# ---- block 1 ----
==> block_1/floorplan.png <==
The bar under the picture is 100 µm long. Pins as bars on the die edge.
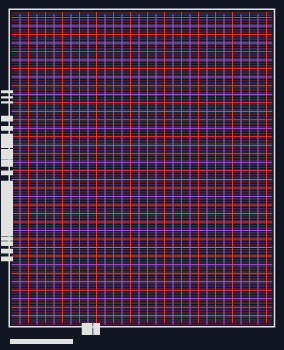
<file path="src/rtl/muldiv_pkg.sv">
// Shared types, constants and helpers for the HI/LO multiply/divide sequencer.
package muldiv_pkg;

  typedef enum logic [2:0] {
    MD_MULT  = 3'd0,
    MD_MULTU = 3'd1,
    MD_DIV   = 3'd2,
    MD_DIVU  = 3'd3,
    MD_MTHI  = 3'd4,
    MD_MTLO  = 3'd5
  } md_op_t;

  typedef enum logic [1:0] {
    ST_IDLE = 2'd0,
    ST_MUL  = 2'd1,
    ST_DIV  = 2'd2
  } md_state_t;

  typedef enum logic [1:0] {
    DV_IDLE = 2'd0,
    DV_STEP = 2'd1,
    DV_FIX  = 2'd2
  } dv_phase_t;

  localparam int          DIV_STEPS = 32;
  localparam logic [31:0] DIV0_Q    = 32'hFFFF_FFFF;

  // Magnitude of a two's-complement value when signed; 0x8000_0000 maps onto itself.
  function automatic logic [31:0] md_abs(input logic [31:0] x, input logic is_signed);
    md_abs = (is_signed && x[31]) ? (32'd0 - x) : x;
  endfunction

  // 64-bit extension so a single truncated 64x64 multiply serves both signednesses.
  function automatic logic [63:0] md_ext(input logic [31:0] x, input logic is_signed);
    md_ext = is_signed ? {{32{x[31]}}, x} : {32'd0, x};
  endfunction

endpackage

</file>
<file path="src/rtl/muldiv_div_core.sv">
// Iterative 32-step restoring divider with a final sign fix-up cycle.
module muldiv_div_core
  import muldiv_pkg::*;
(
  input  logic        clk,
  input  logic        reset,
  input  logic        start,
  input  logic        kill,
  input  logic [31:0] a,
  input  logic [31:0] b,
  input  logic        is_signed,
  output logic [31:0] q,
  output logic [31:0] r,
  output logic        valid
);

  dv_phase_t   phase_r;
  logic [5:0]  cnt_r;
  logic [31:0] quo_r;
  logic [31:0] rem_r;
  logic [31:0] dvs_r;
  logic        neg_q_r;
  logic        neg_r_r;
  logic [32:0] trial_s;

  // Shift the next dividend bit into the partial remainder and try subtracting the divisor.
  assign trial_s = {rem_r, quo_r[31]} - {1'b0, dvs_r};

  // Divider sequencing: latch magnitudes, run the steps, then present the fixed-up result.
  always_ff @(posedge clk) begin
    if (reset) begin
      phase_r <= DV_IDLE;
      cnt_r   <= 6'd0;
      quo_r   <= 32'd0;
      rem_r   <= 32'd0;
      dvs_r   <= 32'd0;
      neg_q_r <= 1'b0;
      neg_r_r <= 1'b0;
    end else if (kill) begin
      phase_r <= DV_IDLE;
      cnt_r   <= 6'd0;
    end else begin
      case (phase_r)
        DV_IDLE: begin
          if (start) begin
            quo_r   <= md_abs(a, is_signed);
            dvs_r   <= md_abs(b, is_signed);
            rem_r   <= 32'd0;
            neg_q_r <= is_signed && (a[31] ^ b[31]);
            neg_r_r <= is_signed && a[31];
            cnt_r   <= 6'd0;
            phase_r <= DV_STEP;
          end
        end
        DV_STEP: begin
          if (!trial_s[32]) begin
            rem_r <= trial_s[31:0];
            quo_r <= {quo_r[30:0], 1'b1};
          end else begin
            rem_r <= {rem_r[30:0], quo_r[31]};
            quo_r <= {quo_r[30:0], 1'b0};
          end
          if (cnt_r == 6'(DIV_STEPS - 1)) begin
            phase_r <= DV_FIX;
          end else begin
            cnt_r <= cnt_r + 6'd1;
          end
        end
        DV_FIX:  phase_r <= DV_IDLE;
        default: phase_r <= DV_IDLE;
      endcase
    end
  end

  assign valid = (phase_r == DV_FIX);
  assign q     = neg_q_r ? (32'd0 - quo_r) : quo_r;
  assign r     = neg_r_r ? (32'd0 - rem_r) : rem_r;

endmodule

</file>
<file path="src/rtl/muldiv_ctrl.sv">
// HI/LO multiply/divide sequencer: owns HI/LO, runs MUL/DIV, raises busy for the hazard unit.
// Optional abort input is enabled by defining MULDIV_FLUSH_EN.
module muldiv_ctrl
  import muldiv_pkg::*;
#(
  parameter int MUL_LAT = 3,
  parameter int XLEN    = 32
) (
  input  logic            clk,
  input  logic            reset,
  input  logic            req_valid,
  input  logic [2:0]      req_op,
  input  logic [XLEN-1:0] req_a,
  input  logic [XLEN-1:0] req_b,
`ifdef MULDIV_FLUSH_EN
  input  logic            flush,
`endif
  output logic            req_ready,
  output logic            busy,
  output logic            done,
  output logic [XLEN-1:0] hi,
  output logic [XLEN-1:0] lo
);

  md_state_t   state_r;
  logic [3:0]  cnt_r;
  logic [31:0] op_a_r;
  logic [31:0] op_b_r;
  logic        mul_signed_r;
  logic        div0_r;
  logic        done_r;
  logic [31:0] hi_r;
  logic [31:0] lo_r;

  md_op_t      op_s;
  logic        flush_s;
  logic        div_start_s;
  logic [63:0] prod_s;
  logic [31:0] dq_s;
  logic [31:0] dr_s;
  logic        dvalid_s;

`ifdef MULDIV_FLUSH_EN
  assign flush_s = flush;
`else
  assign flush_s = 1'b0;
`endif

  assign op_s        = md_op_t'(req_op);
  assign div_start_s = req_valid && (state_r == ST_IDLE) && !flush_s &&
                       ((op_s == MD_DIV) || (op_s == MD_DIVU)) && (req_b != 32'd0);
  assign prod_s      = md_ext(op_a_r, mul_signed_r) * md_ext(op_b_r, mul_signed_r);

  muldiv_div_core u_div (
    .clk       (clk),
    .reset     (reset),
    .start     (div_start_s),
    .kill      (flush_s),
    .a         (req_a),
    .b         (req_b),
    .is_signed (op_s == MD_DIV),
    .q         (dq_s),
    .r         (dr_s),
    .valid     (dvalid_s)
  );

  // Main FSM with HI/LO ownership; results land in HI/LO only on completion.
  always_ff @(posedge clk) begin
    if (reset) begin
      state_r      <= ST_IDLE;
      cnt_r        <= 4'd0;
      op_a_r       <= 32'd0;
      op_b_r       <= 32'd0;
      mul_signed_r <= 1'b0;
      div0_r       <= 1'b0;
      done_r       <= 1'b0;
      hi_r         <= 32'd0;
      lo_r         <= 32'd0;
    end else if (flush_s) begin
      state_r <= ST_IDLE;
      cnt_r   <= 4'd0;
      div0_r  <= 1'b0;
      done_r  <= 1'b0;
    end else begin
      done_r <= 1'b0;
      case (state_r)
        ST_IDLE: begin
          if (req_valid) begin
            case (op_s)
              MD_MTHI: hi_r <= req_a;
              MD_MTLO: lo_r <= req_a;
              MD_MULT, MD_MULTU: begin
                op_a_r       <= req_a;
                op_b_r       <= req_b;
                mul_signed_r <= (op_s == MD_MULT);
                cnt_r        <= 4'(MUL_LAT - 1);
                state_r      <= ST_MUL;
              end
              MD_DIV, MD_DIVU: begin
                op_a_r  <= req_a;
                div0_r  <= (req_b == 32'd0);
                state_r <= ST_DIV;
              end
              default: ;
            endcase
          end
        end
        ST_MUL: begin
          if (cnt_r == 4'd0) begin
            {hi_r, lo_r} <= prod_s;
            done_r       <= 1'b1;
            state_r      <= ST_IDLE;
          end else begin
            cnt_r <= cnt_r - 4'd1;
          end
        end
        ST_DIV: begin
          // Divide by zero never starts the core and resolves in its first busy cycle.
          if (div0_r) begin
            hi_r    <= op_a_r;
            lo_r    <= DIV0_Q;
            div0_r  <= 1'b0;
            done_r  <= 1'b1;
            state_r <= ST_IDLE;
          end else if (dvalid_s) begin
            hi_r    <= dr_s;
            lo_r    <= dq_s;
            done_r  <= 1'b1;
            state_r <= ST_IDLE;
          end
        end
        default: state_r <= ST_IDLE;
      endcase
    end
  end

  assign req_ready = (state_r == ST_IDLE);
  assign busy      = ~req_ready;
  assign done      = done_r;
  assign hi        = hi_r;
  assign lo        = lo_r;

endmodule

</file>
<file path="config.mk">
export PLATFORM = sky130hd
export DESIGN_NAME = muldiv_ctrl
export DESIGN_NICKNAME = d
export VERILOG_FILES = /design/src/rtl/muldiv_pkg.sv /design/src/rtl/muldiv_div_core.sv /design/src/rtl/muldiv_ctrl.sv
export SDC_FILE = /design/constraint.sdc
export NUM_CORES = 2
export LEC_CHECK = 0
export CORE_ASPECT_RATIO = 1.2
export CORE_MARGIN = 2
export CORE_UTILIZATION = 30
export CTS_CLUSTER_SIZE = 20
export DETAILED_ROUTE_END_ITERATION = 8
export PLACE_DENSITY = 0.46
export SLEW_MARGIN = 20
export SYNTH_ARGS = -nofsm -noshare
export SYNTH_HDL_FRONTEND = slang
export SYNTH_SLANG_ARGS = --single-unit
</file>
<file path="constraint.sdc">
create_clock -name clk -period 25.5 [get_ports clk]
set_input_delay 3.825 -clock clk [delete_from_list [all_inputs] [get_ports clk]]
set_output_delay 3.825 -clock clk [all_outputs]
set_load 0.005 [all_outputs]
</file>
==> metrics.cfg <==
[worst_setup_path]
critPathCapture=hi[31]
critical_path_depth=31
worst-endpoint-arrival_ns=10.78
start_of_the_worst_register_to_register_path=op_a_r[31]

[logic_synthesis]
ys_seq_elements=243
edf_count=0
synth_stat.cells=7065

[die]
chipArea_mm2=0.212

[global_routing]
first_global_vias=52144

[route]
via_per_inst=4.87

[cells_and_area]
antennaDiodeCount=4
buffer_area_share_pct=3.10
layout-area-overhead-vs-synth_pct=8.24

[clock_tree]
clock_path_buffers=3

[run_status]
run_status=completed

[hold_path]
min_delay_endpoint=op_b_r[30]

About block_1/floorplan.png:
legend:
  red:
    net: VDD
  purple:
    net: VSS
rows: 183
met5 straps: 36
met4 straps: 30
signal pins: 137
met1 rails: 184
horizontal die dimension: 421 µm
overall die height: 504 µm
maximum resistive drop on vdd: 0.0559 mV
core area: 0.207 mm²

where the power goes:
group	total (mW)	switching [mW]	internal, mW
combinational	0.587	0.377	0.210
clock	0.445	0.198	0.247
sequential	0.436	0.0347	0.401
cell families (layout without fill, tap and decap cells):
kind of cell	after synthesis	after routing	synth area share, %
mux	40	40	0.650
xor+xnor	260	260	3.70
flops	243	243	7.78
compound gates	818	818	8.37
other cells	0	4	0
buf+inv	1976	1882	11.9
fa+ha+maj	1774	1774	52.5
simple gates	1954	1954	15.1

# ---- block 2 ----
==> block_2/clock_nets.png <==
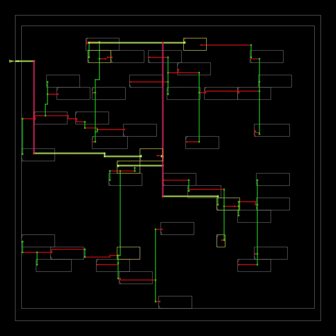
==> block_2/class_map.png <==
Fill, decap, tap and diode cells in grey.
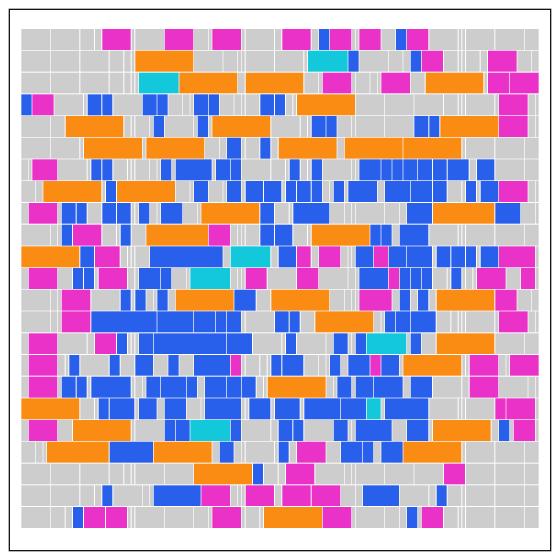
===== src/rtl/prog_loader_if.sv =====
// prog_loader_if: byte stream handshake plus memory port between loader (master) and its environment (slave).
interface prog_loader_if #(
  parameter int DATA_WIDTH = 8,
  parameter int ADDR_WIDTH = 16
);
  logic                  byte_valid;
  logic                  byte_ready;
  logic [DATA_WIDTH-1:0] byte_data;
  logic                  mem_we;
  logic [ADDR_WIDTH-1:0] mem_addr;
  logic [DATA_WIDTH-1:0] mem_din;
  logic [DATA_WIDTH-1:0] mem_dout;
  modport master (
    input  byte_valid, byte_data, mem_dout,
    output byte_ready, mem_we, mem_addr, mem_din
  );
  modport slave (
    output byte_valid, byte_data, mem_dout,
    input  byte_ready, mem_we, mem_addr, mem_din
  );
endinterface


===== src/rtl/prog_loader.sv =====
// prog_loader: loads LENGTH stream bytes into memory from BASE_ADDR and holds the core off until done.
// Readback checksum verify is present only when PROG_LOADER_VERIFY_EN is defined.
module prog_loader #(
  parameter int                    DATA_WIDTH = 8,
  parameter int                    ADDR_WIDTH = 16,
  parameter logic [ADDR_WIDTH-1:0] BASE_ADDR  = 16'h0010,
  parameter int                    LENGTH     = 16
) (
  input  logic                  clk,
  input  logic                  reset,
  input  logic                  start,
  prog_loader_if.master         bus,
  output logic                  owns_mem,
  output logic                  core_hold,
  output logic                  busy,
  output logic                  done,
  output logic                  error,
  output logic [DATA_WIDTH-1:0] checksum
);
  localparam int CW = $clog2(LENGTH + 1);
  localparam logic [CW-1:0] LAST = CW'(LENGTH - 1);
  typedef enum logic [2:0] {IDLE, LOAD, WAIT, VERIFY, DRAIN, DONE, ERROR} state_t;
  state_t state, next;
  logic [CW-1:0] count;
  logic accept, launch;
  assign bus.byte_ready = state == LOAD;
  assign accept = bus.byte_valid && bus.byte_ready;
  assign launch = start && (state == IDLE || state == DONE || state == ERROR);
  assign owns_mem = busy;
`ifdef PROG_LOADER_VERIFY_EN
  logic [DATA_WIDTH-1:0] rb_sum, rb_next;
  assign rb_next = rb_sum + bus.mem_dout;
`else
  logic unused_dout;
  assign unused_dout = ^bus.mem_dout;
`endif
  always_ff @(posedge clk) state <= reset ? IDLE : next;
  always_comb begin
    next = state;
    case (state)
      IDLE, DONE, ERROR: next = start ? LOAD : state;
      LOAD:              next = (accept && count == LAST) ? WAIT : LOAD;
`ifdef PROG_LOADER_VERIFY_EN
      WAIT:              next = VERIFY;
      VERIFY:            next = count == LAST ? DRAIN : VERIFY;
      DRAIN:             next = rb_next == checksum ? DONE : ERROR;
`else
      WAIT:              next = DONE;
`endif
      default:           next = IDLE;
    endcase
  end
  // status flags are registered from the next state so they change on the same edge as the FSM
  always_ff @(posedge clk) begin
    if (reset) begin
      count        <= '0;
      bus.mem_we   <= 1'b0;
      bus.mem_addr <= '0;
      bus.mem_din  <= '0;
      checksum     <= '0;
      busy         <= 1'b0;
      core_hold    <= 1'b0;
      done         <= 1'b0;
      error        <= 1'b0;
`ifdef PROG_LOADER_VERIFY_EN
      rb_sum       <= '0;
`endif
    end else begin
      bus.mem_we <= accept;
      busy       <= next == LOAD || next == WAIT || next == VERIFY || next == DRAIN;
      core_hold  <= next != IDLE && next != DONE;
      done       <= next == DONE;
      error      <= next == ERROR;
      if (launch) begin
        count    <= '0;
        checksum <= '0;
`ifdef PROG_LOADER_VERIFY_EN
        rb_sum   <= '0;
`endif
      end
      if (accept) begin
        bus.mem_addr <= BASE_ADDR + ADDR_WIDTH'(count);
        bus.mem_din  <= bus.byte_data;
        checksum     <= checksum + bus.byte_data;
        count        <= count + 1'b1;
      end
      if (state == WAIT) begin
        bus.mem_addr <= BASE_ADDR;
        count        <= '0;
      end
`ifdef PROG_LOADER_VERIFY_EN
      // read data lags the address by one cycle, so the first VERIFY edge has nothing to add
      if (state == VERIFY) begin
        bus.mem_addr <= bus.mem_addr + 1'b1;
        count        <= count + 1'b1;
        if (count != '0) rb_sum <= rb_next;
      end
`endif
    end
  end
endmodule


===== src/flat_wrapper.sv =====
// flat-port wrapper written by rule: the top's interface ports become plain ports
module prog_loader_flat 
#(
  parameter int                    DATA_WIDTH = 8,
  parameter int                    ADDR_WIDTH = 16,
  parameter logic [ADDR_WIDTH-1:0] BASE_ADDR  = 16'h0010,
  parameter int                    LENGTH     = 16
)
  (clk, reset, start, owns_mem, core_hold, busy, done, error, checksum, bus_byte_valid, bus_byte_data, bus_mem_dout, bus_byte_ready, bus_mem_we, bus_mem_addr, bus_mem_din);
  prog_loader_if #(.DATA_WIDTH(DATA_WIDTH), .ADDR_WIDTH(ADDR_WIDTH)) bus_i ();
  input  logic clk;
  input  logic reset;
  input  logic start;
  output logic owns_mem;
  output logic core_hold;
  output logic busy;
  output logic done;
  output logic error;
  output logic [DATA_WIDTH-1:0] checksum;
  input wire logic [$bits(bus_i.byte_valid)-1:0] bus_byte_valid;
  input wire logic [$bits(bus_i.byte_data)-1:0] bus_byte_data;
  input wire logic [$bits(bus_i.mem_dout)-1:0] bus_mem_dout;
  output wire logic [$bits(bus_i.byte_ready)-1:0] bus_byte_ready;
  output wire logic [$bits(bus_i.mem_we)-1:0] bus_mem_we;
  output wire logic [$bits(bus_i.mem_addr)-1:0] bus_mem_addr;
  output wire logic [$bits(bus_i.mem_din)-1:0] bus_mem_din;
  assign bus_i.byte_valid = bus_byte_valid;
  assign bus_i.byte_data = bus_byte_data;
  assign bus_i.mem_dout = bus_mem_dout;
  assign bus_byte_ready = bus_i.byte_ready;
  assign bus_mem_we = bus_i.mem_we;
  assign bus_mem_addr = bus_i.mem_addr;
  assign bus_mem_din = bus_i.mem_din;
  prog_loader #(.DATA_WIDTH(DATA_WIDTH), .ADDR_WIDTH(ADDR_WIDTH), .BASE_ADDR(BASE_ADDR), .LENGTH(LENGTH)) u_core (.clk(clk), .reset(reset), .start(start), .bus(bus_i), .owns_mem(owns_mem), .core_hold(core_hold), .busy(busy), .done(done), .error(error), .checksum(checksum));
endmodule

===== config.mk =====
export PLATFORM = sky130hd
export DESIGN_NAME = prog_loader_flat
export DESIGN_NICKNAME = d
export VERILOG_FILES = /design/src/rtl/prog_loader_if.sv /design/src/rtl/prog_loader.sv /design/src/flat_wrapper.sv
export SDC_FILE = /design/constraint.sdc
export NUM_CORES = 1
export LEC_CHECK = 0
export CAP_MARGIN = 20
export CORE_MARGIN = 1
export CORE_UTILIZATION = 41
export DETAILED_ROUTE_END_ITERATION = 8
export GPL_TIMING_DRIVEN = 0
export PLACE_DENSITY_LB_ADDON = 0.25
export SLEW_MARGIN = 30
export SYNTH_ARGS = -nofsm -noshare
export SYNTH_HDL_FRONTEND = slang
export SYNTH_SLANG_ARGS = --single-unit

===== constraint.sdc =====
create_clock -name clk -period 1.7 [get_ports clk]
set_input_delay 0.17 -clock clk [delete_from_list [all_inputs] [get_ports clk]]
set_output_delay 0.17 -clock clk [all_outputs]
set_load 0.005 [all_outputs]

==> metrics.cfg <==
[logic_synthesis]
xor_area_share_pct=0.992
ys_types=47
adder_share_pct=7.51
simple_gate_area_share_of_the_yosys_netlist_pct=22.3
yosys-mux-area-fraction_pct=0.567
common_cells=sky130_fd_sc_hd__dfxtp_1, sky130_fd_sc_hd__nand2_1, sky130_fd_sc_hd__a21oi_1
syn_inst=216
synth-seq-area-share_pct=39.7

[clock_tree]
clock_input_transition_at_the_sequential_cells_of_the_worst_setup_and_hold_paths_ns=0.07
cts_setup_buffers=2

[final_timing]
postLayoutSetupSlackWorst_ns=-0.0755
timing.final.setup_violations=2
max_slew_margin_pct=63.4
worst_hold_slack_ns=0.170

[worst_setup_path]
cp.buffers_inverters=1
cp_max_stage_delay_ns=0.33
path_delay_family=AND-OR/OR-AND gates
worstPathCellList=ha_4 -> inv_2 -> fa_2 -> nand2b_4 -> a21oi_4 -> o21a_1 -> or3_1 -> a32o_1

[cells_and_area]
antennaDiodeCount=0
share_of_final_layout_standard_cells_stronger_than_drive_strength_1_pct=17.3

[run_status]
run_status=finished with violations
failed_checks=setup timing

[route]
route.top_layer_used=met4

[die]
die_x_um=67.6

[hold_path]
min_delay_endpoint=u_core.error

[place]
dp_slack_ns=-0.467

[flow_run]
tool_warnings=37
cap_violations=0

[global_routing]
grt.busiest_layer=met2
grt_util_met1_pct=23.9

Notes on block_2/clock_nets.png above:
final-layout clock buffer total: 6
number of buffers inserted during clock tree synthesis: 5
sink count of the clock tree: 35

Notes on block_2/class_map.png above:
legend:
  magenta:
    class: remaining buffers and delay cells
    cells: 63
    share_of_their_area: 23%
  orange:
    class: registers
    cells: 35
    share_of_their_area: 30%
  blue:
    class: remaining logic cells
    cells: 167
    share_of_their_area: 43%
  cyan:
    class: clock drivers and dummy loads
    cells: 7
    share_of_their_area: 3.7%
register fraction of the total cell area: 29.1%
Final Cell Area: 0.00242 mm²
utilization after layout: 59.7%
count of standard-cell rows: 23
core area: 0.00406 mm²

==> power by group <==
part	total [mW]	switching (mW)	internal [mW]
clock network	0.605	0.287	0.318
registers	0.867	0.0206	0.846
logic	0.295	0.141	0.153
==> sequential cells by signal (all words and copies together) (netlist names) <==
register             count
u_core.error             1
u_core.core_hold         1
u_core.count             5
u_core.bus.mem_addr      6
u_core.state             3
u_core.bus.mem_we        1
u_core.bus.mem_din       8
u_core.busy              1
u_core.checksum          8
u_core.done              1

# ---- block 3 ----
--- config.mk ---
export PLATFORM = sky130hd
export DESIGN_NAME = ds1302_sched
export DESIGN_NICKNAME = d
export VERILOG_FILES = /design/src/rtl/ds1302_pkg.sv /design/src/rtl/ds1302_sched.sv
export SDC_FILE = /design/constraint.sdc
export NUM_CORES = 1
export LEC_CHECK = 0
export ABC_AREA = 1
export CORE_ASPECT_RATIO = 1.2
export CORE_UTILIZATION = 45
export CTS_CLUSTER_SIZE = 16
export DETAILED_ROUTE_END_ITERATION = 10
export PLACE_DENSITY = 0.81
export SYNTH_ARGS = -nofsm -noshare
export SYNTH_HDL_FRONTEND = slang
export SYNTH_SLANG_ARGS = --single-unit
--- constraint.sdc ---
create_clock -name sys_clk -period 1.66 [get_ports sys_clk]
set_input_delay 0.249 -clock sys_clk [delete_from_list [all_inputs] [get_ports sys_clk]]
set_output_delay 0.249 -clock sys_clk [all_outputs]
set_load 0.01 [all_outputs]
--- src/rtl/ds1302_pkg.sv ---
// Shared definitions for the DS1302 transaction scheduler: state encoding,
// RTC command bytes and the packed time snapshot type.
package ds1302_pkg;

    localparam logic [2:0] ST_INIT_WR   = 3'd0;
    localparam logic [2:0] ST_INIT_WAIT = 3'd1;
    localparam logic [2:0] ST_TICK      = 3'd2;
    localparam logic [2:0] ST_RD_ISSUE  = 3'd3;
    localparam logic [2:0] ST_RD_WAIT   = 3'd4;
    localparam logic [2:0] ST_PUBLISH   = 3'd5;
    localparam logic [2:0] ST_SET_ISSUE = 3'd6;
    localparam logic [2:0] ST_SET_WAIT  = 3'd7;

    localparam logic [7:0] CMD_WP_WR  = 8'h8E;
    localparam logic [7:0] CMD_SEC_WR = 8'h80;
    localparam logic [7:0] CMD_SEC_RD = 8'h81;

    localparam int unsigned NUM_TIME_REGS = 7;
    localparam int unsigned TICK_W        = 19;

    typedef logic [8*NUM_TIME_REGS-1:0] time_bcd_t;

    // Time registers sit at even offsets from the seconds command.
    function automatic logic [7:0] reg_cmd(input logic [7:0] base, input logic [2:0] idx);
        return base + {4'b0000, idx, 1'b0};
    endfunction

endpackage

--- src/rtl/ds1302_sched.sv ---
// DS1302 scheduler: clears write-protect, polls the seven time registers
// periodically, services host set-time bursts and selects the bus owner.
module ds1302_sched
    import ds1302_pkg::*;
#(
    parameter int unsigned POLL_DIV = 500000,
    parameter int unsigned TIMEOUT  = 127
) (
    input  logic        sys_clk,
    input  logic        rst,
    input  logic        set_req,
    input  logic [55:0] set_time,
    output logic        set_busy,
    output logic [55:0] time_out,
    output logic        time_valid,
    output logic        err,
    output logic        rd_start,
    output logic [7:0]  rd_cmd,
    input  logic [7:0]  rd_data,
    input  logic        rd_done,
    output logic        wr_start,
    output logic [7:0]  wr_cmd,
    output logic [7:0]  wr_byte,
    input  logic        wr_done,
    output logic        bus_sel
);

    localparam int unsigned TO_W = (TIMEOUT < 2) ? 1 : $clog2(TIMEOUT);
    localparam logic [TO_W-1:0] TO_LAST = (TIMEOUT == 0) ? '0 : TO_W'(TIMEOUT - 1);
    localparam logic [TICK_W-1:0] TICK_END =
        (POLL_DIV == 0)              ? '0 :
        (POLL_DIV > (1 << TICK_W))   ? '1 : TICK_W'(POLL_DIV - 1);
    localparam logic [2:0] LAST_IDX = 3'(NUM_TIME_REGS - 1);

    logic [2:0]        state;
    logic [2:0]        idx;
    logic [TICK_W-1:0] tick_cnt;
    logic [TO_W-1:0]   to_cnt;
    time_bcd_t         shadow;
    time_bcd_t         set_latch;
    logic              init_ok;
    logic [7:0]        set_byte;
    logic              to_expired;

    always_comb begin
        set_byte = '0;
        for (int unsigned i = 0; i < NUM_TIME_REGS; i++) begin
            if (idx == 3'(i)) begin
                set_byte = set_latch[i*8 +: 8];
            end
        end
    end

    assign to_expired = (to_cnt == TO_LAST);

    always_ff @(posedge sys_clk or negedge rst) begin
        if (!rst) begin
            state      <= ST_INIT_WR;
            idx        <= '0;
            tick_cnt   <= '0;
            to_cnt     <= '0;
            shadow     <= '0;
            set_latch  <= '0;
            init_ok    <= 1'b0;
            time_out   <= '0;
            time_valid <= 1'b0;
            err        <= 1'b0;
            set_busy   <= 1'b0;
            rd_start   <= 1'b0;
            rd_cmd     <= '0;
            wr_start   <= 1'b0;
            wr_cmd     <= '0;
            wr_byte    <= '0;
            bus_sel    <= 1'b1;
        end else begin
            rd_start   <= 1'b0;
            wr_start   <= 1'b0;
            time_valid <= 1'b0;
            err        <= 1'b0;

            // Accepted at any time; the FSM picks it up on its next TICK visit.
            if (set_req && !set_busy) begin
                set_busy  <= 1'b1;
                set_latch <= set_time;
            end

            case (state)
                ST_INIT_WR: begin
                    bus_sel  <= 1'b1;
                    wr_cmd   <= CMD_WP_WR;
                    wr_byte  <= 8'h00;
                    wr_start <= 1'b1;
                    to_cnt   <= '0;
                    state    <= ST_INIT_WAIT;
                end

                ST_INIT_WAIT: begin
                    if (wr_done) begin
                        init_ok <= 1'b1;
                        state   <= ST_TICK;
                    end else if (to_expired) begin
                        err   <= 1'b1;
                        state <= ST_TICK;
                    end else begin
                        to_cnt <= to_cnt + TO_W'(1);
                    end
                end

                ST_TICK: begin
                    if (set_busy && init_ok) begin
                        idx   <= '0;
                        state <= ST_SET_ISSUE;
                    end else if (tick_cnt >= TICK_END) begin
                        idx   <= '0;
                        state <= init_ok ? ST_RD_ISSUE : ST_INIT_WR;
                    end else if (tick_cnt != '1) begin
                        tick_cnt <= tick_cnt + TICK_W'(1);
                    end
                end

                ST_RD_ISSUE: begin
                    bus_sel  <= 1'b0;
                    rd_cmd   <= reg_cmd(CMD_SEC_RD, idx);
                    rd_start <= 1'b1;
                    to_cnt   <= '0;
                    state    <= ST_RD_WAIT;
                end

                ST_RD_WAIT: begin
                    if (rd_done) begin
                        for (int unsigned i = 0; i < NUM_TIME_REGS; i++) begin
                            if (idx == 3'(i)) begin
                                shadow[i*8 +: 8] <= rd_data;
                            end
                        end
                        if (idx == LAST_IDX) begin
                            state <= ST_PUBLISH;
                        end else begin
                            idx   <= idx + 3'd1;
                            state <= ST_RD_ISSUE;
                        end
                    end else if (to_expired) begin
                        err   <= 1'b1;
                        state <= ST_TICK;
                    end else begin
                        to_cnt <= to_cnt + TO_W'(1);
                    end
                end

                ST_PUBLISH: begin
                    time_out   <= shadow;
                    time_valid <= 1'b1;
                    state      <= ST_TICK;
                end

                ST_SET_ISSUE: begin
                    bus_sel  <= 1'b1;
                    wr_cmd   <= reg_cmd(CMD_SEC_WR, idx);
                    wr_byte  <= set_byte;
                    wr_start <= 1'b1;
                    to_cnt   <= '0;
                    state    <= ST_SET_WAIT;
                end

                ST_SET_WAIT: begin
                    if (wr_done) begin
                        if (idx == LAST_IDX) begin
                            set_busy <= 1'b0;
                            state    <= ST_TICK;
                        end else begin
                            idx   <= idx + 3'd1;
                            state <= ST_SET_ISSUE;
                        end
                    end else if (to_expired) begin
                        err      <= 1'b1;
                        set_busy <= 1'b0;
                        state    <= ST_TICK;
                    end else begin
                        to_cnt <= to_cnt + TO_W'(1);
                    end
                end

                default: state <= ST_INIT_WR;
            endcase

            // Holding the counter at zero outside TICK gives every return to
            // TICK (publish, set end, timeout) a fresh full poll period.
            if (state != ST_TICK) begin
                tick_cnt <= '0;
            end
        end
    end

endmodule

==> metrics.cfg <==
[final_timing]
timing.final.setup_violations=0
achievable-frequency_mhz=614

[clock_tree]
cts_setup_buffers=1
cts_tree=done

[worst_setup_path]
crit_path_end_kind=flop
path_delay_family=simple AND/OR/NAND/NOR gates

[pwr]
cell_internal_pwr_mw=12.4

[global_routing]
grtUsageMet2_pct=41.3

[logic_synthesis]
synthTopLogicFamily=simple AND/OR/NAND/NOR gates
ys_async_sr_fraction_pct=100

[route]
wire_length_reported_by_the_detailed_router_mm=26.4
route.top_layer_used=met4

[cells_and_area]
nFillCells=1775
share_of_final_layout_standard_cells_stronger_than_drive_strength_1_pct=19.3

[run_status]
run_status=completed

final cells by class:
type	instances	area, µm²	area share (%)
well taps	274	343	2.56
repair buffers	224	2220	16.5
clock buffers	33	663	4.94
multi-input cells	757	4050	30.2
flip-flops and latches	223	5590	41.6
clock inverters	9	135	1.01
inverters	107	418	3.11
sequential cells by signal (all words and copies together), names as in the netlist, 3 cells and up:
signal and count:
shadow 56, set_latch 56, to_cnt 7, wr_byte 8
time_out 56, idx 3, state 3, tick_cnt 19
wr_cmd 4, rd_cmd 4
==> block_3/floorplan.png <==
The bar under the picture is 50 µm long. Pins as bars on the die edge.
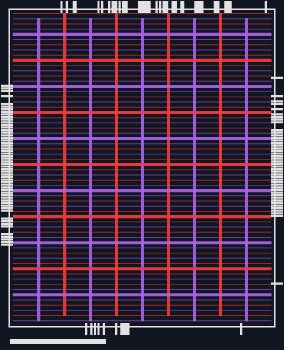
legend:
  purple:
    net: VSS
  red:
    net: VDD
met1 rails: 60
rows: 59
met5 straps: 11
met4 straps: 9
horizontal die dimension: 138 µm
overall die height: 165 µm

==> block_3/class_map.png <==
Fill, decap, tap and diode cells in grey.
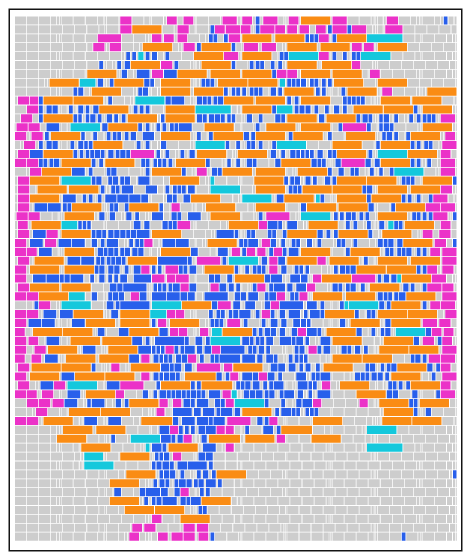
legend:
  blue:
    class: remaining logic cells
    cells: 864
    share_of_their_area: 34%
  magenta:
    class: remaining buffers and delay cells
    cells: 224
    share_of_their_area: 17%
  orange:
    class: registers
    cells: 223
    share_of_their_area: 43%
  cyan:
    class: clock drivers and dummy loads
    cells: 42
    share_of_their_area: 6.1%
register fraction of the total cell area: 41.6%
utilization after layout: 61.8%
Final Cell Area: 0.0134 mm²
core area: 0.0217 mm²

==> block_3/clock_wires.png <==
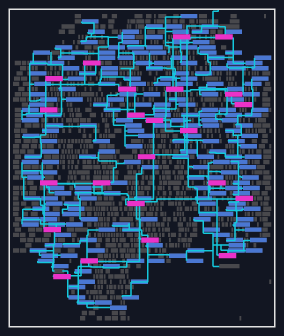
legend:
  blue:
    item: flip-flops
    count: 223
  cyan:
    item: clock wires
    length: 2610 µm
  magenta:
    item: clock-net drivers
    count: 23
flops lie: spread over the die
routed clock nets: 24
final setup skew: 0.0109 ns
power dissipated in the clock network: 5.37 mW
Skew-Pair Late Insertion Delay: 0.51 ns
part of the total power dissipated in the clock network: 28.7%


# ---- block 4 ----
==> block_4/floorplan.png <==
The bar under the picture is 20 µm long. Pins as bars on the die edge.
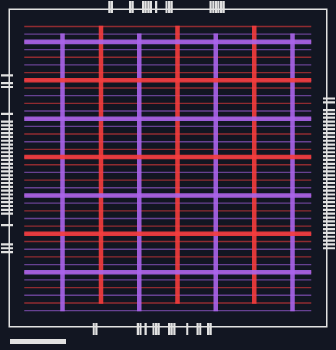
[config.mk]
export PLATFORM = sky130hd
export DESIGN_NAME = rca_seq_ctrl
export DESIGN_NICKNAME = d
export VERILOG_FILES = /design/src/rtl/rca_pkg.sv /design/src/rtl/ripple_carry_adder.sv /design/src/rtl/rca_seq_ctrl.sv
export SDC_FILE = /design/constraint.sdc
export NUM_CORES = 1
export LEC_CHECK = 0
export ABC_AREA = 1
export CAP_MARGIN = 5
export CORE_MARGIN = 5
export CORE_UTILIZATION = 48
export CTS_CLUSTER_DIAMETER = 80
export DETAILED_ROUTE_END_ITERATION = 10
export GPL_ROUTABILITY_DRIVEN = 0
export PLACE_DENSITY = 0.85
export SLEW_MARGIN = 10
export SYNTH_ARGS = -nofsm -noshare
export SYNTH_HDL_FRONTEND = slang
export SYNTH_SLANG_ARGS = --single-unit
[constraint.sdc]
create_clock -name clk -period 11.1 [get_ports clk]
set_clock_uncertainty 0.15 [all_clocks]
set_input_delay 1.665 -clock clk [delete_from_list [all_inputs] [get_ports clk]]
set_output_delay 1.665 -clock clk [all_outputs]
set_load 0.01 [all_outputs]
[src/rtl/rca_pkg.sv]
// Shared constants for the byte-serial adder sequencer: adder slice width and FSM encodings.
package rca_pkg;
  localparam int ADD_W = 8;

  typedef enum logic [1:0] {
    IDLE = 2'd0,
    ADD  = 2'd1,
    DONE = 2'd2
  } state_t;
endpackage

[src/rtl/ripple_carry_adder.sv]
// 8-bit ripple-carry adder: a chain of full adders, carry propagating from bit 0 upward.
module ripple_carry_adder (
  input  logic [7:0] a,
  input  logic [7:0] b,
  input  logic       cin,
  output logic [7:0] sum,
  output logic       cout
);
  logic [8:0] c;

  always_comb begin
    c    = '0;
    sum  = '0;
    c[0] = cin;
    for (int i = 0; i < 8; i++) begin
      sum[i]   = a[i] ^ b[i] ^ c[i];
      c[i + 1] = (a[i] & b[i]) | (c[i] & (a[i] ^ b[i]));
    end
    cout = c[8];
  end
endmodule

[src/rtl/rca_seq_ctrl.sv]
// Byte-serial add/subtract of WORDS*8-bit operands through a single 8-bit ripple adder,
// LSB byte first, with the carry registered between bytes and valid/ready on both sides.
module rca_seq_ctrl
  import rca_pkg::*;
#(
  parameter int WORDS = 4
) (
  input  logic                   clk,
  input  logic                   rst,
  input  logic                   in_valid,
  output logic                   in_ready,
  input  logic [WORDS*ADD_W-1:0] op_a,
  input  logic [WORDS*ADD_W-1:0] op_b,
  input  logic                   op_sub,
  input  logic                   cin,
  output logic                   out_valid,
  input  logic                   out_ready,
  output logic [WORDS*ADD_W-1:0] sum,
  output logic                   cout,
  output logic                   busy
);
  localparam int KW = (WORDS > 1) ? $clog2(WORDS) : 1;
  localparam logic [KW-1:0] K_LAST = KW'(WORDS - 1);

  state_t                       state;
  logic [KW-1:0]                k;
  logic                         carry_q;
  logic [WORDS-1:0][ADD_W-1:0]  a_q;
  logic [WORDS-1:0][ADD_W-1:0]  bx_q;
  logic [WORDS-1:0][ADD_W-1:0]  sum_q;

  logic [ADD_W-1:0] add_sum;
  logic             add_cout;

  ripple_carry_adder u_adder (
    .a    (a_q[k]),
    .b    (bx_q[k]),
    .cin  (carry_q),
    .sum  (add_sum),
    .cout (add_cout)
  );

  // Subtraction is folded in at accept time: B is inverted and the borrow-in becomes ~cin.
  always_ff @(posedge clk or posedge rst) begin
    if (rst) begin
      state   <= IDLE;
      k       <= '0;
      carry_q <= 1'b0;
      a_q     <= '0;
      bx_q    <= '0;
      sum_q   <= '0;
      cout    <= 1'b0;
    end else begin
      case (state)
        IDLE: begin
          if (in_valid) begin
            a_q     <= op_a;
            bx_q    <= op_sub ? ~op_b : op_b;
            carry_q <= cin ^ op_sub;
            k       <= '0;
            state   <= ADD;
          end
        end
        ADD: begin
          sum_q[k] <= add_sum;
          carry_q  <= add_cout;
          if (k == K_LAST) begin
            cout  <= add_cout;
            k     <= '0;
            state <= DONE;
          end else begin
            k <= k + 1'b1;
          end
        end
        DONE: begin
          if (out_ready) state <= IDLE;
        end
        default: state <= IDLE;
      endcase
    end
  end

  assign sum       = sum_q;
  assign out_valid = (state == DONE);
  assign busy      = (state != IDLE);
  assign in_ready  = (state == IDLE) && !rst;
endmodule

==> metrics.cfg <==
[run_status]
run_status=completed

[flow_run]
tool_warnings=29

[global_routing]
grt_pass1_wl_mm=19.2
first_global_vias=4127
gr-total-overflow=0
grtUsageMet2_pct=29.4
grt_antenna_before_repair=0

[clock_tree]
cts.sinks=102
cts_setup_buffers=0

[place]
hpwlAfterDp_mm=8.44
detailed_place.area_mm2=0.00603

[route]
wl_met1_mm=4.93
dr_total_vias=4051
dr_wl_met2_mm=5.12

[logic_synthesis]
synthTopLogicFamily=simple AND/OR/NAND/NOR gates
synth_compound_gate_area_share_pct=8.48
xor_area_share_pct=5.62
synth-warning-count=0
ys_top_cells_by_area=sky130_fd_sc_hd__dfrtp_1, sky130_fd_sc_hd__nand2_1, sky130_fd_sc_hd__xor2_1, sky130_fd_sc_hd__o21ai_0, sky130_fd_sc_hd__o211ai_1

[final_timing]
worst_hold_slack_ns=0.343

[worst_setup_path]
slowest_stage=sky130_fd_sc_hd__dfrtp_1

[cells_and_area]
design.seq.count=102
clkbuf_count=10
register_fraction_of_the_total_cell_area_pct=41.0
layout.non_clock_inverters=43

[die]
chipArea_mm2=0.0125

[pwr]
p_total_mw=1.82
cell_internal_pwr_mw=1.02

About block_4/floorplan.png:
legend:
  purple:
    net: VSS
  red:
    net: VDD
rows: 37
met4 straps: 7
met1 rails: 38
met5 straps: 7
horizontal die dimension: 112 µm
maximum resistive drop on vdd: 0.134 mV

==> cells in the final DEF (no fill, tap or decap), drive strengths merged, types with 8 or more instances in the layout <==
| cell | Yosys | layout |
|---|---|---|
| nand2 | 274 | 274 |
| dfrtp | 102 | 102 |
| nand3 | 10 | 10 |
| clkbuf | 4 | 10 |
| inv | 42 | 46 |
| fa | 8 | 8 |
| o211ai | 24 | 24 |
| xor2 | 32 | 32 |
| o21ai | 47 | 47 |
| clkdlybuf4s50 | 0 | 104 |
==> registers in the layout, indices dropped and copies added, names as in the netlist <==
name and flops:
k 2, a_q 32, carry_q 1, cout 1, sum 32, state 2
bx_q 32

# ---- block 5 ----
==> block_5/class_map.png <==
Fill, decap, tap and diode cells in grey.
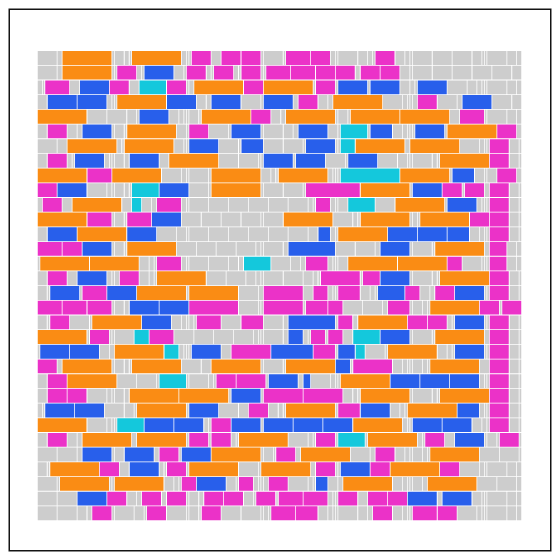
==> block_5/layers.png <==
The bar under the picture is 20 µm long. Only two layers are drawn.
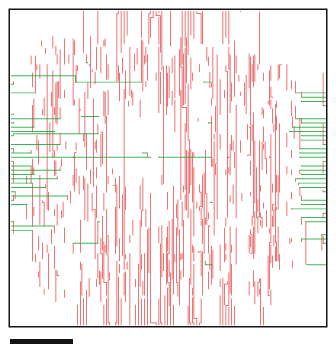
**config.mk**
```make
export PLATFORM = sky130hd
export DESIGN_NAME = bsg_noc_flit_deserializer
export DESIGN_NICKNAME = d
export VERILOG_FILES = /design/src/rtl/bsg_noc_flit_deserializer.sv
export SDC_FILE = /design/constraint.sdc
export NUM_CORES = 1
export LEC_CHECK = 0
export CORE_MARGIN = 5
export CORE_UTILIZATION = 39
export CTS_BUF_LIST = sky130_fd_sc_hd__clkbuf_4 sky130_fd_sc_hd__clkbuf_8 sky130_fd_sc_hd__clkbuf_16
export DETAILED_ROUTE_END_ITERATION = 10
export PLACE_DENSITY = 0.75
export SYNTH_ARGS = -nofsm -noshare
export SYNTH_HDL_FRONTEND = slang
export SYNTH_SLANG_ARGS = --single-unit
```
**constraint.sdc**
```tcl
create_clock -name clk_i -period 1.7 [get_ports clk_i]
set_clock_uncertainty 0.05 [all_clocks]
set_input_delay 0.34 -clock clk_i [delete_from_list [all_inputs] [get_ports clk_i]]
set_output_delay 0.34 -clock clk_i [all_outputs]
set_load 0.01 [all_outputs]
```
**src/rtl/bsg_noc_flit_deserializer.sv**
```systemverilog
// bsg_noc_flit_deserializer
//
// Reassembles a wide packet from a stream of narrow flits. Flits arrive on a
// then-ready link (v_i / data_i, acknowledged by yumi_o). Flit 0 lands in the
// least-significant slice of data_o. Any bits of the last flit that lie above
// wide_width_p-1 are dropped. Once the packet is complete it is presented on
// a valid/ready output (v_o / data_o / ready_and_i).
//
// Handshake semantics:
//   input side : a flit is consumed on a rising edge where yumi_o=1. yumi_o
//                is only raised while v_i=1, so the sender may look at it
//                combinationally.
//   output side: a packet transfers on a rising edge where v_o & ready_and_i.
//                While v_o=1 and ready_and_i=0, data_o holds its value.
//
// Ports:
//   clk_i        rising-edge clock
//   reset_n_i    asynchronous active-low reset
//   v_i          flit valid
//   data_i       flit payload [flit_width_p-1:0]
//   yumi_o       flit consumed this cycle
//   v_o          reassembled packet valid
//   data_o       reassembled packet [wide_width_p-1:0]
//   ready_and_i  downstream ready
//   pkt_count_o  16-bit count of output handshakes, wraps at 0xFFFF
//                (present only with BSG_NOC_FLIT_DESER_PKT_CNT_EN defined)
//   dbg_state_o  current FSM state (0 = COLLECT, 1 = FULL)
//
// Optional feature macro: BSG_NOC_FLIT_DESER_PKT_CNT_EN

module bsg_noc_flit_deserializer #(
  parameter int wide_width_p = 80,
  parameter int flit_width_p = 32
) (
  input  logic                    clk_i,
  input  logic                    reset_n_i,
  input  logic                    v_i,
  input  logic [flit_width_p-1:0] data_i,
  output logic                    yumi_o,
  output logic                    v_o,
  output logic [wide_width_p-1:0] data_o,
  input  logic                    ready_and_i,
`ifdef BSG_NOC_FLIT_DESER_PKT_CNT_EN
  output logic [15:0]             pkt_count_o,
`endif
  output logic                    dbg_state_o
);

  localparam int num_flits_raw_lp = (wide_width_p + flit_width_p - 1) / flit_width_p;
  localparam int num_flits_lp     = (num_flits_raw_lp < 1) ? 1 : num_flits_raw_lp;
  localparam int cnt_width_lp     = (num_flits_lp > 1) ? $clog2(num_flits_lp) : 1;

  typedef enum logic {
    COLLECT = 1'b0,
    FULL    = 1'b1
  } state_e;

  state_e                   state_r, state_n;
  logic [cnt_width_lp-1:0]  cnt_r, cnt_n;
  logic [wide_width_p-1:0]  data_r;
  logic                     yumi;
  logic                     out_hs;
  logic                     last_flit;

  // Some data_i bits are never stored when the packet is narrower than one
  // flit; fold them here so that is visibly intentional.
  logic unused_data_bits;
  assign unused_data_bits = ^data_i;

  always_comb begin
    state_n   = state_r;
    cnt_n     = cnt_r;
    last_flit = (cnt_r == cnt_width_lp'(num_flits_lp - 1));
    out_hs    = (state_r == FULL) & ready_and_i;
    // Gating with reset_n_i keeps yumi_o low while reset is held, even if
    // the sender is already presenting a flit.
    yumi      = v_i & reset_n_i & ((state_r == COLLECT) | out_hs);

    if (yumi) begin
      cnt_n = last_flit ? '0 : cnt_r + cnt_width_lp'(1);
    end

    case (state_r)
      COLLECT: begin
        if (yumi && last_flit) state_n = FULL;
      end
      FULL: begin
        // In FULL the counter sits at 0, so a flit accepted alongside the
        // output handshake becomes flit 0 of the next packet. With a single
        // flit per packet that flit completes it immediately.
        if (out_hs) state_n = (yumi && last_flit) ? FULL : COLLECT;
      end
      default: state_n = COLLECT;
    endcase
  end

  always_ff @(posedge clk_i or negedge reset_n_i) begin
    if (!reset_n_i) begin
      state_r <= COLLECT;
      cnt_r   <= '0;
    end else begin
      state_r <= state_n;
      cnt_r   <= cnt_n;
    end
  end

  // Each output bit belongs to exactly one flit slot; it is written only
  // when that slot's flit is consumed. Bits of the last flit beyond the
  // packet width have no destination and fall away here.
  always_ff @(posedge clk_i or negedge reset_n_i) begin
    if (!reset_n_i) begin
      data_r <= '0;
    end else if (yumi) begin
      for (int b = 0; b < wide_width_p; b++) begin
        if (cnt_r == cnt_width_lp'(b / flit_width_p)) begin
          data_r[b] <= data_i[b % flit_width_p];
        end
      end
    end
  end

`ifdef BSG_NOC_FLIT_DESER_PKT_CNT_EN
  logic [15:0] pkt_count_r;

  always_ff @(posedge clk_i or negedge reset_n_i) begin
    if (!reset_n_i) begin
      pkt_count_r <= '0;
    end else if (out_hs) begin
      pkt_count_r <= pkt_count_r + 16'd1;
    end
  end

  assign pkt_count_o = pkt_count_r;
`endif

  assign yumi_o      = yumi;
  assign v_o         = (state_r == FULL);
  assign data_o      = data_r;
  assign dbg_state_o = state_r;

endmodule

```
==> metrics.cfg <==
[final_timing]
timing.final.setup_violations=32
postLayoutSetupSlackWorst_ns=-0.0821
achievable-frequency_mhz=561
fin_setup_tns_ns=-1.58

[cells_and_area]
top_library_cells_by_usage_in_the_layout_fill_and_taps_aside=sky130_fd_sc_hd__clkdlybuf4s50_1, sky130_fd_sc_hd__dfrtp_1, sky130_fd_sc_hd__mux2_4
fin_cells=434
layout-area-overhead-vs-synth_pct=67.1
antennaDiodeCount=0

[route]
tritonroute_pass_1_iters=4

[global_routing]
gr-total-overflow=0
first_global_vias=2313
grt_start_max_net_pins=84

[place]
gp_congestion=0.728
dp_slack_ns=-0.519
place.port_buffers=118

[pwr]
pg_seq_mw=3.56
leakagePower_nw=2.55
power_top_consumer=combinational cells

[run_status]
failed_checks=setup timing
run_status=finished with violations

[clock_tree]
root_buffer=sky130_fd_sc_hd__clkbuf_8

[logic_synthesis]
yosys-mux-area-fraction_pct=28.5
synth_top_cell_by_area=sky130_fd_sc_hd__dfrtp_1
ys_seq_elements=83
ys_types=12
adder_share_pct=0
synthMostInstantiatedCell=sky130_fd_sc_hd__dfrtp_1
synthTopLogicFamily=multiplexers
simple_gate_area_share_of_the_yosys_netlist_pct=3.13
syn_inst=181

About block_5/class_map.png:
legend:
  orange:
    class: registers
    cells: 83
    share_of_their_area: 40%
  blue:
    class: remaining logic cells
    cells: 90
    share_of_their_area: 25%
  magenta:
    class: remaining buffers and delay cells
    cells: 144
    share_of_their_area: 31%
  cyan:
    class: clock drivers and dummy loads
    cells: 15
    share_of_their_area: 3.6%
Final Cell Area: 0.00528 mm²
count of standard-cell rows: 32
register fraction of the total cell area: 39.3%

About block_5/layers.png:
legend:
  green:
    layer: M3
    wire_length: 537 µm
  red:
    layer: M2
    wire_length: 4040 µm
GRT Util Overall: 16.4%
wire length reported by the detailed router: 8.34 mm
drt wl/cell: 19.2 µm
DR vias: 2080

## repair_timing
item | in CTS | in global routing
buffers inserted | 7 | 5
setup endpoints to repair | 72 | 98
gates cloned | 4 | 3
pin swaps | 0 | 4
gates resized | 46 | 86
## layer usage
layer  wire length (µm)  GRT usage, %
met3                537          5.91
met5                  0             0
met1               3630          20.8
met4                130          6.22
met2               4040          25.8
## layout make-up
class	count	area, µm²	area share (%)
flip-flops and latches	83	2080	39.3
repair buffers	144	1580	30.0
multi-input cells	89	1300	24.7
clock buffers	12	146	2.77
well taps	102	128	2.42
clock inverters	3	40.0	0.758
inverters	1	3.75	0.0711

# ---- block 6 ----
==> block_6/floorplan.png <==
The bar under the picture is 50 µm long. Pins as bars on the die edge.
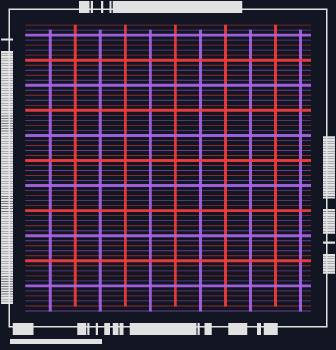
`src/rtl/lb_decode_mux.sv`:
```
// LocalBus window decoder and read-return arbiter (clk_lb domain).
// Window 0 holds local registers; windows 1..NUM_SLAVES map to slave ports.
module lb_decode_mux #(
   parameter int          NUM_SLAVES = 4,
   parameter int          RD_TIMEOUT = 256,
   parameter logic [31:0] ID_VALUE   = 32'h53554D50,
   parameter logic [31:0] ERR_DATA   = 32'hDEAD0000
) (
   input  logic                     clk_lb,
   input  logic                     reset,
   input  logic                     lb_wr,
   input  logic                     lb_rd,
   input  logic [31:0]              lb_addr,
   input  logic [31:0]              lb_wr_d,
   output logic [31:0]              lb_rd_d,
   output logic                     lb_rd_rdy,
   output logic [NUM_SLAVES-1:0]    slv_cs,
   output logic                     slv_wr,
   output logic                     slv_rd,
   output logic [15:0]              slv_addr,
   output logic [31:0]              slv_wr_d,
   input  logic [32*NUM_SLAVES-1:0] slv_rd_d,
   input  logic [NUM_SLAVES-1:0]    slv_rd_rdy,
   output logic [31:0]              user_ctrl,
   output logic [3:0]               led_bus
);

   localparam int TW = $clog2(RD_TIMEOUT + 1);

   // Handshake: lb_wr/lb_rd are single-cycle strobes sampled on clk_lb; a read
   // is accepted only in IDLE and answered by exactly one lb_rd_rdy pulse, with
   // lb_rd_d valid in that cycle and held afterwards. Slave strobes are 1-cycle
   // registered pulses; slv_rd_rdy counts only from the selected slave in WAIT.
   typedef enum logic [1:0] {
      ST_IDLE = 2'd0,
      ST_WAIT = 2'd1,
      ST_RESP = 2'd2
   } state_t;

   state_t                r_state;
   state_t                w_state_nxt;

   logic [3:0]            w_win;
   logic [15:0]           w_off;
   logic [NUM_SLAVES-1:0] w_win_oh;
   logic                  w_is_local;
   logic                  w_is_slave;
   logic [31:0]           w_local_val;
   logic [31:0]           w_unmap_val;
   logic                  w_sel_rdy;
   logic [31:0]           w_sel_data;
   logic                  w_busy;
   logic                  w_go_direct;
   logic                  w_go_slave;
   logic                  w_got_rdy;
   logic                  w_timeout;
   logic                  w_unused_addr;

   logic [TW-1:0]         r_timer;
   logic [NUM_SLAVES-1:0] r_rd_cs;
   logic [3:0]            r_rd_win;
   logic [31:0]           r_rd_d;
   logic [NUM_SLAVES-1:0] r_slv_cs;
   logic                  r_slv_wr;
   logic                  r_slv_rd;
   logic [15:0]           r_slv_addr;
   logic [31:0]           r_slv_wr_d;
   logic [31:0]           r_scratch;
   logic [31:0]           r_user_ctrl;
   logic [15:0]           r_to_cnt;
   logic                  r_to_seen;
   logic [3:0]            r_last_to_win;

   assign w_win         = lb_addr[19:16];
   assign w_off         = lb_addr[15:0];
   assign w_unused_addr = ^lb_addr[31:20];
   assign w_is_local    = (w_win == 4'd0);
   assign w_is_slave    = |w_win_oh;
   assign w_unmap_val   = ERR_DATA | {28'd0, w_win};
   assign w_busy        = (r_state != ST_IDLE);

   always_comb begin
      w_win_oh = '0;
      for (int k = 0; k < NUM_SLAVES; k++) begin
         w_win_oh[k] = (w_win == 4'(k + 1));
      end
   end

   always_comb begin
      w_local_val = 32'd0;
      case (w_off)
         16'h0000: w_local_val = ID_VALUE;
         16'h0004: w_local_val = r_scratch;
         16'h0008: w_local_val = r_user_ctrl;
         16'h000C: w_local_val = {r_to_cnt, 11'd0, r_last_to_win, w_busy};
         default:  w_local_val = 32'd0;
      endcase
   end

   // Return path is an AND-OR mux keyed by the one-hot select latched at issue.
   always_comb begin
      w_sel_data = 32'd0;
      for (int k = 0; k < NUM_SLAVES; k++) begin
         if (r_rd_cs[k]) begin
            w_sel_data = w_sel_data | slv_rd_d[32*k +: 32];
         end
      end
      w_sel_rdy = |(slv_rd_rdy & r_rd_cs);
   end

   always_ff @(posedge clk_lb or posedge reset) begin
      if (reset) begin
         r_state <= ST_IDLE;
      end else begin
         r_state <= w_state_nxt;
      end
   end

   always_comb begin
      w_state_nxt = r_state;
      w_go_direct = 1'b0;
      w_go_slave  = 1'b0;
      w_got_rdy   = 1'b0;
      w_timeout   = 1'b0;
      case (r_state)
         ST_IDLE: begin
            if (lb_rd && !lb_wr) begin
               if (w_is_slave) begin
                  w_go_slave  = 1'b1;
                  w_state_nxt = ST_WAIT;
               end else begin
                  w_go_direct = 1'b1;
                  w_state_nxt = ST_RESP;
               end
            end
         end
         ST_WAIT: begin
            if (w_sel_rdy) begin
               w_got_rdy   = 1'b1;
               w_state_nxt = ST_RESP;
            end else if (r_timer == TW'(RD_TIMEOUT)) begin
               w_timeout   = 1'b1;
               w_state_nxt = ST_RESP;
            end
         end
         ST_RESP: begin
            w_state_nxt = ST_IDLE;
         end
         default: begin
            w_state_nxt = ST_IDLE;
         end
      endcase
   end

   always_ff @(posedge clk_lb or posedge reset) begin
      if (reset) begin
         r_slv_cs   <= '0;
         r_slv_wr   <= 1'b0;
         r_slv_rd   <= 1'b0;
         r_slv_addr <= 16'd0;
         r_slv_wr_d <= 32'd0;
      end else begin
         r_slv_cs <= '0;
         r_slv_wr <= 1'b0;
         r_slv_rd <= 1'b0;
         if (lb_wr && w_is_slave) begin
            r_slv_cs   <= w_win_oh;
            r_slv_wr   <= 1'b1;
            r_slv_addr <= w_off;
            r_slv_wr_d <= lb_wr_d;
         end else if (w_go_slave) begin
            r_slv_cs   <= w_win_oh;
            r_slv_rd   <= 1'b1;
            r_slv_addr <= w_off;
         end
      end
   end

   always_ff @(posedge clk_lb or posedge reset) begin
      if (reset) begin
         r_timer  <= '0;
         r_rd_cs  <= '0;
         r_rd_win <= 4'd0;
      end else if (w_go_slave) begin
         r_timer  <= '0;
         r_rd_cs  <= w_win_oh;
         r_rd_win <= w_win;
      end else if (r_state == ST_WAIT) begin
         r_timer <= r_timer + 1'b1;
      end
   end

   always_ff @(posedge clk_lb or posedge reset) begin
      if (reset) begin
         r_rd_d <= 32'd0;
      end else if (w_go_direct) begin
         r_rd_d <= w_is_local ? w_local_val : w_unmap_val;
      end else if (w_got_rdy) begin
         r_rd_d <= w_sel_data;
      end else if (w_timeout) begin
         r_rd_d <= ERR_DATA | {28'd0, r_rd_win};
      end
   end

   // A status write in the same cycle as a timeout leaves the counter cleared.
   always_ff @(posedge clk_lb or posedge reset) begin
      if (reset) begin
         r_scratch     <= 32'd0;
         r_user_ctrl   <= 32'd0;
         r_to_cnt      <= 16'd0;
         r_to_seen     <= 1'b0;
         r_last_to_win <= 4'd0;
      end else begin
         if (w_timeout) begin
            if (r_to_cnt != 16'hFFFF) begin
               r_to_cnt <= r_to_cnt + 16'd1;
            end
            r_to_seen     <= 1'b1;
            r_last_to_win <= r_rd_win;
         end
         if (lb_wr && w_is_local) begin
            case (w_off)
               16'h0004: r_scratch   <= lb_wr_d;
               16'h0008: r_user_ctrl <= lb_wr_d;
               16'h000C: begin
                  r_to_cnt  <= 16'd0;
                  r_to_seen <= 1'b0;
               end
               default: ;
            endcase
         end
      end
   end

   assign lb_rd_d   = r_rd_d;
   assign lb_rd_rdy = (r_state == ST_RESP);
   assign slv_cs    = r_slv_cs;
   assign slv_wr    = r_slv_wr;
   assign slv_rd    = r_slv_rd;
   assign slv_addr  = r_slv_addr;
   assign slv_wr_d  = r_slv_wr_d;
   assign user_ctrl = r_user_ctrl;
   assign led_bus   = r_user_ctrl[3:0] | {w_busy, r_to_seen, 2'b00};

endmodule

```
`config.mk`:
```
export PLATFORM = sky130hd
export DESIGN_NAME = lb_decode_mux
export DESIGN_NICKNAME = d
export VERILOG_FILES = /design/src/rtl/lb_decode_mux.sv
export SDC_FILE = /design/constraint.sdc
export NUM_CORES = 1
export LEC_CHECK = 0
export CAP_MARGIN = 10
export CELL_PAD_IN_SITES_DETAIL_PLACEMENT = 1
export CELL_PAD_IN_SITES_GLOBAL_PLACEMENT = 1
export CORE_MARGIN = 8
export CORE_UTILIZATION = 38
export CTS_BUF_LIST = sky130_fd_sc_hd__clkbuf_4
export DETAILED_ROUTE_END_ITERATION = 6
export GPL_TIMING_DRIVEN = 1
export HOLD_SLACK_MARGIN = 0.08
export PLACE_DENSITY_LB_ADDON = 0.08
export SLEW_MARGIN = 30
export SYNTH_ARGS = -nofsm -noshare
export SYNTH_HDL_FRONTEND = slang
export SYNTH_SLANG_ARGS = --single-unit
```
`constraint.sdc`:
```
create_clock -name clk_lb -period 20.8 [get_ports clk_lb]
set_input_delay 5.2 -clock clk_lb [delete_from_list [all_inputs] [get_ports clk_lb]]
set_output_delay 5.2 -clock clk_lb [all_outputs]
set_load 0.02 [all_outputs]
```
==> metrics.cfg <==
[run_status]
run_status=completed

[global_routing]
met3_usage_pct=6.68
grt_antenna_before_repair=3

[pwr]
pwr_dens_mw_per_mm2=73.5

[logic_synthesis]
synthMostInstantiatedCell=sky130_fd_sc_hd__dfrtp_1
ys_async_sr_fraction_pct=100
synth-warning-count=0
synthTopLogicFamily=AND-OR/OR-AND gates
yosys-mux-area-fraction_pct=12.9

[route]
wl_met1_mm=14.4
met3_wirelength_mm=2.37

[worst_setup_path]
worstPathCellList=clkdlybuf4s50_1 -> o21ai_0 -> a31o_2 -> and2_1 -> inv_1 -> mux2_2

[final_timing]
max_slew_margin_pct=44.6

[flow_run]
tool_warnings=41

[cells_and_area]
share_of_final_layout_standard_cells_stronger_than_drive_strength_1_pct=11.4

## Picture notes: block_6/floorplan.png
legend:
  purple:
    net: VSS
  red:
    net: VDD
met1 rails: 58
met4 straps: 11
overall die height: 171 µm
horizontal die dimension: 171 µm

layout make-up:
class                      instances  area (µm²)  share of cell area [%]
clock buffer                      17         128                   0.981
multi-input combinational        589        4160                    32.0
sequential                       190        4750                    36.5
inverter                          17        71.3                   0.548
clock inverter                    15         185                    1.42
timing repair buffer             329        3310                    25.4
antenna                            1        2.50                  0.0192
tap                              324         405                    3.11
worst max-delay path: cells and delay by family:
family / cells / cell delay, ns
AND/OR/NAND/NOR: 1 / 0.73
multiplexers: 1 / 0.40
AND-OR/OR-AND: 2 / 1.04
buffers and inverters: 2 / 1.16

# ---- block 7 ----
==> block_7/floorplan.png <==
The bar under the picture is 20 µm long. Pins as bars on the die edge.
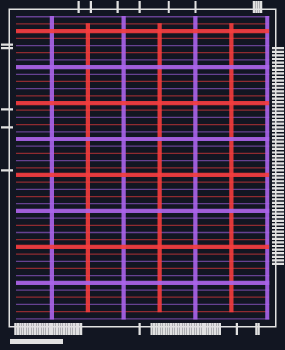
==> block_7/class_map.png <==
Fill, decap, tap and diode cells in grey.
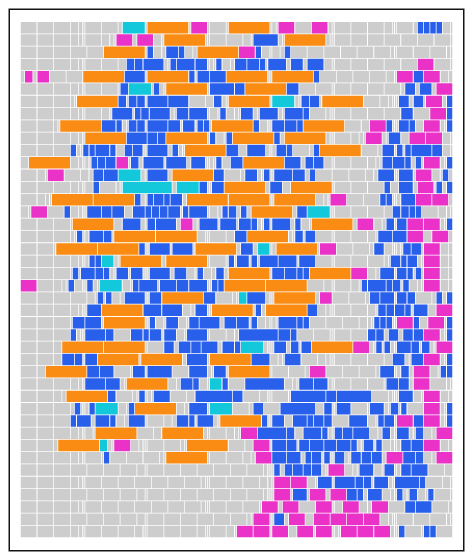
==> block_7/clock_wires.png <==
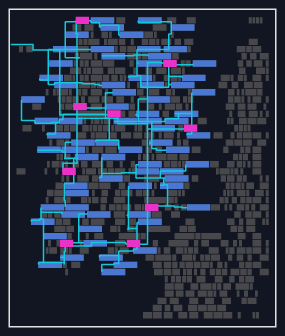
### config.mk
export PLATFORM = sky130hd
export DESIGN_NAME = rgb_pwm
export DESIGN_NICKNAME = d
export VERILOG_FILES = /design/src/rtl/rgb_pwm_pkg.sv /design/src/rtl/rgb_pwm_channel.sv /design/src/rtl/rgb_pwm.sv
export SDC_FILE = /design/constraint.sdc
export NUM_CORES = 1
export LEC_CHECK = 0
export CORE_ASPECT_RATIO = 1.2
export CORE_MARGIN = 2
export CORE_UTILIZATION = 45
export CTS_BUF_LIST = sky130_fd_sc_hd__clkbuf_2 sky130_fd_sc_hd__clkbuf_4 sky130_fd_sc_hd__clkbuf_8
export DETAILED_ROUTE_END_ITERATION = 12
export PLACE_DENSITY = 0.79
export SYNTH_ARGS = -nofsm -noshare
export SYNTH_HDL_FRONTEND = slang
export SYNTH_SLANG_ARGS = --single-unit
### constraint.sdc
create_clock -name clk -period 7.5 [get_ports clk]
set_clock_uncertainty 0.15 [all_clocks]
set_input_delay 0.75 -clock clk [delete_from_list [all_inputs] [get_ports clk]]
set_output_delay 0.75 -clock clk [all_outputs]
set_load 0.01 [all_outputs]
### src/rtl/rgb_pwm_pkg.sv
// Shared types, register map and address decode for the rgb_pwm block.
package rgb_pwm_pkg;

    typedef logic [7:0] duty_t;

    localparam int NUM_CH = 3;

    localparam logic [3:0] DUTY_R_OFS = 4'h0;
    localparam logic [3:0] DUTY_G_OFS = 4'h4;
    localparam logic [3:0] DUTY_B_OFS = 4'h8;
    localparam logic [3:0] CTRL_OFS   = 4'hC;

    typedef struct packed {
        logic       hit;
        logic [1:0] idx;
    } reg_sel_t;

    // Word-aligned hit inside the 16-byte window starting at base.
    function automatic reg_sel_t decode(input logic [31:0] addr, input logic [31:0] base);
        reg_sel_t   sel;
        logic [31:0] ofs;
        ofs     = addr - base;
        sel.hit = (ofs[31:4] == '0) && (ofs[1:0] == 2'b00);
        sel.idx = ofs[3:2];
        return sel;
    endfunction

endpackage

### src/rtl/rgb_pwm_channel.sv
// One PWM channel: shadow duty register and registered compare output.
// With RGB_PWM_FADE_EN the shadow walks one step per period toward staging.
module pwm_channel
    import rgb_pwm_pkg::*;
(
    input  logic  clk,
    input  logic  rst_n,
    input  logic  enable,
    input  logic  enable_next,
    input  logic  period_end,
    input  duty_t pwm_cnt,
    input  duty_t staging,
    input  duty_t staging_next,
    output logic  pwm_out
);

    duty_t shadow_q, shadow_d;
    logic  out_q, out_d;

    always_comb begin
        shadow_d = shadow_q;
        // While idle the shadow follows the incoming value so a re-enable starts clean.
        if (!enable) begin
            shadow_d = staging_next;
        end else if (period_end) begin
`ifdef RGB_PWM_FADE_EN
            if (shadow_q < staging)      shadow_d = shadow_q + 8'd1;
            else if (shadow_q > staging) shadow_d = shadow_q - 8'd1;
`else
            shadow_d = staging;
`endif
        end
        out_d = enable_next && (pwm_cnt < shadow_q);
    end

    always_ff @(posedge clk or negedge rst_n) begin
        if (!rst_n) begin
            shadow_q <= '0;
            out_q    <= 1'b0;
        end else begin
            shadow_q <= shadow_d;
            out_q    <= out_d;
        end
    end

    assign pwm_out = out_q;

endmodule

### src/rtl/rgb_pwm.sv
// Memory-mapped three-channel PWM LED driver with period-aligned duty updates.
// Define RGB_PWM_FADE_EN for one-step-per-period hardware fading.
module rgb_pwm
    import rgb_pwm_pkg::*;
#(
    parameter logic [31:0] BASE_ADDR = 32'hFFFF_FFE0,
    parameter int          PRESCALE  = 24
) (
    input  logic        clk,
    input  logic        rst_n,
    input  logic        write_mem,
    input  logic [2:0]  funct3,
    input  logic [31:0] write_address,
    input  logic [31:0] write_data,
    input  logic [31:0] read_address,
    output logic [31:0] read_data,
    output logic        red,
    output logic        green,
    output logic        blue
);

    localparam int               PRE_W    = (PRESCALE > 1) ? $clog2(PRESCALE) : 1;
    localparam logic [PRE_W-1:0] PRE_LAST = PRE_W'(PRESCALE - 1);

    duty_t [NUM_CH-1:0] staging_q, staging_d;
    logic               enable_q, enable_d;
    logic [PRE_W-1:0]   pre_cnt_q, pre_cnt_d;
    duty_t              pwm_cnt_q, pwm_cnt_d;
    logic [31:0]        read_data_q, read_data_d;
    reg_sel_t           wsel, rsel;
    logic               tick, period_end;
    logic [NUM_CH-1:0]  ch_out;

    // Every store width lands in byte 0, so funct3 and the upper data bytes are don't-care.
    logic unused_bits;
    assign unused_bits = ^{funct3, write_data[31:8]};

    always_comb begin
        wsel      = decode(write_address, BASE_ADDR);
        rsel      = decode(read_address, BASE_ADDR);
        staging_d = staging_q;
        enable_d  = enable_q;
        if (write_mem && wsel.hit) begin
            case ({wsel.idx, 2'b00})
                DUTY_R_OFS: staging_d[0] = write_data[7:0];
                DUTY_G_OFS: staging_d[1] = write_data[7:0];
                DUTY_B_OFS: staging_d[2] = write_data[7:0];
                CTRL_OFS:   enable_d     = write_data[0];
                default:    ;
            endcase
        end

        tick       = (pre_cnt_q == PRE_LAST);
        period_end = enable_q && tick && (pwm_cnt_q == 8'hFF);

        // Counters only run once enable has been stable for a cycle, so a fresh enable starts at 0.
        pre_cnt_d = '0;
        pwm_cnt_d = '0;
        if (enable_q && enable_d) begin
            pre_cnt_d = tick ? '0 : pre_cnt_q + PRE_W'(1);
            pwm_cnt_d = tick ? pwm_cnt_q + 8'd1 : pwm_cnt_q;
        end

        read_data_d = '0;
        if (rsel.hit) begin
            case ({rsel.idx, 2'b00})
                DUTY_R_OFS: read_data_d = {24'b0, staging_q[0]};
                DUTY_G_OFS: read_data_d = {24'b0, staging_q[1]};
                DUTY_B_OFS: read_data_d = {24'b0, staging_q[2]};
                CTRL_OFS:   read_data_d = {31'b0, enable_q};
                default:    read_data_d = '0;
            endcase
        end
    end

    always_ff @(posedge clk or negedge rst_n) begin
        if (!rst_n) begin
            staging_q   <= '0;
            enable_q    <= 1'b0;
            pre_cnt_q   <= '0;
            pwm_cnt_q   <= '0;
            read_data_q <= '0;
        end else begin
            staging_q   <= staging_d;
            enable_q    <= enable_d;
            pre_cnt_q   <= pre_cnt_d;
            pwm_cnt_q   <= pwm_cnt_d;
            read_data_q <= read_data_d;
        end
    end

    for (genvar c = 0; c < NUM_CH; c++) begin : g_ch
        pwm_channel u_ch (
            .clk          (clk),
            .rst_n        (rst_n),
            .enable       (enable_q),
            .enable_next  (enable_d),
            .period_end   (period_end),
            .pwm_cnt      (pwm_cnt_q),
            .staging      (staging_q[c]),
            .staging_next (staging_d[c]),
            .pwm_out      (ch_out[c])
        );
    end

    assign read_data = read_data_q;
    assign red       = ch_out[0];
    assign green     = ch_out[1];
    assign blue      = ch_out[2];

endmodule

==> metrics.cfg <==
[run_status]
run_status=completed

[cells_and_area]
design.seq.count=73
layout_top_registers=g_ch.u_ch.shadow_q (24), staging_q (24)
layout-area-overhead-vs-synth_pct=21.0

[logic_synthesis]
post_synth_area_from_yosys_stat_mm2=0.00500

[worst_setup_path]
slowest_stage=sky130_fd_sc_hd__nor2_1
cp_max_stage_delay_ns=0.68

[route]
initialDrtViolationCount=200

[die]
chipArea_mm2=0.0120
core_util_floorplan_pct=45.8

[place]
hpwlAfterDp_mm=8.66

[final_timing]
postLayoutSetupSlackWorst_ns=3.37
drv_slew=0
max_slew_margin_pct=35.2
achievable-frequency_mhz=242

[global_routing]
gr-total-overflow=0
grt_start_max_net_pins=74

[clock_tree]
clock_input_transition_at_the_sequential_cells_of_the_worst_setup_and_hold_paths_ns=0.07

[hold_path]
hp-start=pre_cnt_q[0]

[pwr]
leakagePower_nw=2.64
power_top_consumer=registers

[flow_run]
tool_warnings=53

About block_7/floorplan.png:
legend:
  red:
    net: VDD
  purple:
    net: VSS
signal pins: 137
met4 straps: 7
rows: 42
met1 rails: 43
horizontal die dimension: 100 µm
overall die height: 120 µm
maximum resistive drop on vdd: 0.107 mV
core area: 0.0109 mm²

About block_7/class_map.png:
legend:
  cyan:
    class: clock drivers and dummy loads
    cells: 16
    share_of_their_area: 3.4%
  blue:
    class: remaining logic cells
    cells: 440
    share_of_their_area: 51%
  magenta:
    class: remaining buffers and delay cells
    cells: 89
    share_of_their_area: 15%
  orange:
    class: registers
    cells: 73
    share_of_their_area: 31%
count of standard-cell rows: 42
Final Cell Area: 0.00605 mm²
register fraction of the total cell area: 30.2%
utilization after layout: 55.4%

About block_7/clock_wires.png:
legend:
  blue:
    item: flip-flops
    count: 73
  cyan:
    item: clock wires
    length: 942 µm
  magenta:
    item: clock-net drivers
    count: 9
routed clock nets: 10
part of the total power dissipated in the clock network: 39.1%
Skew-Pair Late Insertion Delay: 0.36 ns
power dissipated in the clock network: 0.315 mW

cells in the final DEF, fill, tap and decap left out, types with 20 or more instances in the layout:
master                             n
sky130_fd_sc_hd__clkdlybuf4s50_1  84
sky130_fd_sc_hd__dfrtp_1          73
sky130_fd_sc_hd__nand2_1          57
sky130_fd_sc_hd__nor2_1           32
sky130_fd_sc_hd__inv_1            30
sky130_fd_sc_hd__ha_1             25
sky130_fd_sc_hd__o21a_1           24
sky130_fd_sc_hd__conb_1           24
sky130_fd_sc_hd__mux2_2           22
sky130_fd_sc_hd__o211ai_1         20

# ---- block 8 ----
==> block_8/floorplan.png <==
The bar under the picture is 20 µm long. Pins as bars on the die edge.
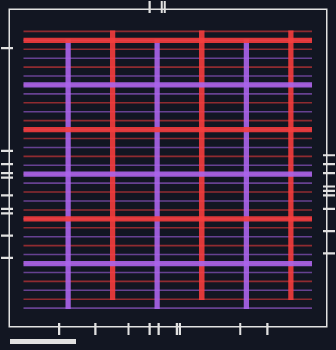
==> block_8/class_map.png <==
Fill, decap, tap and diode cells in grey.
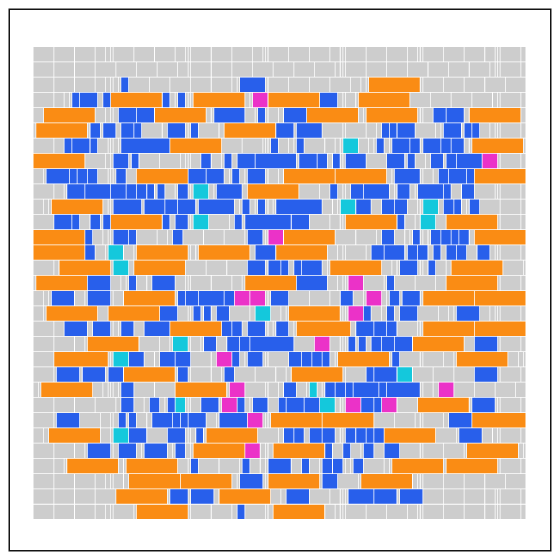
==> config.mk <==
export PLATFORM = sky130hd
export DESIGN_NAME = pattern_gen
export DESIGN_NICKNAME = d
export VERILOG_FILES = /design/src/rtl/vga_pkg.sv /design/src/rtl/vga_timing.sv /design/src/rtl/pattern_gen.sv
export SDC_FILE = /design/constraint.sdc
export NUM_CORES = 1
export LEC_CHECK = 0
export CORE_MARGIN = 4
export CORE_UTILIZATION = 50
export CTS_BUF_LIST = sky130_fd_sc_hd__clkbuf_4
export DETAILED_ROUTE_END_ITERATION = 10
export DONT_BUFFER_PORTS = 1
export PLACE_DENSITY = 0.68
export SYNTH_ARGS = -nofsm -noshare
export SYNTH_HDL_FRONTEND = slang
export SYNTH_HIERARCHICAL = 1
export SYNTH_SLANG_ARGS = --single-unit
==> constraint.sdc <==
create_clock -name clk_i -period 2.8 [get_ports clk_i]
set_clock_uncertainty 0.05 [all_clocks]
set_input_delay 0.56 -clock clk_i [delete_from_list [all_inputs] [get_ports clk_i]]
set_output_delay 0.56 -clock clk_i [all_outputs]
set_load 0.1 [all_outputs]
==> src/rtl/vga_pkg.sv <==
// Shared VGA timing defaults, pattern mode encodings and colour constants
// for the pattern generator and its timing core.
package vga_pkg;

    localparam int unsigned VGA_CLK_DIV       = 2;
    localparam int unsigned VGA_H_ACTIVE      = 640;
    localparam int unsigned VGA_H_FP          = 16;
    localparam int unsigned VGA_H_SYNC        = 96;
    localparam int unsigned VGA_H_BP          = 48;
    localparam int unsigned VGA_V_ACTIVE      = 480;
    localparam int unsigned VGA_V_FP          = 10;
    localparam int unsigned VGA_V_SYNC        = 2;
    localparam int unsigned VGA_V_BP          = 33;
    localparam int unsigned VGA_H_TOTAL       = VGA_H_ACTIVE + VGA_H_FP + VGA_H_SYNC + VGA_H_BP;
    localparam int unsigned VGA_V_TOTAL       = VGA_V_ACTIVE + VGA_V_FP + VGA_V_SYNC + VGA_V_BP;
    localparam int unsigned VGA_BAR_W         = 80;
    localparam int unsigned VGA_BAR_H         = 60;
    localparam int unsigned VGA_SCROLL_FRAMES = 1;

    localparam int unsigned COORD_W = 10;

    typedef enum logic [1:0] {
        MODE_VBAR   = 2'd0,
        MODE_HBAR   = 2'd1,
        MODE_CHECK  = 2'd2,
        MODE_SCROLL = 2'd3
    } mode_e;

    localparam logic [2:0] COL_BLACK = 3'b000;
    localparam logic [2:0] COL_WHITE = 3'b111;

endpackage

==> src/rtl/vga_timing.sv <==
// VGA timing core: pixel-rate enable, h/v counters, raw sync/de decode and
// frame/line boundary strobes, all relative to the current (h,v).
module vga_timing
    import vga_pkg::*;
#(
    parameter int unsigned CLK_DIV  = VGA_CLK_DIV,
    parameter int unsigned H_ACTIVE = VGA_H_ACTIVE,
    parameter int unsigned H_FP     = VGA_H_FP,
    parameter int unsigned H_SYNC   = VGA_H_SYNC,
    parameter int unsigned H_BP     = VGA_H_BP,
    parameter int unsigned V_ACTIVE = VGA_V_ACTIVE,
    parameter int unsigned V_FP     = VGA_V_FP,
    parameter int unsigned V_SYNC   = VGA_V_SYNC,
    parameter int unsigned V_BP     = VGA_V_BP
) (
    input  logic               clk_i,
    input  logic               rst_i,
    output logic               pix_ce_o,
    output logic [COORD_W-1:0] h_o,
    output logic [COORD_W-1:0] v_o,
    output logic               de_o,
    output logic               hsync_o,
    output logic               vsync_o,
    output logic               frame_start_o,
    output logic               line_end_o,
    output logic               frame_end_o
);

    localparam int unsigned H_TOTAL = H_ACTIVE + H_FP + H_SYNC + H_BP;
    localparam int unsigned V_TOTAL = V_ACTIVE + V_FP + V_SYNC + V_BP;
    localparam int unsigned DIV_W   = (CLK_DIV > 1) ? $clog2(CLK_DIV) : 1;

    localparam logic [DIV_W-1:0]   DIV_LAST = DIV_W'(CLK_DIV - 1);
    localparam logic [COORD_W-1:0] H_LAST   = COORD_W'(H_TOTAL - 1);
    localparam logic [COORD_W-1:0] V_LAST   = COORD_W'(V_TOTAL - 1);
    localparam logic [COORD_W-1:0] H_ACT    = COORD_W'(H_ACTIVE);
    localparam logic [COORD_W-1:0] V_ACT    = COORD_W'(V_ACTIVE);
    localparam logic [COORD_W-1:0] HS_START = COORD_W'(H_ACTIVE + H_FP);
    localparam logic [COORD_W-1:0] HS_END   = COORD_W'(H_ACTIVE + H_FP + H_SYNC);
    localparam logic [COORD_W-1:0] VS_START = COORD_W'(V_ACTIVE + V_FP);
    localparam logic [COORD_W-1:0] VS_END   = COORD_W'(V_ACTIVE + V_FP + V_SYNC);

    logic [DIV_W-1:0]   div_q, div_d;
    logic [COORD_W-1:0] h_q, h_d;
    logic [COORD_W-1:0] v_q, v_d;
    logic               pix_ce, line_end, frame_end;

    always_comb begin
        pix_ce    = (div_q == DIV_LAST);
        div_d     = pix_ce ? '0 : div_q + 1'b1;
        line_end  = (h_q == H_LAST);
        frame_end = line_end && (v_q == V_LAST);
        h_d       = h_q;
        v_d       = v_q;
        if (pix_ce) begin
            if (line_end) begin
                h_d = '0;
                v_d = frame_end ? '0 : v_q + 1'b1;
            end else begin
                h_d = h_q + 1'b1;
            end
        end
    end

    always_ff @(posedge clk_i or posedge rst_i) begin
        if (rst_i) begin
            div_q <= '0;
            h_q   <= '0;
            v_q   <= '0;
        end else begin
            div_q <= div_d;
            h_q   <= h_d;
            v_q   <= v_d;
        end
    end

    assign pix_ce_o      = pix_ce;
    assign h_o           = h_q;
    assign v_o           = v_q;
    assign de_o          = (h_q < H_ACT) && (v_q < V_ACT);
    assign hsync_o       = !((h_q >= HS_START) && (h_q < HS_END));
    assign vsync_o       = !((v_q >= VS_START) && (v_q < VS_END));
    assign frame_start_o = pix_ce && (h_q == '0) && (v_q == '0);
    assign line_end_o    = line_end;
    assign frame_end_o   = frame_end;

endmodule

==> src/rtl/pattern_gen.sv <==
// VGA test-pattern source: four selectable patterns (one scrolling), mode
// latched at frame start, all outputs registered on the pixel enable.
module pattern_gen
    import vga_pkg::*;
#(
    parameter int unsigned CLK_DIV       = VGA_CLK_DIV,
    parameter int unsigned H_ACTIVE      = VGA_H_ACTIVE,
    parameter int unsigned H_FP          = VGA_H_FP,
    parameter int unsigned H_SYNC        = VGA_H_SYNC,
    parameter int unsigned H_BP          = VGA_H_BP,
    parameter int unsigned V_ACTIVE      = VGA_V_ACTIVE,
    parameter int unsigned V_FP          = VGA_V_FP,
    parameter int unsigned V_SYNC        = VGA_V_SYNC,
    parameter int unsigned V_BP          = VGA_V_BP,
    parameter int unsigned BAR_W         = VGA_BAR_W,
    parameter int unsigned BAR_H         = VGA_BAR_H,
    parameter int unsigned SCROLL_FRAMES = VGA_SCROLL_FRAMES
) (
    input  logic               clk_i,
    input  logic               rst_i,
    input  logic [1:0]         mode_i,
    output logic               hsync_o,
    output logic               vsync_o,
    output logic               de_o,
    output logic [COORD_W-1:0] col_o,
    output logic [COORD_W-1:0] row_o,
    output logic [2:0]         rgb_o,
    output logic               frame_o
);

    localparam int unsigned FCNT_W = (SCROLL_FRAMES > 1) ? $clog2(SCROLL_FRAMES) : 1;

    localparam logic [FCNT_W-1:0]  FCNT_LAST = FCNT_W'(SCROLL_FRAMES - 1);
    localparam logic [COORD_W-1:0] HBAR_LAST = COORD_W'(BAR_W - 1);
    localparam logic [COORD_W-1:0] VBAR_LAST = COORD_W'(BAR_H - 1);

    logic               pix_ce, de_raw, hsync_raw, vsync_raw;
    logic               frame_start, line_end, frame_end;
    logic [COORD_W-1:0] h, v;

    vga_timing #(
        .CLK_DIV  (CLK_DIV),
        .H_ACTIVE (H_ACTIVE),
        .H_FP     (H_FP),
        .H_SYNC   (H_SYNC),
        .H_BP     (H_BP),
        .V_ACTIVE (V_ACTIVE),
        .V_FP     (V_FP),
        .V_SYNC   (V_SYNC),
        .V_BP     (V_BP)
    ) u_timing (
        .clk_i         (clk_i),
        .rst_i         (rst_i),
        .pix_ce_o      (pix_ce),
        .h_o           (h),
        .v_o           (v),
        .de_o          (de_raw),
        .hsync_o       (hsync_raw),
        .vsync_o       (vsync_raw),
        .frame_start_o (frame_start),
        .line_end_o    (line_end),
        .frame_end_o   (frame_end)
    );

    logic [1:0]         mode_q, mode_d;
    logic [COORD_W-1:0] hbar_cnt_q, hbar_cnt_d, vbar_cnt_q, vbar_cnt_d;
    logic [2:0]         hbar_idx_q, hbar_idx_d, vbar_idx_q, vbar_idx_d;
    logic [FCNT_W-1:0]  fcnt_q, fcnt_d;
    logic [2:0]         scroll_q, scroll_d;
    logic               hsync_q, hsync_d, vsync_q, vsync_d, de_q, de_d, frame_q, frame_d;
    logic [COORD_W-1:0] col_q, col_d, row_q, row_d;
    logic [2:0]         rgb_q, rgb_d, pat;

    // Bar counters track h/v so bar index = coordinate / bar size without a divider.
    always_comb begin
        hbar_cnt_d = hbar_cnt_q;
        hbar_idx_d = hbar_idx_q;
        vbar_cnt_d = vbar_cnt_q;
        vbar_idx_d = vbar_idx_q;
        fcnt_d     = fcnt_q;
        scroll_d   = scroll_q;
        if (pix_ce) begin
            if (line_end) begin
                hbar_cnt_d = '0;
                hbar_idx_d = '0;
                if (frame_end) begin
                    vbar_cnt_d = '0;
                    vbar_idx_d = '0;
                end else if (vbar_cnt_q == VBAR_LAST) begin
                    vbar_cnt_d = '0;
                    vbar_idx_d = vbar_idx_q + 1'b1;
                end else begin
                    vbar_cnt_d = vbar_cnt_q + 1'b1;
                end
            end else if (hbar_cnt_q == HBAR_LAST) begin
                hbar_cnt_d = '0;
                hbar_idx_d = hbar_idx_q + 1'b1;
            end else begin
                hbar_cnt_d = hbar_cnt_q + 1'b1;
            end
            // Advancing on the last pixel makes the new offset visible from (0,0).
            if (frame_end) begin
                if (fcnt_q == FCNT_LAST) begin
                    fcnt_d   = '0;
                    scroll_d = scroll_q + 1'b1;
                end else begin
                    fcnt_d = fcnt_q + 1'b1;
                end
            end
        end
    end

    always_comb begin
        mode_d = frame_start ? mode_i : mode_q;
        pat    = COL_BLACK;
        case (mode_e'(mode_d))
            MODE_VBAR:   pat = hbar_idx_q;
            MODE_HBAR:   pat = vbar_idx_q;
            MODE_CHECK:  pat = (h[5] ^ v[5]) ? COL_WHITE : COL_BLACK;
            MODE_SCROLL: pat = hbar_idx_q + scroll_q;
            default:     pat = COL_BLACK;
        endcase
    end

    always_comb begin
        hsync_d = hsync_q;
        vsync_d = vsync_q;
        de_d    = de_q;
        col_d   = col_q;
        row_d   = row_q;
        rgb_d   = rgb_q;
        frame_d = frame_start;
        if (pix_ce) begin
            hsync_d = hsync_raw;
            vsync_d = vsync_raw;
            de_d    = de_raw;
            col_d   = h;
            row_d   = v;
            rgb_d   = de_raw ? pat : COL_BLACK;
        end
    end

    always_ff @(posedge clk_i or posedge rst_i) begin
        if (rst_i) begin
            mode_q     <= '0;
            hbar_cnt_q <= '0;
            hbar_idx_q <= '0;
            vbar_cnt_q <= '0;
            vbar_idx_q <= '0;
            fcnt_q     <= '0;
            scroll_q   <= '0;
            hsync_q    <= 1'b1;
            vsync_q    <= 1'b1;
            de_q       <= 1'b0;
            col_q      <= '0;
            row_q      <= '0;
            rgb_q      <= COL_BLACK;
            frame_q    <= 1'b0;
        end else begin
            mode_q     <= mode_d;
            hbar_cnt_q <= hbar_cnt_d;
            hbar_idx_q <= hbar_idx_d;
            vbar_cnt_q <= vbar_cnt_d;
            vbar_idx_q <= vbar_idx_d;
            fcnt_q     <= fcnt_d;
            scroll_q   <= scroll_d;
            hsync_q    <= hsync_d;
            vsync_q    <= vsync_d;
            de_q       <= de_d;
            col_q      <= col_d;
            row_q      <= row_d;
            rgb_q      <= rgb_d;
            frame_q    <= frame_d;
        end
    end

    assign hsync_o = hsync_q;
    assign vsync_o = vsync_q;
    assign de_o    = de_q;
    assign col_o   = col_q;
    assign row_o   = row_q;
    assign rgb_o   = rgb_q;
    assign frame_o = frame_q;

endmodule
==> metrics.cfg <==
[worst_setup_path]
cp_max_stage_delay_ns=0.53
worstReg2RegEnd=rgb_o[1]
critPathLaunch=u_timing/v_o[1]

[place]
detailed_place.area_mm2=0.00410

[cells_and_area]
antennaDiodeCount=0
nFillCells=659
net_count_reported_at_finish=386
layout.cells.most_common=sky130_fd_sc_hd__dfrtp_1
dominant-cell-class=sequential cells
layout.non_clock_inverters=23
design.seq.count=79

[logic_synthesis]
synth_largest_type_area_fraction_pct=49.5
ys_seq_elements=79
syn-cell-area_mm2=0.00390
synth_area_per_cell_um2=11.0
edf_count=0

[route]
initialDrtViolationCount=119

[run_status]
run_status=completed

[die]
rows=31

[global_routing]
grt_util_all_layers_pct=18.4
grtUsageMet2_pct=28.1

[clock_tree]
cts-htree-levels=3

## Picture notes: block_8/floorplan.png
legend:
  purple:
    net: VSS
  red:
    net: VDD
rows: 31
signal pins: 31
met5 straps: 6
met1 rails: 32
met4 straps: 6
overall die height: 96.3 µm
horizontal die dimension: 96.3 µm
maximum resistive drop on vdd: 0.390 mV

## Picture notes: block_8/class_map.png
legend:
  magenta:
    class: remaining buffers and delay cells
    cells: 17
    share_of_their_area: 3.1%
  cyan:
    class: clock drivers and dummy loads
    cells: 16
    share_of_their_area: 2.8%
  blue:
    class: remaining logic cells
    cells: 264
    share_of_their_area: 46%
  orange:
    class: registers
    cells: 79
    share_of_their_area: 48%
utilization after layout: 57.0%
core area: 0.00741 mm²
Final Cell Area: 0.00422 mm²
register fraction of the total cell area: 46.9%

[repair_timing]
item | in CTS | in global routing
hold endpoints to repair | 0 | 0
setup endpoints to repair | 0 | 2
resized | 0 | 1
[flip-flops by register name (all words and copies together) (netlist names)]
signal             flops
u_timing/pix_ce_o      1
mode_q                 2
frame_o                1
col_o                 10
scroll_q               3
de_o                   1
vsync_o                1
u_timing/h_o          10
hbar_idx_q             3
row_o                 10
hsync_o                1
vbar_cnt_q            10
vbar_idx_q             3
hbar_cnt_q            10
rgb_o                  3
u_timing/v_o          10

# ---- block 9 ----
==> block_9/floorplan.png <==
The bar under the picture is 20 µm long. Pins as bars on the die edge.
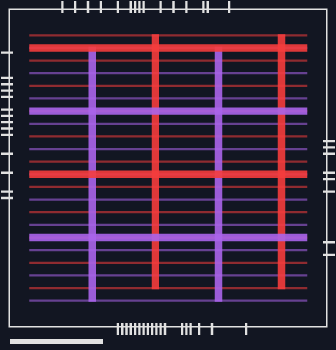
==> block_9/class_map.png <==
Fill, decap, tap and diode cells in grey.
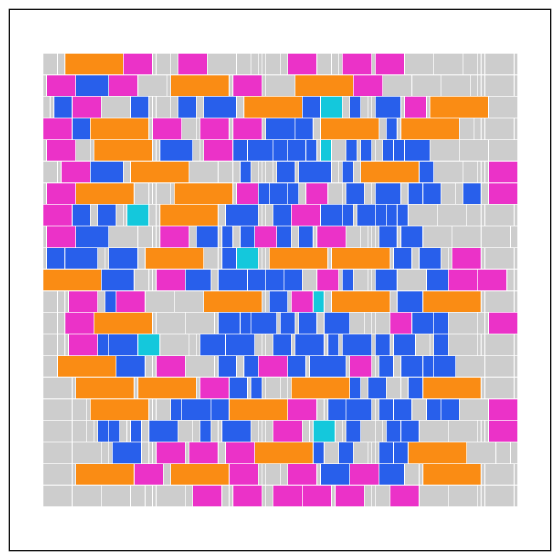
## src/rtl/i2c_mem_pkg.sv

```systemverilog
// i2c_mem_pkg: shared state type, R/W bit index and pointer wrap helper for the I2C memory controller
package i2c_mem_pkg;
  typedef enum logic [2:0] {IDLE, DEV, ADDR_HI, ADDR_LO, WDATA, RDATA, IGNORE} state_t;
  localparam int RW_BIT = 0;
  function automatic int unsigned next_addr(input int unsigned ptr, input int unsigned page_size, input int unsigned depth);
    int unsigned m;
    m = (page_size == 0) ? depth - 1 : page_size - 1;
    return ((ptr & ~m) | ((ptr + 1) & m)) & (depth - 1);
  endfunction
endpackage

```

## src/rtl/i2c_mem_addr_ptr.sv

```systemverilog
// i2c_mem_addr_ptr: memory address pointer with load and page/linear wrapping increment
module i2c_mem_addr_ptr
  import i2c_mem_pkg::*;
#(
  parameter int DEPTH = 256,
  parameter int PAGE_SIZE = 0,
  localparam int AW = $clog2(DEPTH)
) (
  input  logic          clk,
  input  logic          rst_n,
  input  logic          load,
  input  logic          inc,
  input  logic [AW-1:0] load_val,
  output logic [AW-1:0] ptr
);
  always_ff @(posedge clk)
    if (!rst_n) ptr <= '0;
    else if (load) ptr <= load_val;
    else if (inc) ptr <= AW'(next_addr(32'(ptr), PAGE_SIZE, DEPTH));
endmodule

```

## src/rtl/i2c_mem_ctrl.sv

```systemverilog
// i2c_mem_ctrl: I2C subordinate memory-side FSM driving a synchronous single-port RAM
module i2c_mem_ctrl
  import i2c_mem_pkg::*;
#(
  parameter logic [6:0] DEV_ADDR = 7'h50,
  parameter int ADDR_BYTES = 1,
  parameter int DEPTH = 256,
  parameter int PAGE_SIZE = 0,
  localparam int AW = $clog2(DEPTH)
) (
  input  logic          clk,
  input  logic          rst_n,
  input  logic          start_det,
  input  logic          stop_det,
  input  logic          byte_done,
  input  logic [7:0]    rx_byte,
  input  logic          ack_done,
  input  logic          mack_valid,
  input  logic          mack,
  input  logic          tx_load,
  input  logic          wp,
  input  logic [7:0]    mem_rdata,
  output logic          ack_req,
  output logic          rd_mode,
  output logic [AW-1:0] mem_addr,
  output logic [7:0]    mem_wdata,
  output logic          mem_we,
  output logic          mem_re,
  output logic [7:0]    tx_byte,
  output logic          tx_valid
);
  state_t state, state_n;
  logic ev, bd_live, dev_hit, dev_rd, hi_ld, ptr_load, wr_ok, acked, rd_inc, nack;
  logic ack_n, rd_mode_n, txv_n, re_n;
  logic mack_q, rd_pend, txv_q;
  logic [7:0] addr_hi, tx_hold;

  assign ev = start_det | stop_det;

  always_ff @(posedge clk) state <= !rst_n ? IDLE : state_n;

  always_comb begin
    state_n = state;
    if (start_det) state_n = DEV;
    else if (stop_det) state_n = IDLE;
    else
      case (state)
        DEV:     if (byte_done) state_n = rx_byte[7:1] != DEV_ADDR ? IGNORE : rx_byte[RW_BIT] ? RDATA : ADDR_BYTES == 2 ? ADDR_HI : ADDR_LO;
        ADDR_HI: if (byte_done) state_n = ADDR_LO;
        ADDR_LO: if (byte_done) state_n = WDATA;
        WDATA:   if (byte_done && wp) state_n = IGNORE;
        RDATA:   if (mack_valid && !mack) state_n = IGNORE;
        default: state_n = state;
      endcase
  end

  always_comb begin
    bd_live   = byte_done && !ev && state inside {DEV, ADDR_HI, ADDR_LO, WDATA};
    dev_hit   = bd_live && state == DEV && rx_byte[7:1] == DEV_ADDR;
    dev_rd    = dev_hit && rx_byte[RW_BIT];
    hi_ld     = bd_live && state == ADDR_HI;
    ptr_load  = bd_live && state == ADDR_LO;
    wr_ok     = bd_live && state == WDATA && !wp;
    acked     = dev_hit || hi_ld || ptr_load || wr_ok;
    rd_inc    = !ev && state == RDATA && mack_valid && mack;
    nack      = !ev && state == RDATA && mack_valid && !mack;
    ack_n     = acked || (!ev && !bd_live && !ack_done && ack_req);
    rd_mode_n = dev_rd || (!ev && rd_mode);
    txv_n     = !(ev || nack || tx_load) && (rd_pend || txv_q);
    re_n      = !ev && (dev_rd || mack_q);
  end

  always_ff @(posedge clk)
    if (!rst_n) begin
      ack_req   <= 1'b0;
      rd_mode   <= 1'b0;
      mem_we    <= 1'b0;
      mem_re    <= 1'b0;
      mem_wdata <= '0;
      mack_q    <= 1'b0;
      rd_pend   <= 1'b0;
      txv_q     <= 1'b0;
      addr_hi   <= '0;
      tx_hold   <= '0;
    end else begin
      ack_req <= ack_n;
      rd_mode <= rd_mode_n;
      mem_we  <= wr_ok;
      mem_re  <= re_n;
      mack_q  <= rd_inc;
      rd_pend <= mem_re && !ev;
      txv_q   <= txv_n;
      if (wr_ok) mem_wdata <= rx_byte;
      if (hi_ld) addr_hi <= rx_byte;
      if (rd_pend) tx_hold <= mem_rdata;
    end

  // RAM data is forwarded in its arrival cycle so the engine sees it one cycle after the read strobe
  assign tx_valid = txv_q || rd_pend;
  assign tx_byte  = rd_pend ? mem_rdata : tx_hold;

  i2c_mem_addr_ptr #(.DEPTH(DEPTH), .PAGE_SIZE(PAGE_SIZE)) u_ptr (
    .clk      (clk),
    .rst_n    (rst_n),
    .load     (ptr_load),
    .inc      (mem_we || rd_inc),
    .load_val (AW'({addr_hi, rx_byte})),
    .ptr      (mem_addr)
  );
endmodule

```

## config.mk

```make
export PLATFORM = sky130hd
export DESIGN_NAME = i2c_mem_ctrl
export DESIGN_NICKNAME = d
export VERILOG_FILES = /design/src/rtl/i2c_mem_pkg.sv /design/src/rtl/i2c_mem_addr_ptr.sv /design/src/rtl/i2c_mem_ctrl.sv
export SDC_FILE = /design/constraint.sdc
export NUM_CORES = 1
export LEC_CHECK = 0
export CORE_MARGIN = 4
export CORE_UTILIZATION = 44
export DETAILED_ROUTE_END_ITERATION = 7
export PLACE_DENSITY = 0.76
export SYNTH_ARGS = -nofsm -noshare
export SYNTH_HDL_FRONTEND = slang
export SYNTH_HIERARCHICAL = 1
export SYNTH_SLANG_ARGS = --single-unit
```

## constraint.sdc

```tcl
create_clock -name clk -period 2.2 [get_ports clk]
set_input_delay 0.22 -clock clk [delete_from_list [all_inputs] [get_ports clk]]
set_output_delay 0.22 -clock clk [all_outputs]
set_load 0.01 [all_outputs]
```

==> metrics.cfg <==
[die]
chipArea_mm2=0.00462
rows=21
design.portCount=55

[logic_synthesis]
common_cells=sky130_fd_sc_hd__dfxtp_1, sky130_fd_sc_hd__nor2_1, sky130_fd_sc_hd__and2_1
synth_largest_type_area_fraction_pct=43.0
edf_count=0
mappedNetlistNets=200
ys_top_cells_by_area=sky130_fd_sc_hd__dfxtp_1, sky130_fd_sc_hd__mux2i_1, sky130_fd_sc_hd__mux2_2, sky130_fd_sc_hd__and2_1, sky130_fd_sc_hd__nor2_1
synth_top_cell_by_area=sky130_fd_sc_hd__dfxtp_1
synthMostInstantiatedCell=sky130_fd_sc_hd__dfxtp_1

[worst_setup_path]
type_of_the_worst_setup_path=reg -> out
critical_path_depth=2
cp.buffers_inverters=1
start_kind=flop
path_delay_family=flip-flops
timing.reg2reg.setup_slack_ns=0.22

[final_timing]
postLayoutSetupSlackWorst_ns=0.172
rsz_0062_raised_after_global_routing=false
fin_setup_tns_ns=0
worst_slew_pin_slew_ns=0.547

[run_status]
run_status=completed

[flow_run]
tool_warnings=26

[pwr]
pwr_dens_mw_per_mm2=460

[cells_and_area]
layout_top_registers=mem_wdata (8), tx_hold (8), u_ptr/ptr (8)

[route]
route.top_layer_used=met4

[hold_path]
hp-start=mack_q

## Picture notes: block_9/floorplan.png
legend:
  purple:
    net: VSS
  red:
    net: VDD
met5 straps: 4
met1 rails: 22
rows: 21
maximum resistive drop on vdd: 0.273 mV
overall die height: 68 µm

## Picture notes: block_9/class_map.png
legend:
  cyan:
    class: clock drivers and dummy loads
    cells: 7
    share_of_their_area: 2.1%
  magenta:
    class: remaining buffers and delay cells
    cells: 62
    share_of_their_area: 27%
  blue:
    class: remaining logic cells
    cells: 131
    share_of_their_area: 39%
  orange:
    class: registers
    cells: 34
    share_of_their_area: 31%
utilization after layout: 65.6%
Final Cell Area: 0.00224 mm²
core area: 0.00342 mm²

-- cell families (layout without fill, tap and decap cells) --
logic type	after synthesis	count (layout)	share of synthesized area, %
mux	17	17	11.4
buf+inv	13	74	4.03
xor+xnor	4	4	2.21
compound gates	33	33	13.7
fa+ha+maj	1	1	0.790
flops	34	34	43.0
simple gates	71	71	25.0
-- final cells by class --
cell class                 instances  area (µm²)
sequential                        34         681
tap                               46        57.6
multi-input combinational        126         840
timing repair buffer              62         601
fill                             307        1170
clock buffer                       7        45.0
inverter                           5        18.8

# ---- block 10 ----
<file path="src/rtl/down_counter.sv">
// Loadable down-counter / timer with a start/done/ack handshake.
// The period register remembers the last loaded value so that auto-reload
// mode can restart the count for periodic ticks without control-unit help.
module down_counter #(
    parameter int unsigned      width       = 8,
    parameter logic [width-1:0] init_value  = 8'hff,
    parameter bit               auto_reload = 1'b0
) (
    input  logic             clk,
    input  logic             rst,
    input  logic             clear,
    input  logic             load,
    input  logic [width-1:0] load_value,
    input  logic             start,
    input  logic             c_down,
    input  logic             ack,
    output logic [width-1:0] q,
    output logic             busy,
    output logic             done,
    output logic             tc
);

    typedef enum logic [1:0] {
        ST_IDLE = 2'd0,
        ST_RUN  = 2'd1,
        ST_DONE = 2'd2
    } state_t;

    localparam logic [width-1:0] ONE = width'(1);

    state_t           state, state_nxt;
    logic [width-1:0] period, period_nxt;
    logic [width-1:0] q_nxt;
    logic             done_nxt;

    // Next-state, next-count and done-pulse decode for the RUN/DONE handshake.
    always_comb begin
        // NOTE: every signal gets a default before the case so no path
        // leaves it unassigned, which would otherwise infer a latch.
        state_nxt  = state;
        q_nxt      = q;
        period_nxt = period;
        done_nxt   = 1'b0;

        unique case (state)
            ST_IDLE: begin
                if (load) begin
                    // load beats start: start must be reasserted afterwards
                    q_nxt      = load_value;
                    period_nxt = load_value;
                end else if (start) begin
                    if (q == '0) begin
                        state_nxt = ST_DONE;
                        done_nxt  = 1'b1;
                    end else begin
                        state_nxt = ST_RUN;
                    end
                end
            end

            ST_RUN: begin
                if (q == '0) begin
                    // defensive: a zero count in RUN never decrements
                    state_nxt = ST_DONE;
                    done_nxt  = 1'b1;
                end else if (c_down) begin
                    if (q > ONE) begin
                        q_nxt = q - ONE;
                    end else if (auto_reload && (period != '0)) begin
                        // periodic tick: restart from period, pulse done once
                        q_nxt    = period;
                        done_nxt = 1'b1;
                    end else begin
                        q_nxt     = '0;
                        state_nxt = ST_DONE;
                        done_nxt  = 1'b1;
                    end
                end
            end

            ST_DONE: begin
                if (ack) begin
                    state_nxt = ST_IDLE;
                end else begin
                    done_nxt = 1'b1;
                end
            end

            default: begin
                state_nxt = ST_IDLE;
            end
        endcase
    end

    // State, count, period and done registers with synchronous reset/clear.
    always_ff @(posedge clk) begin
        // NOTE: non-blocking assignments so every register samples the
        // pre-edge values, independent of statement order.
        if (rst || clear) begin
            state  <= ST_IDLE;
            q      <= init_value;
            period <= init_value;
            done   <= 1'b0;
        end else begin
            state  <= state_nxt;
            q      <= q_nxt;
            period <= period_nxt;
            done   <= done_nxt;
        end
    end

    // busy decodes the state register; tc is a purely combinational zero flag.
    assign busy = (state == ST_RUN);
    assign tc   = (q == '0);

endmodule

</file>
<file path="config.mk">
export PLATFORM = sky130hd
export DESIGN_NAME = down_counter
export DESIGN_NICKNAME = d
export VERILOG_FILES = /design/src/rtl/down_counter.sv
export SDC_FILE = /design/constraint.sdc
export NUM_CORES = 1
export LEC_CHECK = 0
export CORE_MARGIN = 2
export CORE_UTILIZATION = 60
export DETAILED_ROUTE_END_ITERATION = 10
export DONT_BUFFER_PORTS = 1
export PLACE_DENSITY = 0.81
export RECOVER_POWER = 25
export SYNTH_ARGS = -nofsm -noshare
export SYNTH_HDL_FRONTEND = slang
export SYNTH_SLANG_ARGS = --single-unit
</file>
<file path="constraint.sdc">
create_clock -name clk -period 4.7 [get_ports clk]
set_input_delay 0.94 -clock clk [delete_from_list [all_inputs] [get_ports clk]]
set_output_delay 0.94 -clock clk [all_outputs]
set_load 0.03 [all_outputs]
</file>
==> block_10/floorplan.png <==
The bar under the picture is 10 µm long. Pins as bars on the die edge.
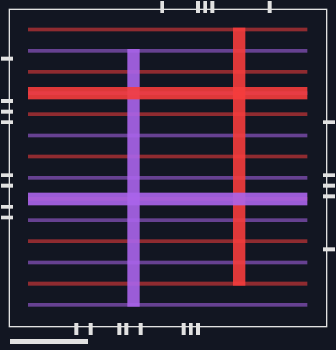
legend:
  purple:
    net: VSS
  red:
    net: VDD
met5 straps: 2
met1 rails: 14
met4 straps: 2
maximum resistive drop on vdd: 0.178 mV
core area: 0.00127 mm²
horizontal die dimension: 40.6 µm
overall die height: 40.6 µm

==> metrics.cfg <==
[clock_tree]
cts_hold_repair.buffers=0
root_buffer=sky130_fd_sc_hd__clkbuf_4
cts.sinks=11

[cells_and_area]
layout_top_registers=q (8), state (2), done (1)
antennaDiodeCount=0
comb_cells=72
buffer_area_share_pct=0
seqCellArea_um2=220
combinational_share_of_cell_area_pct=64.6

[pwr]
power_frac_clock_pct=34.3
leakagePower_nw=0.315
cell_internal_pwr_mw=0.144

[logic_synthesis]
synth_stat.cells=96
mappedNetlistNets=114
synthMostInstantiatedCell=sky130_fd_sc_hd__dfxtp_1
synth-seq-area-share_pct=27.4

[worst_setup_path]
rr_worst_depth=4
timing.reg2reg.setup_slack_ns=2.56
worstPathCellList=nor4_4 -> nand3_1 -> inv_1

[die]
tapcell.inserted=15
core_util_floorplan_pct=63.3

[run_status]
run_status=completed

[route]
antenna_violating_nets_post_route=0
route.detailed.drc=0

[place]
place.port_buffers=0

[hold_path]
min_path_type=reg -> reg

[final_timing]
clock_period_minus_worst_slack_ns=2.93

==> block_10/class_map.png <==
Fill, decap, tap and diode cells in grey.
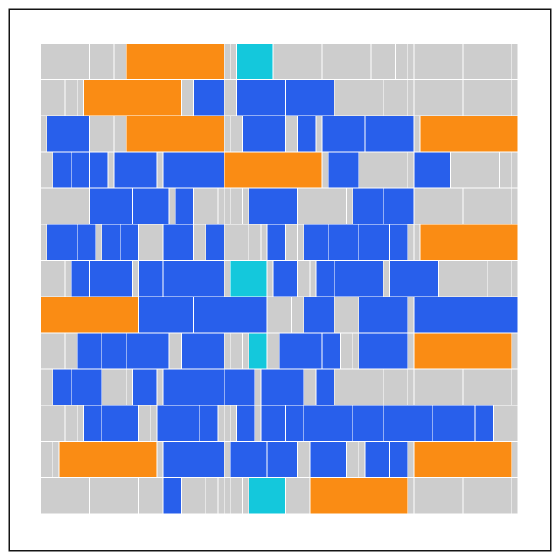
legend:
  cyan:
    class: clock drivers and dummy loads
    cells: 4
    share_of_their_area: 3.3%
  orange:
    class: registers
    cells: 11
    share_of_their_area: 28%
  blue:
    class: remaining logic cells
    cells: 78
    share_of_their_area: 69%
register fraction of the total cell area: 27.1%
utilization after layout: 64.1%
Final Cell Area: 813 µm²
count of standard-cell rows: 13

## kinds of logic (layout without fill, tap and decap cells)
family	after synthesis	after routing	synth area share (%)
simple gates	35	35	23.2
compound gates	34	34	37.5
buf+inv	13	10	7.16
flops	11	11	27.4
fa+ha+maj	3	3	4.67
## through the flow
step	utilization (%)	worst slack, ns	power [mW]	cell area (µm²)
3_5_place_dp	62.0	2.11	0.143	787
6_report	64.1	1.77	0.216	813
3_3_place_gp	62.0	2.19	0.142	787
4_1_cts	64.1	1.80	0.211	813
2_1_floorplan	-	2.27	0.139	803
5_1_grt	64.1	1.66	0.222	813

# ---- block 11 ----
===== config.mk =====
export PLATFORM = sky130hd
export DESIGN_NAME = instr_fetch
export DESIGN_NICKNAME = d
export VERILOG_FILES = /design/src/rtl/fetch_pkg.sv /design/src/rtl/pc_next_calc.sv /design/src/rtl/instr_fetch.sv
export SDC_FILE = /design/constraint.sdc
export NUM_CORES = 1
export LEC_CHECK = 0
export CORE_UTILIZATION = 45
export CTS_CLUSTER_SIZE = 14
export DETAILED_ROUTE_END_ITERATION = 7
export HOLD_SLACK_MARGIN = 0.06
export PLACE_DENSITY_LB_ADDON = 0.12
export SYNTH_ARGS = -nofsm -noshare
export SYNTH_HDL_FRONTEND = slang
export SYNTH_SLANG_ARGS = --single-unit

===== constraint.sdc =====
create_clock -name clk -period 3.42 [get_ports clk]
set_input_delay 0.684 -clock clk [delete_from_list [all_inputs] [get_ports clk]]
set_output_delay 0.684 -clock clk [all_outputs]
set_load 0.01 [all_outputs]

===== src/rtl/fetch_pkg.sv =====
// Shared definitions for the instruction-fetch stage: FSM encoding, field
// positions of the pre-split instruction outputs and the sequential PC step.
package fetch_pkg;

    typedef enum logic [1:0] {
        IDLE  = 2'd0,
        FETCH = 2'd1,
        HOLD  = 2'd2
    } fetch_state_t;

    localparam int unsigned OPCODE_MSB = 31;
    localparam int unsigned OPCODE_LSB = 26;
    localparam int unsigned FUNCT_MSB  = 5;
    localparam int unsigned FUNCT_LSB  = 0;

    localparam logic [31:0] PC_INC = 32'd4;

endpackage


===== src/rtl/pc_next_calc.sv =====
// Next-PC selection: sequential PC+4, or PC+4 plus a sign-extended word offset.
// Purely combinational, modulo 2^ADDR_W.
module pc_next_calc
    import fetch_pkg::*;
#(
    parameter int unsigned ADDR_W = 32
) (
    input  logic [ADDR_W-1:0] pc,
    input  logic              npc_sel,
    input  logic [15:0]       branch_imm,
    output logic [ADDR_W-1:0] next_pc
);

    logic [ADDR_W-1:0] pc_plus4;
    logic [ADDR_W-1:0] branch_off;

    always_comb begin
        pc_plus4   = pc + ADDR_W'(PC_INC);
        branch_off = {{(ADDR_W-18){branch_imm[15]}}, branch_imm, 2'b00};
        next_pc    = npc_sel ? (pc_plus4 + branch_off) : pc_plus4;
    end

endmodule


===== src/rtl/instr_fetch.sv =====
// Instruction-fetch stage: PC register, imem req/ready fetch and valid/ready
// hand-off to decode. Define INSTR_FETCH_PERF_CNT_EN to add retired/stall counters.
module instr_fetch
    import fetch_pkg::*;
#(
    parameter int unsigned       ADDR_W   = 32,
    parameter logic [ADDR_W-1:0] RESET_PC = '0
) (
    input  logic              clk,
    input  logic              rst_n,
    output logic              imem_req,
    output logic [ADDR_W-1:0] imem_addr,
    input  logic              imem_ready,
    input  logic [31:0]       imem_rdata,
    output logic              instr_valid,
    input  logic              instr_ready,
    output logic [31:0]       instr,
    output logic [ADDR_W-1:0] instr_pc,
    output logic [5:0]        op_code,
    output logic [5:0]        funct,
`ifdef INSTR_FETCH_PERF_CNT_EN
    output logic [31:0]       retired_cnt,
    output logic [31:0]       stall_cnt,
`endif
    input  logic              npc_sel,
    input  logic [15:0]       branch_imm
);

    fetch_state_t      state, state_next;
    logic [ADDR_W-1:0] pc, next_pc;
    logic              capture, advance;

    pc_next_calc #(.ADDR_W(ADDR_W)) u_pc_next (
        .pc         (pc),
        .npc_sel    (npc_sel),
        .branch_imm (branch_imm),
        .next_pc    (next_pc)
    );

    always_ff @(posedge clk or negedge rst_n) begin
        if (!rst_n) state <= IDLE;
        else        state <= state_next;
    end

    // req/valid decode straight from state so reset withdraws them at once
    always_comb begin
        state_next  = state;
        imem_req    = 1'b0;
        instr_valid = 1'b0;
        capture     = 1'b0;
        advance     = 1'b0;
        case (state)
            IDLE:  state_next = FETCH;
            FETCH: begin
                imem_req = 1'b1;
                if (imem_ready) begin
                    capture    = 1'b1;
                    state_next = HOLD;
                end
            end
            HOLD: begin
                instr_valid = 1'b1;
                if (instr_ready) begin
                    advance    = 1'b1;
                    state_next = FETCH;
                end
            end
            default: state_next = IDLE;
        endcase
    end

    always_ff @(posedge clk or negedge rst_n) begin
        if (!rst_n) begin
            pc       <= RESET_PC;
            instr    <= '0;
            instr_pc <= RESET_PC;
        end else begin
            if (capture) begin
                instr    <= imem_rdata;
                instr_pc <= pc;
            end
            if (advance) pc <= next_pc;
        end
    end

    assign imem_addr = pc;
    assign op_code   = instr[OPCODE_MSB:OPCODE_LSB];
    assign funct     = instr[FUNCT_MSB:FUNCT_LSB];

`ifdef INSTR_FETCH_PERF_CNT_EN
    always_ff @(posedge clk or negedge rst_n) begin
        if (!rst_n) begin
            retired_cnt <= '0;
            stall_cnt   <= '0;
        end else begin
            if (advance) retired_cnt <= retired_cnt + 32'd1;
            if ((state == FETCH && !imem_ready) || (state == HOLD && !instr_ready))
                stall_cnt <= stall_cnt + 32'd1;
        end
    end
`endif

endmodule


==> metrics.cfg <==
[run_status]
run_status=finished with violations
failed_checks=setup timing

[final_timing]
number_of_hold_slack_violations_in_the_final_timing_report=0
timing.final.setup_violations=1
postLayoutSetupSlackWorst_ns=-0.0787

[cells_and_area]
buffer_area_share_pct=26.1
comb_cells=495
layout.cells.most_common=sky130_fd_sc_hd__clkdlybuf4s50_1
clkbuf_count=10

[route]
dr_wl_met2_mm=8.61
routed_wire_length_per_instance_um=17.4

[clock_tree]
cts.repair.resized=45

[die]
design.portCount=163
rows=42

[worst_setup_path]
worst-endpoint-arrival_ns=3.72

[pwr]
p_total_mw=8.92

[place]
detailed_place.area_mm2=0.00857
hpwlAfterDp_mm=13.5

[logic_synthesis]
ys_async_sr_fraction_pct=100
synth_area_per_cell_um2=9.63

==> cell families after synthesis <==
family          synth area share, %
flops                          38.0
simple gates                   13.4
fa+ha+maj                      7.81
xor+xnor                       7.22
other cells                  0.0606
compound gates                 17.4
buf+inv                        4.47
mux                            11.6
==> final timing paths <==
kind,start,cells after the start,end
max in group asynchronous,rst_n,2,imem_addr[3]
max reg2reg,imem_addr[7],15,imem_addr[31]
min,rst_n,1,instr_pc[6]
min reg2reg,state[1],1,state[0]
min in group clk,state[1],1,state[0]
max,imem_addr[7],15,imem_addr[31]
==> block_11/floorplan.png <==
The bar under the picture is 20 µm long. Pins as bars on the die edge.
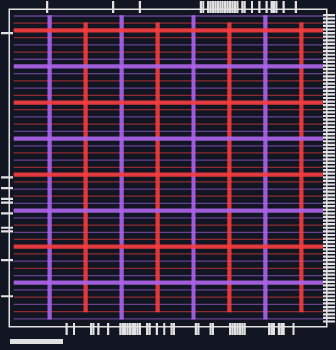
legend:
  purple:
    net: VSS
  red:
    net: VDD
met5 straps: 8
met1 rails: 43
maximum resistive drop on vdd: 0.444 mV
overall die height: 119 µm
horizontal die dimension: 119 µm
core area: 0.0133 mm²


# ---- block 12 ----
$ cat src/rtl/pixel_feeder.sv
// pixel_feeder: buffers a non-stallable camera pixel stream in a small FIFO
// and hands pixels one at a time to the face detector over its
// ready / recieve_pixel / end handshake. It tracks the frame position of the
// next pixel to send and flags overflow and frame-sync errors.
module pixel_feeder #(
  parameter int DATA_WIDTH   = 16,
  parameter int FIFO_DEPTH   = 16,
  parameter int ADDR_WIDTH   = 4,
  parameter int FRAME_WIDTH  = 800,
  parameter int FRAME_HEIGHT = 600,
  parameter int COORD_WIDTH  = 12
) (
  input  logic                   clk,
  input  logic                   reset,
  input  logic                   i_valid,
  input  logic                   i_sof,
  input  logic [DATA_WIDTH-1:0]  i_pixel,
  input  logic                   fpga_ready_recieve_pixel,
  input  logic                   recieve_pixel_end,
  output logic                   o_recieve_pixel,
  output logic [DATA_WIDTH-1:0]  o_pixel,
  output logic [COORD_WIDTH-1:0] o_x,
  output logic [COORD_WIDTH-1:0] o_y,
  output logic                   o_frame_done,
  output logic                   o_overflow,
  output logic                   o_sync_error,
  output logic [ADDR_WIDTH:0]    o_fifo_level
);

  localparam int unsigned LW = ADDR_WIDTH + 1;
  localparam logic [ADDR_WIDTH:0]    LEVEL_FULL = LW'(FIFO_DEPTH);
  localparam logic [COORD_WIDTH-1:0] X_LAST     = COORD_WIDTH'(FRAME_WIDTH - 1);
  localparam logic [COORD_WIDTH-1:0] Y_LAST     = COORD_WIDTH'(FRAME_HEIGHT - 1);

  typedef enum logic [1:0] {
    SYNC,
    WAIT_READY,
    SEND,
    WAIT_ACK
  } state_e;

  state_e state_q, state_d;

  logic [DATA_WIDTH:0]    mem_q [FIFO_DEPTH];
  logic [ADDR_WIDTH-1:0]  wr_ptr_q, wr_ptr_d;
  logic [ADDR_WIDTH-1:0]  rd_ptr_q, rd_ptr_d;
  logic [ADDR_WIDTH:0]    level_q, level_d;
  logic [COORD_WIDTH-1:0] x_q, x_d, y_q, y_d;
  logic                   frame_done_q, frame_done_d;
  logic                   overflow_q, overflow_d;
  logic                   sync_error_q, sync_error_d;

  logic                   full, empty, push, pop;
  logic                   head_sof;
  logic [DATA_WIDTH-1:0]  head_pixel;

  assign full       = (level_q == LEVEL_FULL);
  assign empty      = (level_q == '0);
  // Full is judged on the registered level, so a push in a pop cycle is still dropped.
  assign push       = i_valid && !full && ((state_q != SYNC) || i_sof);
  assign head_sof   = mem_q[rd_ptr_q][DATA_WIDTH];
  assign head_pixel = mem_q[rd_ptr_q][DATA_WIDTH-1:0];

  // FSM state register.
  always_ff @(posedge clk or negedge reset) begin
    if (!reset) state_q <= SYNC;
    else        state_q <= state_d;
  end

  // FSM next-state: lock onto SOF, then one strobe per ready, wait for the ack.
  always_comb begin
    state_d = state_q;
    unique case (state_q)
      SYNC:       if (push)                                 state_d = WAIT_READY;
      WAIT_READY: if (!empty && fpga_ready_recieve_pixel)   state_d = SEND;
      SEND:                                                 state_d = WAIT_ACK;
      WAIT_ACK:   if (recieve_pixel_end)                    state_d = WAIT_READY;
      default:                                              state_d = SYNC;
    endcase
  end

  // FSM outputs: strobe and pop are both tied to the single SEND cycle.
  always_comb begin
    o_recieve_pixel = 1'b0;
    o_pixel         = '0;
    pop             = 1'b0;
    if (state_q == SEND) begin
      o_recieve_pixel = 1'b1;
      o_pixel         = head_pixel;
      pop             = 1'b1;
    end
  end

  // FIFO storage, written with the SOF tag alongside the pixel.
  always_ff @(posedge clk) begin
    if (push) mem_q[wr_ptr_q] <= {i_sof, i_pixel};
  end

  // Datapath next-state: pointers, occupancy, frame position and sticky flags.
  always_comb begin
    wr_ptr_d     = push ? wr_ptr_q + 1'b1 : wr_ptr_q;
    rd_ptr_d     = pop  ? rd_ptr_q + 1'b1 : rd_ptr_q;
    level_d      = level_q;
    x_d          = x_q;
    y_d          = y_q;
    frame_done_d = 1'b0;
    overflow_d   = overflow_q | (i_valid && full);
    sync_error_d = sync_error_q;

    unique case ({push, pop})
      2'b10:   level_d = level_q + 1'b1;
      2'b01:   level_d = level_q - 1'b1;
      default: level_d = level_q;
    endcase

    // A misplaced SOF restarts the frame at the pixel being sent; a missing
    // SOF at the frame origin is only reported.
    if (state_q == SEND) begin
      if (head_sof && ((x_q != '0) || (y_q != '0))) begin
        sync_error_d = 1'b1;
        x_d          = '0;
        y_d          = '0;
      end else if (!head_sof && (x_q == '0) && (y_q == '0)) begin
        sync_error_d = 1'b1;
      end
    end

    if ((state_q == WAIT_ACK) && recieve_pixel_end) begin
      if (x_q == X_LAST) begin
        x_d = '0;
        if (y_q == Y_LAST) begin
          y_d          = '0;
          frame_done_d = 1'b1;
        end else begin
          y_d = y_q + 1'b1;
        end
      end else begin
        x_d = x_q + 1'b1;
      end
    end
  end

  // Datapath registers.
  always_ff @(posedge clk or negedge reset) begin
    if (!reset) begin
      wr_ptr_q     <= '0;
      rd_ptr_q     <= '0;
      level_q      <= '0;
      x_q          <= '0;
      y_q          <= '0;
      frame_done_q <= 1'b0;
      overflow_q   <= 1'b0;
      sync_error_q <= 1'b0;
    end else begin
      wr_ptr_q     <= wr_ptr_d;
      rd_ptr_q     <= rd_ptr_d;
      level_q      <= level_d;
      x_q          <= x_d;
      y_q          <= y_d;
      frame_done_q <= frame_done_d;
      overflow_q   <= overflow_d;
      sync_error_q <= sync_error_d;
    end
  end

  assign o_x          = x_q;
  assign o_y          = y_q;
  assign o_frame_done = frame_done_q;
  assign o_overflow   = overflow_q;
  assign o_sync_error = sync_error_q;
  assign o_fifo_level = level_q;

endmodule

$ cat config.mk
export PLATFORM = sky130hd
export DESIGN_NAME = pixel_feeder
export DESIGN_NICKNAME = d
export VERILOG_FILES = /design/src/rtl/pixel_feeder.sv
export SDC_FILE = /design/constraint.sdc
export NUM_CORES = 1
export LEC_CHECK = 0
export CAP_MARGIN = 20
export CORE_MARGIN = 2
export CORE_UTILIZATION = 54
export CTS_CLUSTER_DIAMETER = 100
export DETAILED_ROUTE_END_ITERATION = 10
export GPL_TIMING_DRIVEN = 0
export PLACE_DENSITY = 0.87
export SYNTH_ARGS = -nofsm -noshare
export SYNTH_HDL_FRONTEND = slang
export SYNTH_SLANG_ARGS = --single-unit
$ cat constraint.sdc
create_clock -name clk -period 3.41 [get_ports clk]
set_input_delay 0.8525 -clock clk [delete_from_list [all_inputs] [get_ports clk]]
set_output_delay 0.8525 -clock clk [all_outputs]
set_load 0.05 [all_outputs]
==> block_12/floorplan.png <==
The bar under the picture is 50 µm long. Pins as bars on the die edge.
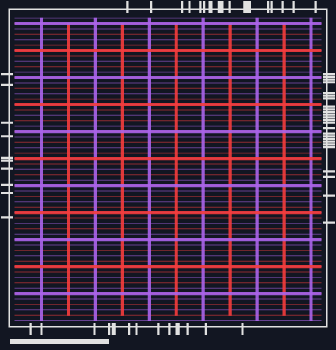
legend:
  purple:
    net: VSS
  red:
    net: VDD
met5 straps: 11
met1 rails: 57
overall die height: 159 µm
core area: 0.0235 mm²
maximum resistive drop on vdd: 0.465 mV
horizontal die dimension: 159 µm

==> block_12/class_map.png <==
Fill, decap, tap and diode cells in grey.
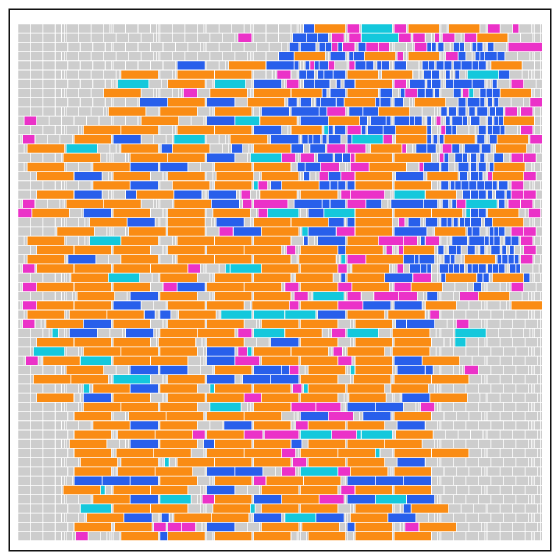
legend:
  cyan:
    class: clock drivers and dummy loads
    cells: 54
    share_of_their_area: 6.3%
  orange:
    class: registers
    cells: 314
    share_of_their_area: 60%
  blue:
    class: remaining logic cells
    cells: 358
    share_of_their_area: 24%
  magenta:
    class: remaining buffers and delay cells
    cells: 146
    share_of_their_area: 10%
Final Cell Area: 0.0158 mm²
count of standard-cell rows: 56
utilization after layout: 67.2%

-- kinds of logic (layout without fill, tap and decap cells) --
family | Yosys count | after routing | synth area share [%]
muxes | 91 | 91 | 15.2
and+or+nand+nor | 147 | 147 | 6.02
adders and majority gates | 17 | 17 | 1.64
buffers and inverters | 64 | 228 | 2.34
AOI/OAI and AO/OA | 63 | 63 | 3.06
DFF | 314 | 314 | 70.9
xor gates and xnor gates | 12 | 12 | 0.809
==> metrics.cfg <==
[run_status]
run_status=finished with violations
failed_checks=setup timing

[cells_and_area]
combinational_share_of_cell_area_pct=22.5
comb_area_mm2=0.00356
layout-area-overhead-vs-synth_pct=21.8
top_register=mem_q
buffer_area_share_pct=9.95
top_library_cells_by_usage_in_the_layout_fill_and_taps_aside=sky130_fd_sc_hd__edfxtp_1, sky130_fd_sc_hd__mux4_2, sky130_fd_sc_hd__clkdlybuf4s50_1
register_fraction_of_the_total_cell_area_pct=58.3

[final_timing]
timing.final.setup_violations=16
number_of_hold_slack_violations_in_the_final_timing_report=0
postLayoutSetupSlackWorst_ns=-0.264

[worst_setup_path]
worstPathCellList=buf_8 -> buf_12 -> buf_8 -> buf_6 -> mux4_2 -> mux4_2 -> and2_4 -> buf_8
timing.reg2reg.setup_slack_ns=0.33
cp.required_ns=2.56
critical_path_depth=8

[place]
placed_cells=1122
dp_slack_ns=-0.957

[clock_tree]
cts_hold_repair.buffers=0
root_buffer=sky130_fd_sc_hd__clkbuf_16
cts.sinks=314

[pwr]
power_top_consumer=combinational cells

[logic_synthesis]
syn-cell-area_mm2=0.0130
synth_largest_type_area_fraction_pct=62.9
ff_type=sky130_fd_sc_hd__edfxtp_1
synth_top_cell_by_area=sky130_fd_sc_hd__edfxtp_1
synth_stat.cells=708

[route]
wl_met1_mm=12.2
dr_wl_met2_mm=17.4

[global_routing]
first_global_vias=7729



==> screenshots <==
Clock routing.
image #1
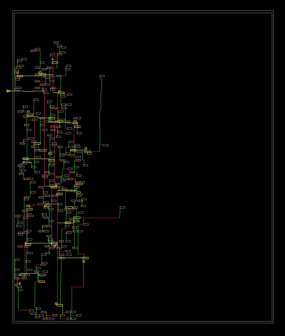
image #2
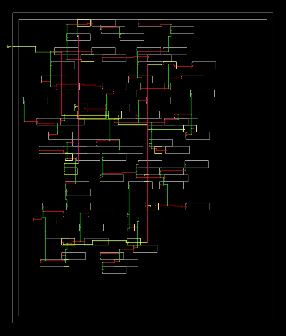
image #3
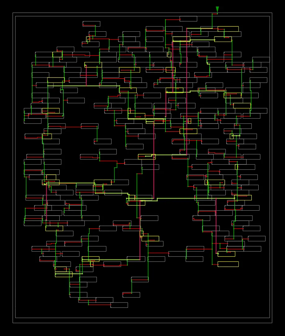
image #4
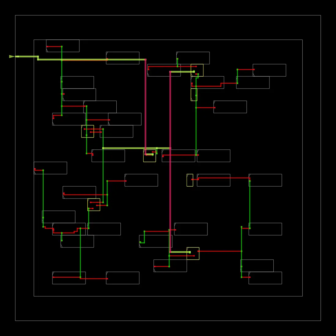
image #5
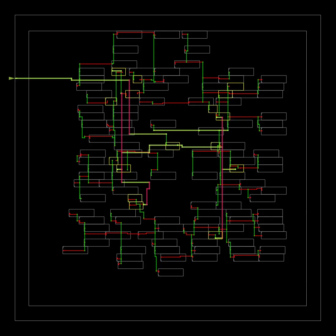
image #6
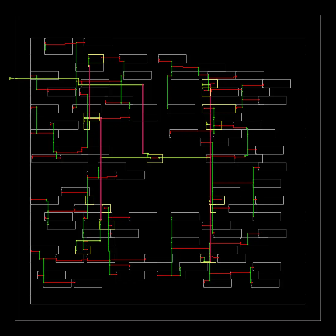
The one with the fewest sequential cells is image #4.
Image #2 comes from block 7.
Image #6 comes from block 5.
Image #3 comes from block 3.
Image #1 comes from block 1.
Image #5 comes from block 4.
Image #4 comes from block 9.


==> notes/layouts.md <==
Pictures saved along the way, in no particular order.

Clock routing.
Plate I
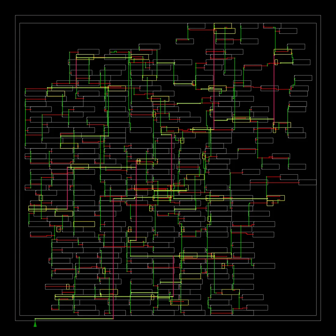
Plate II
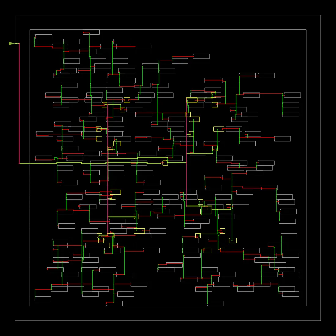
Plate III
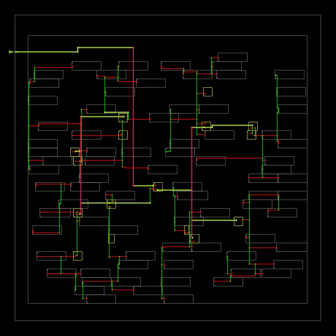
Plate IV
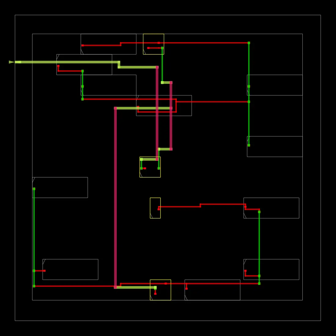
Plate V
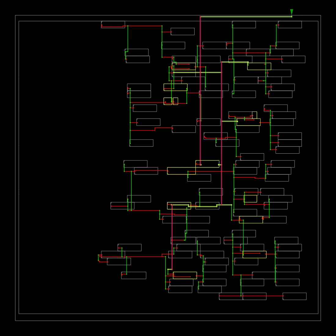
- fewest clock buffers: Plate IV
- most clock buffers: Plate I
Plate IV is block 10.
Plate II is block 6.
Plate I is block 12.
Plate III is block 8.
Plate V is block 11.

No activity file was given, so power comes from the tool's default toggle rates.
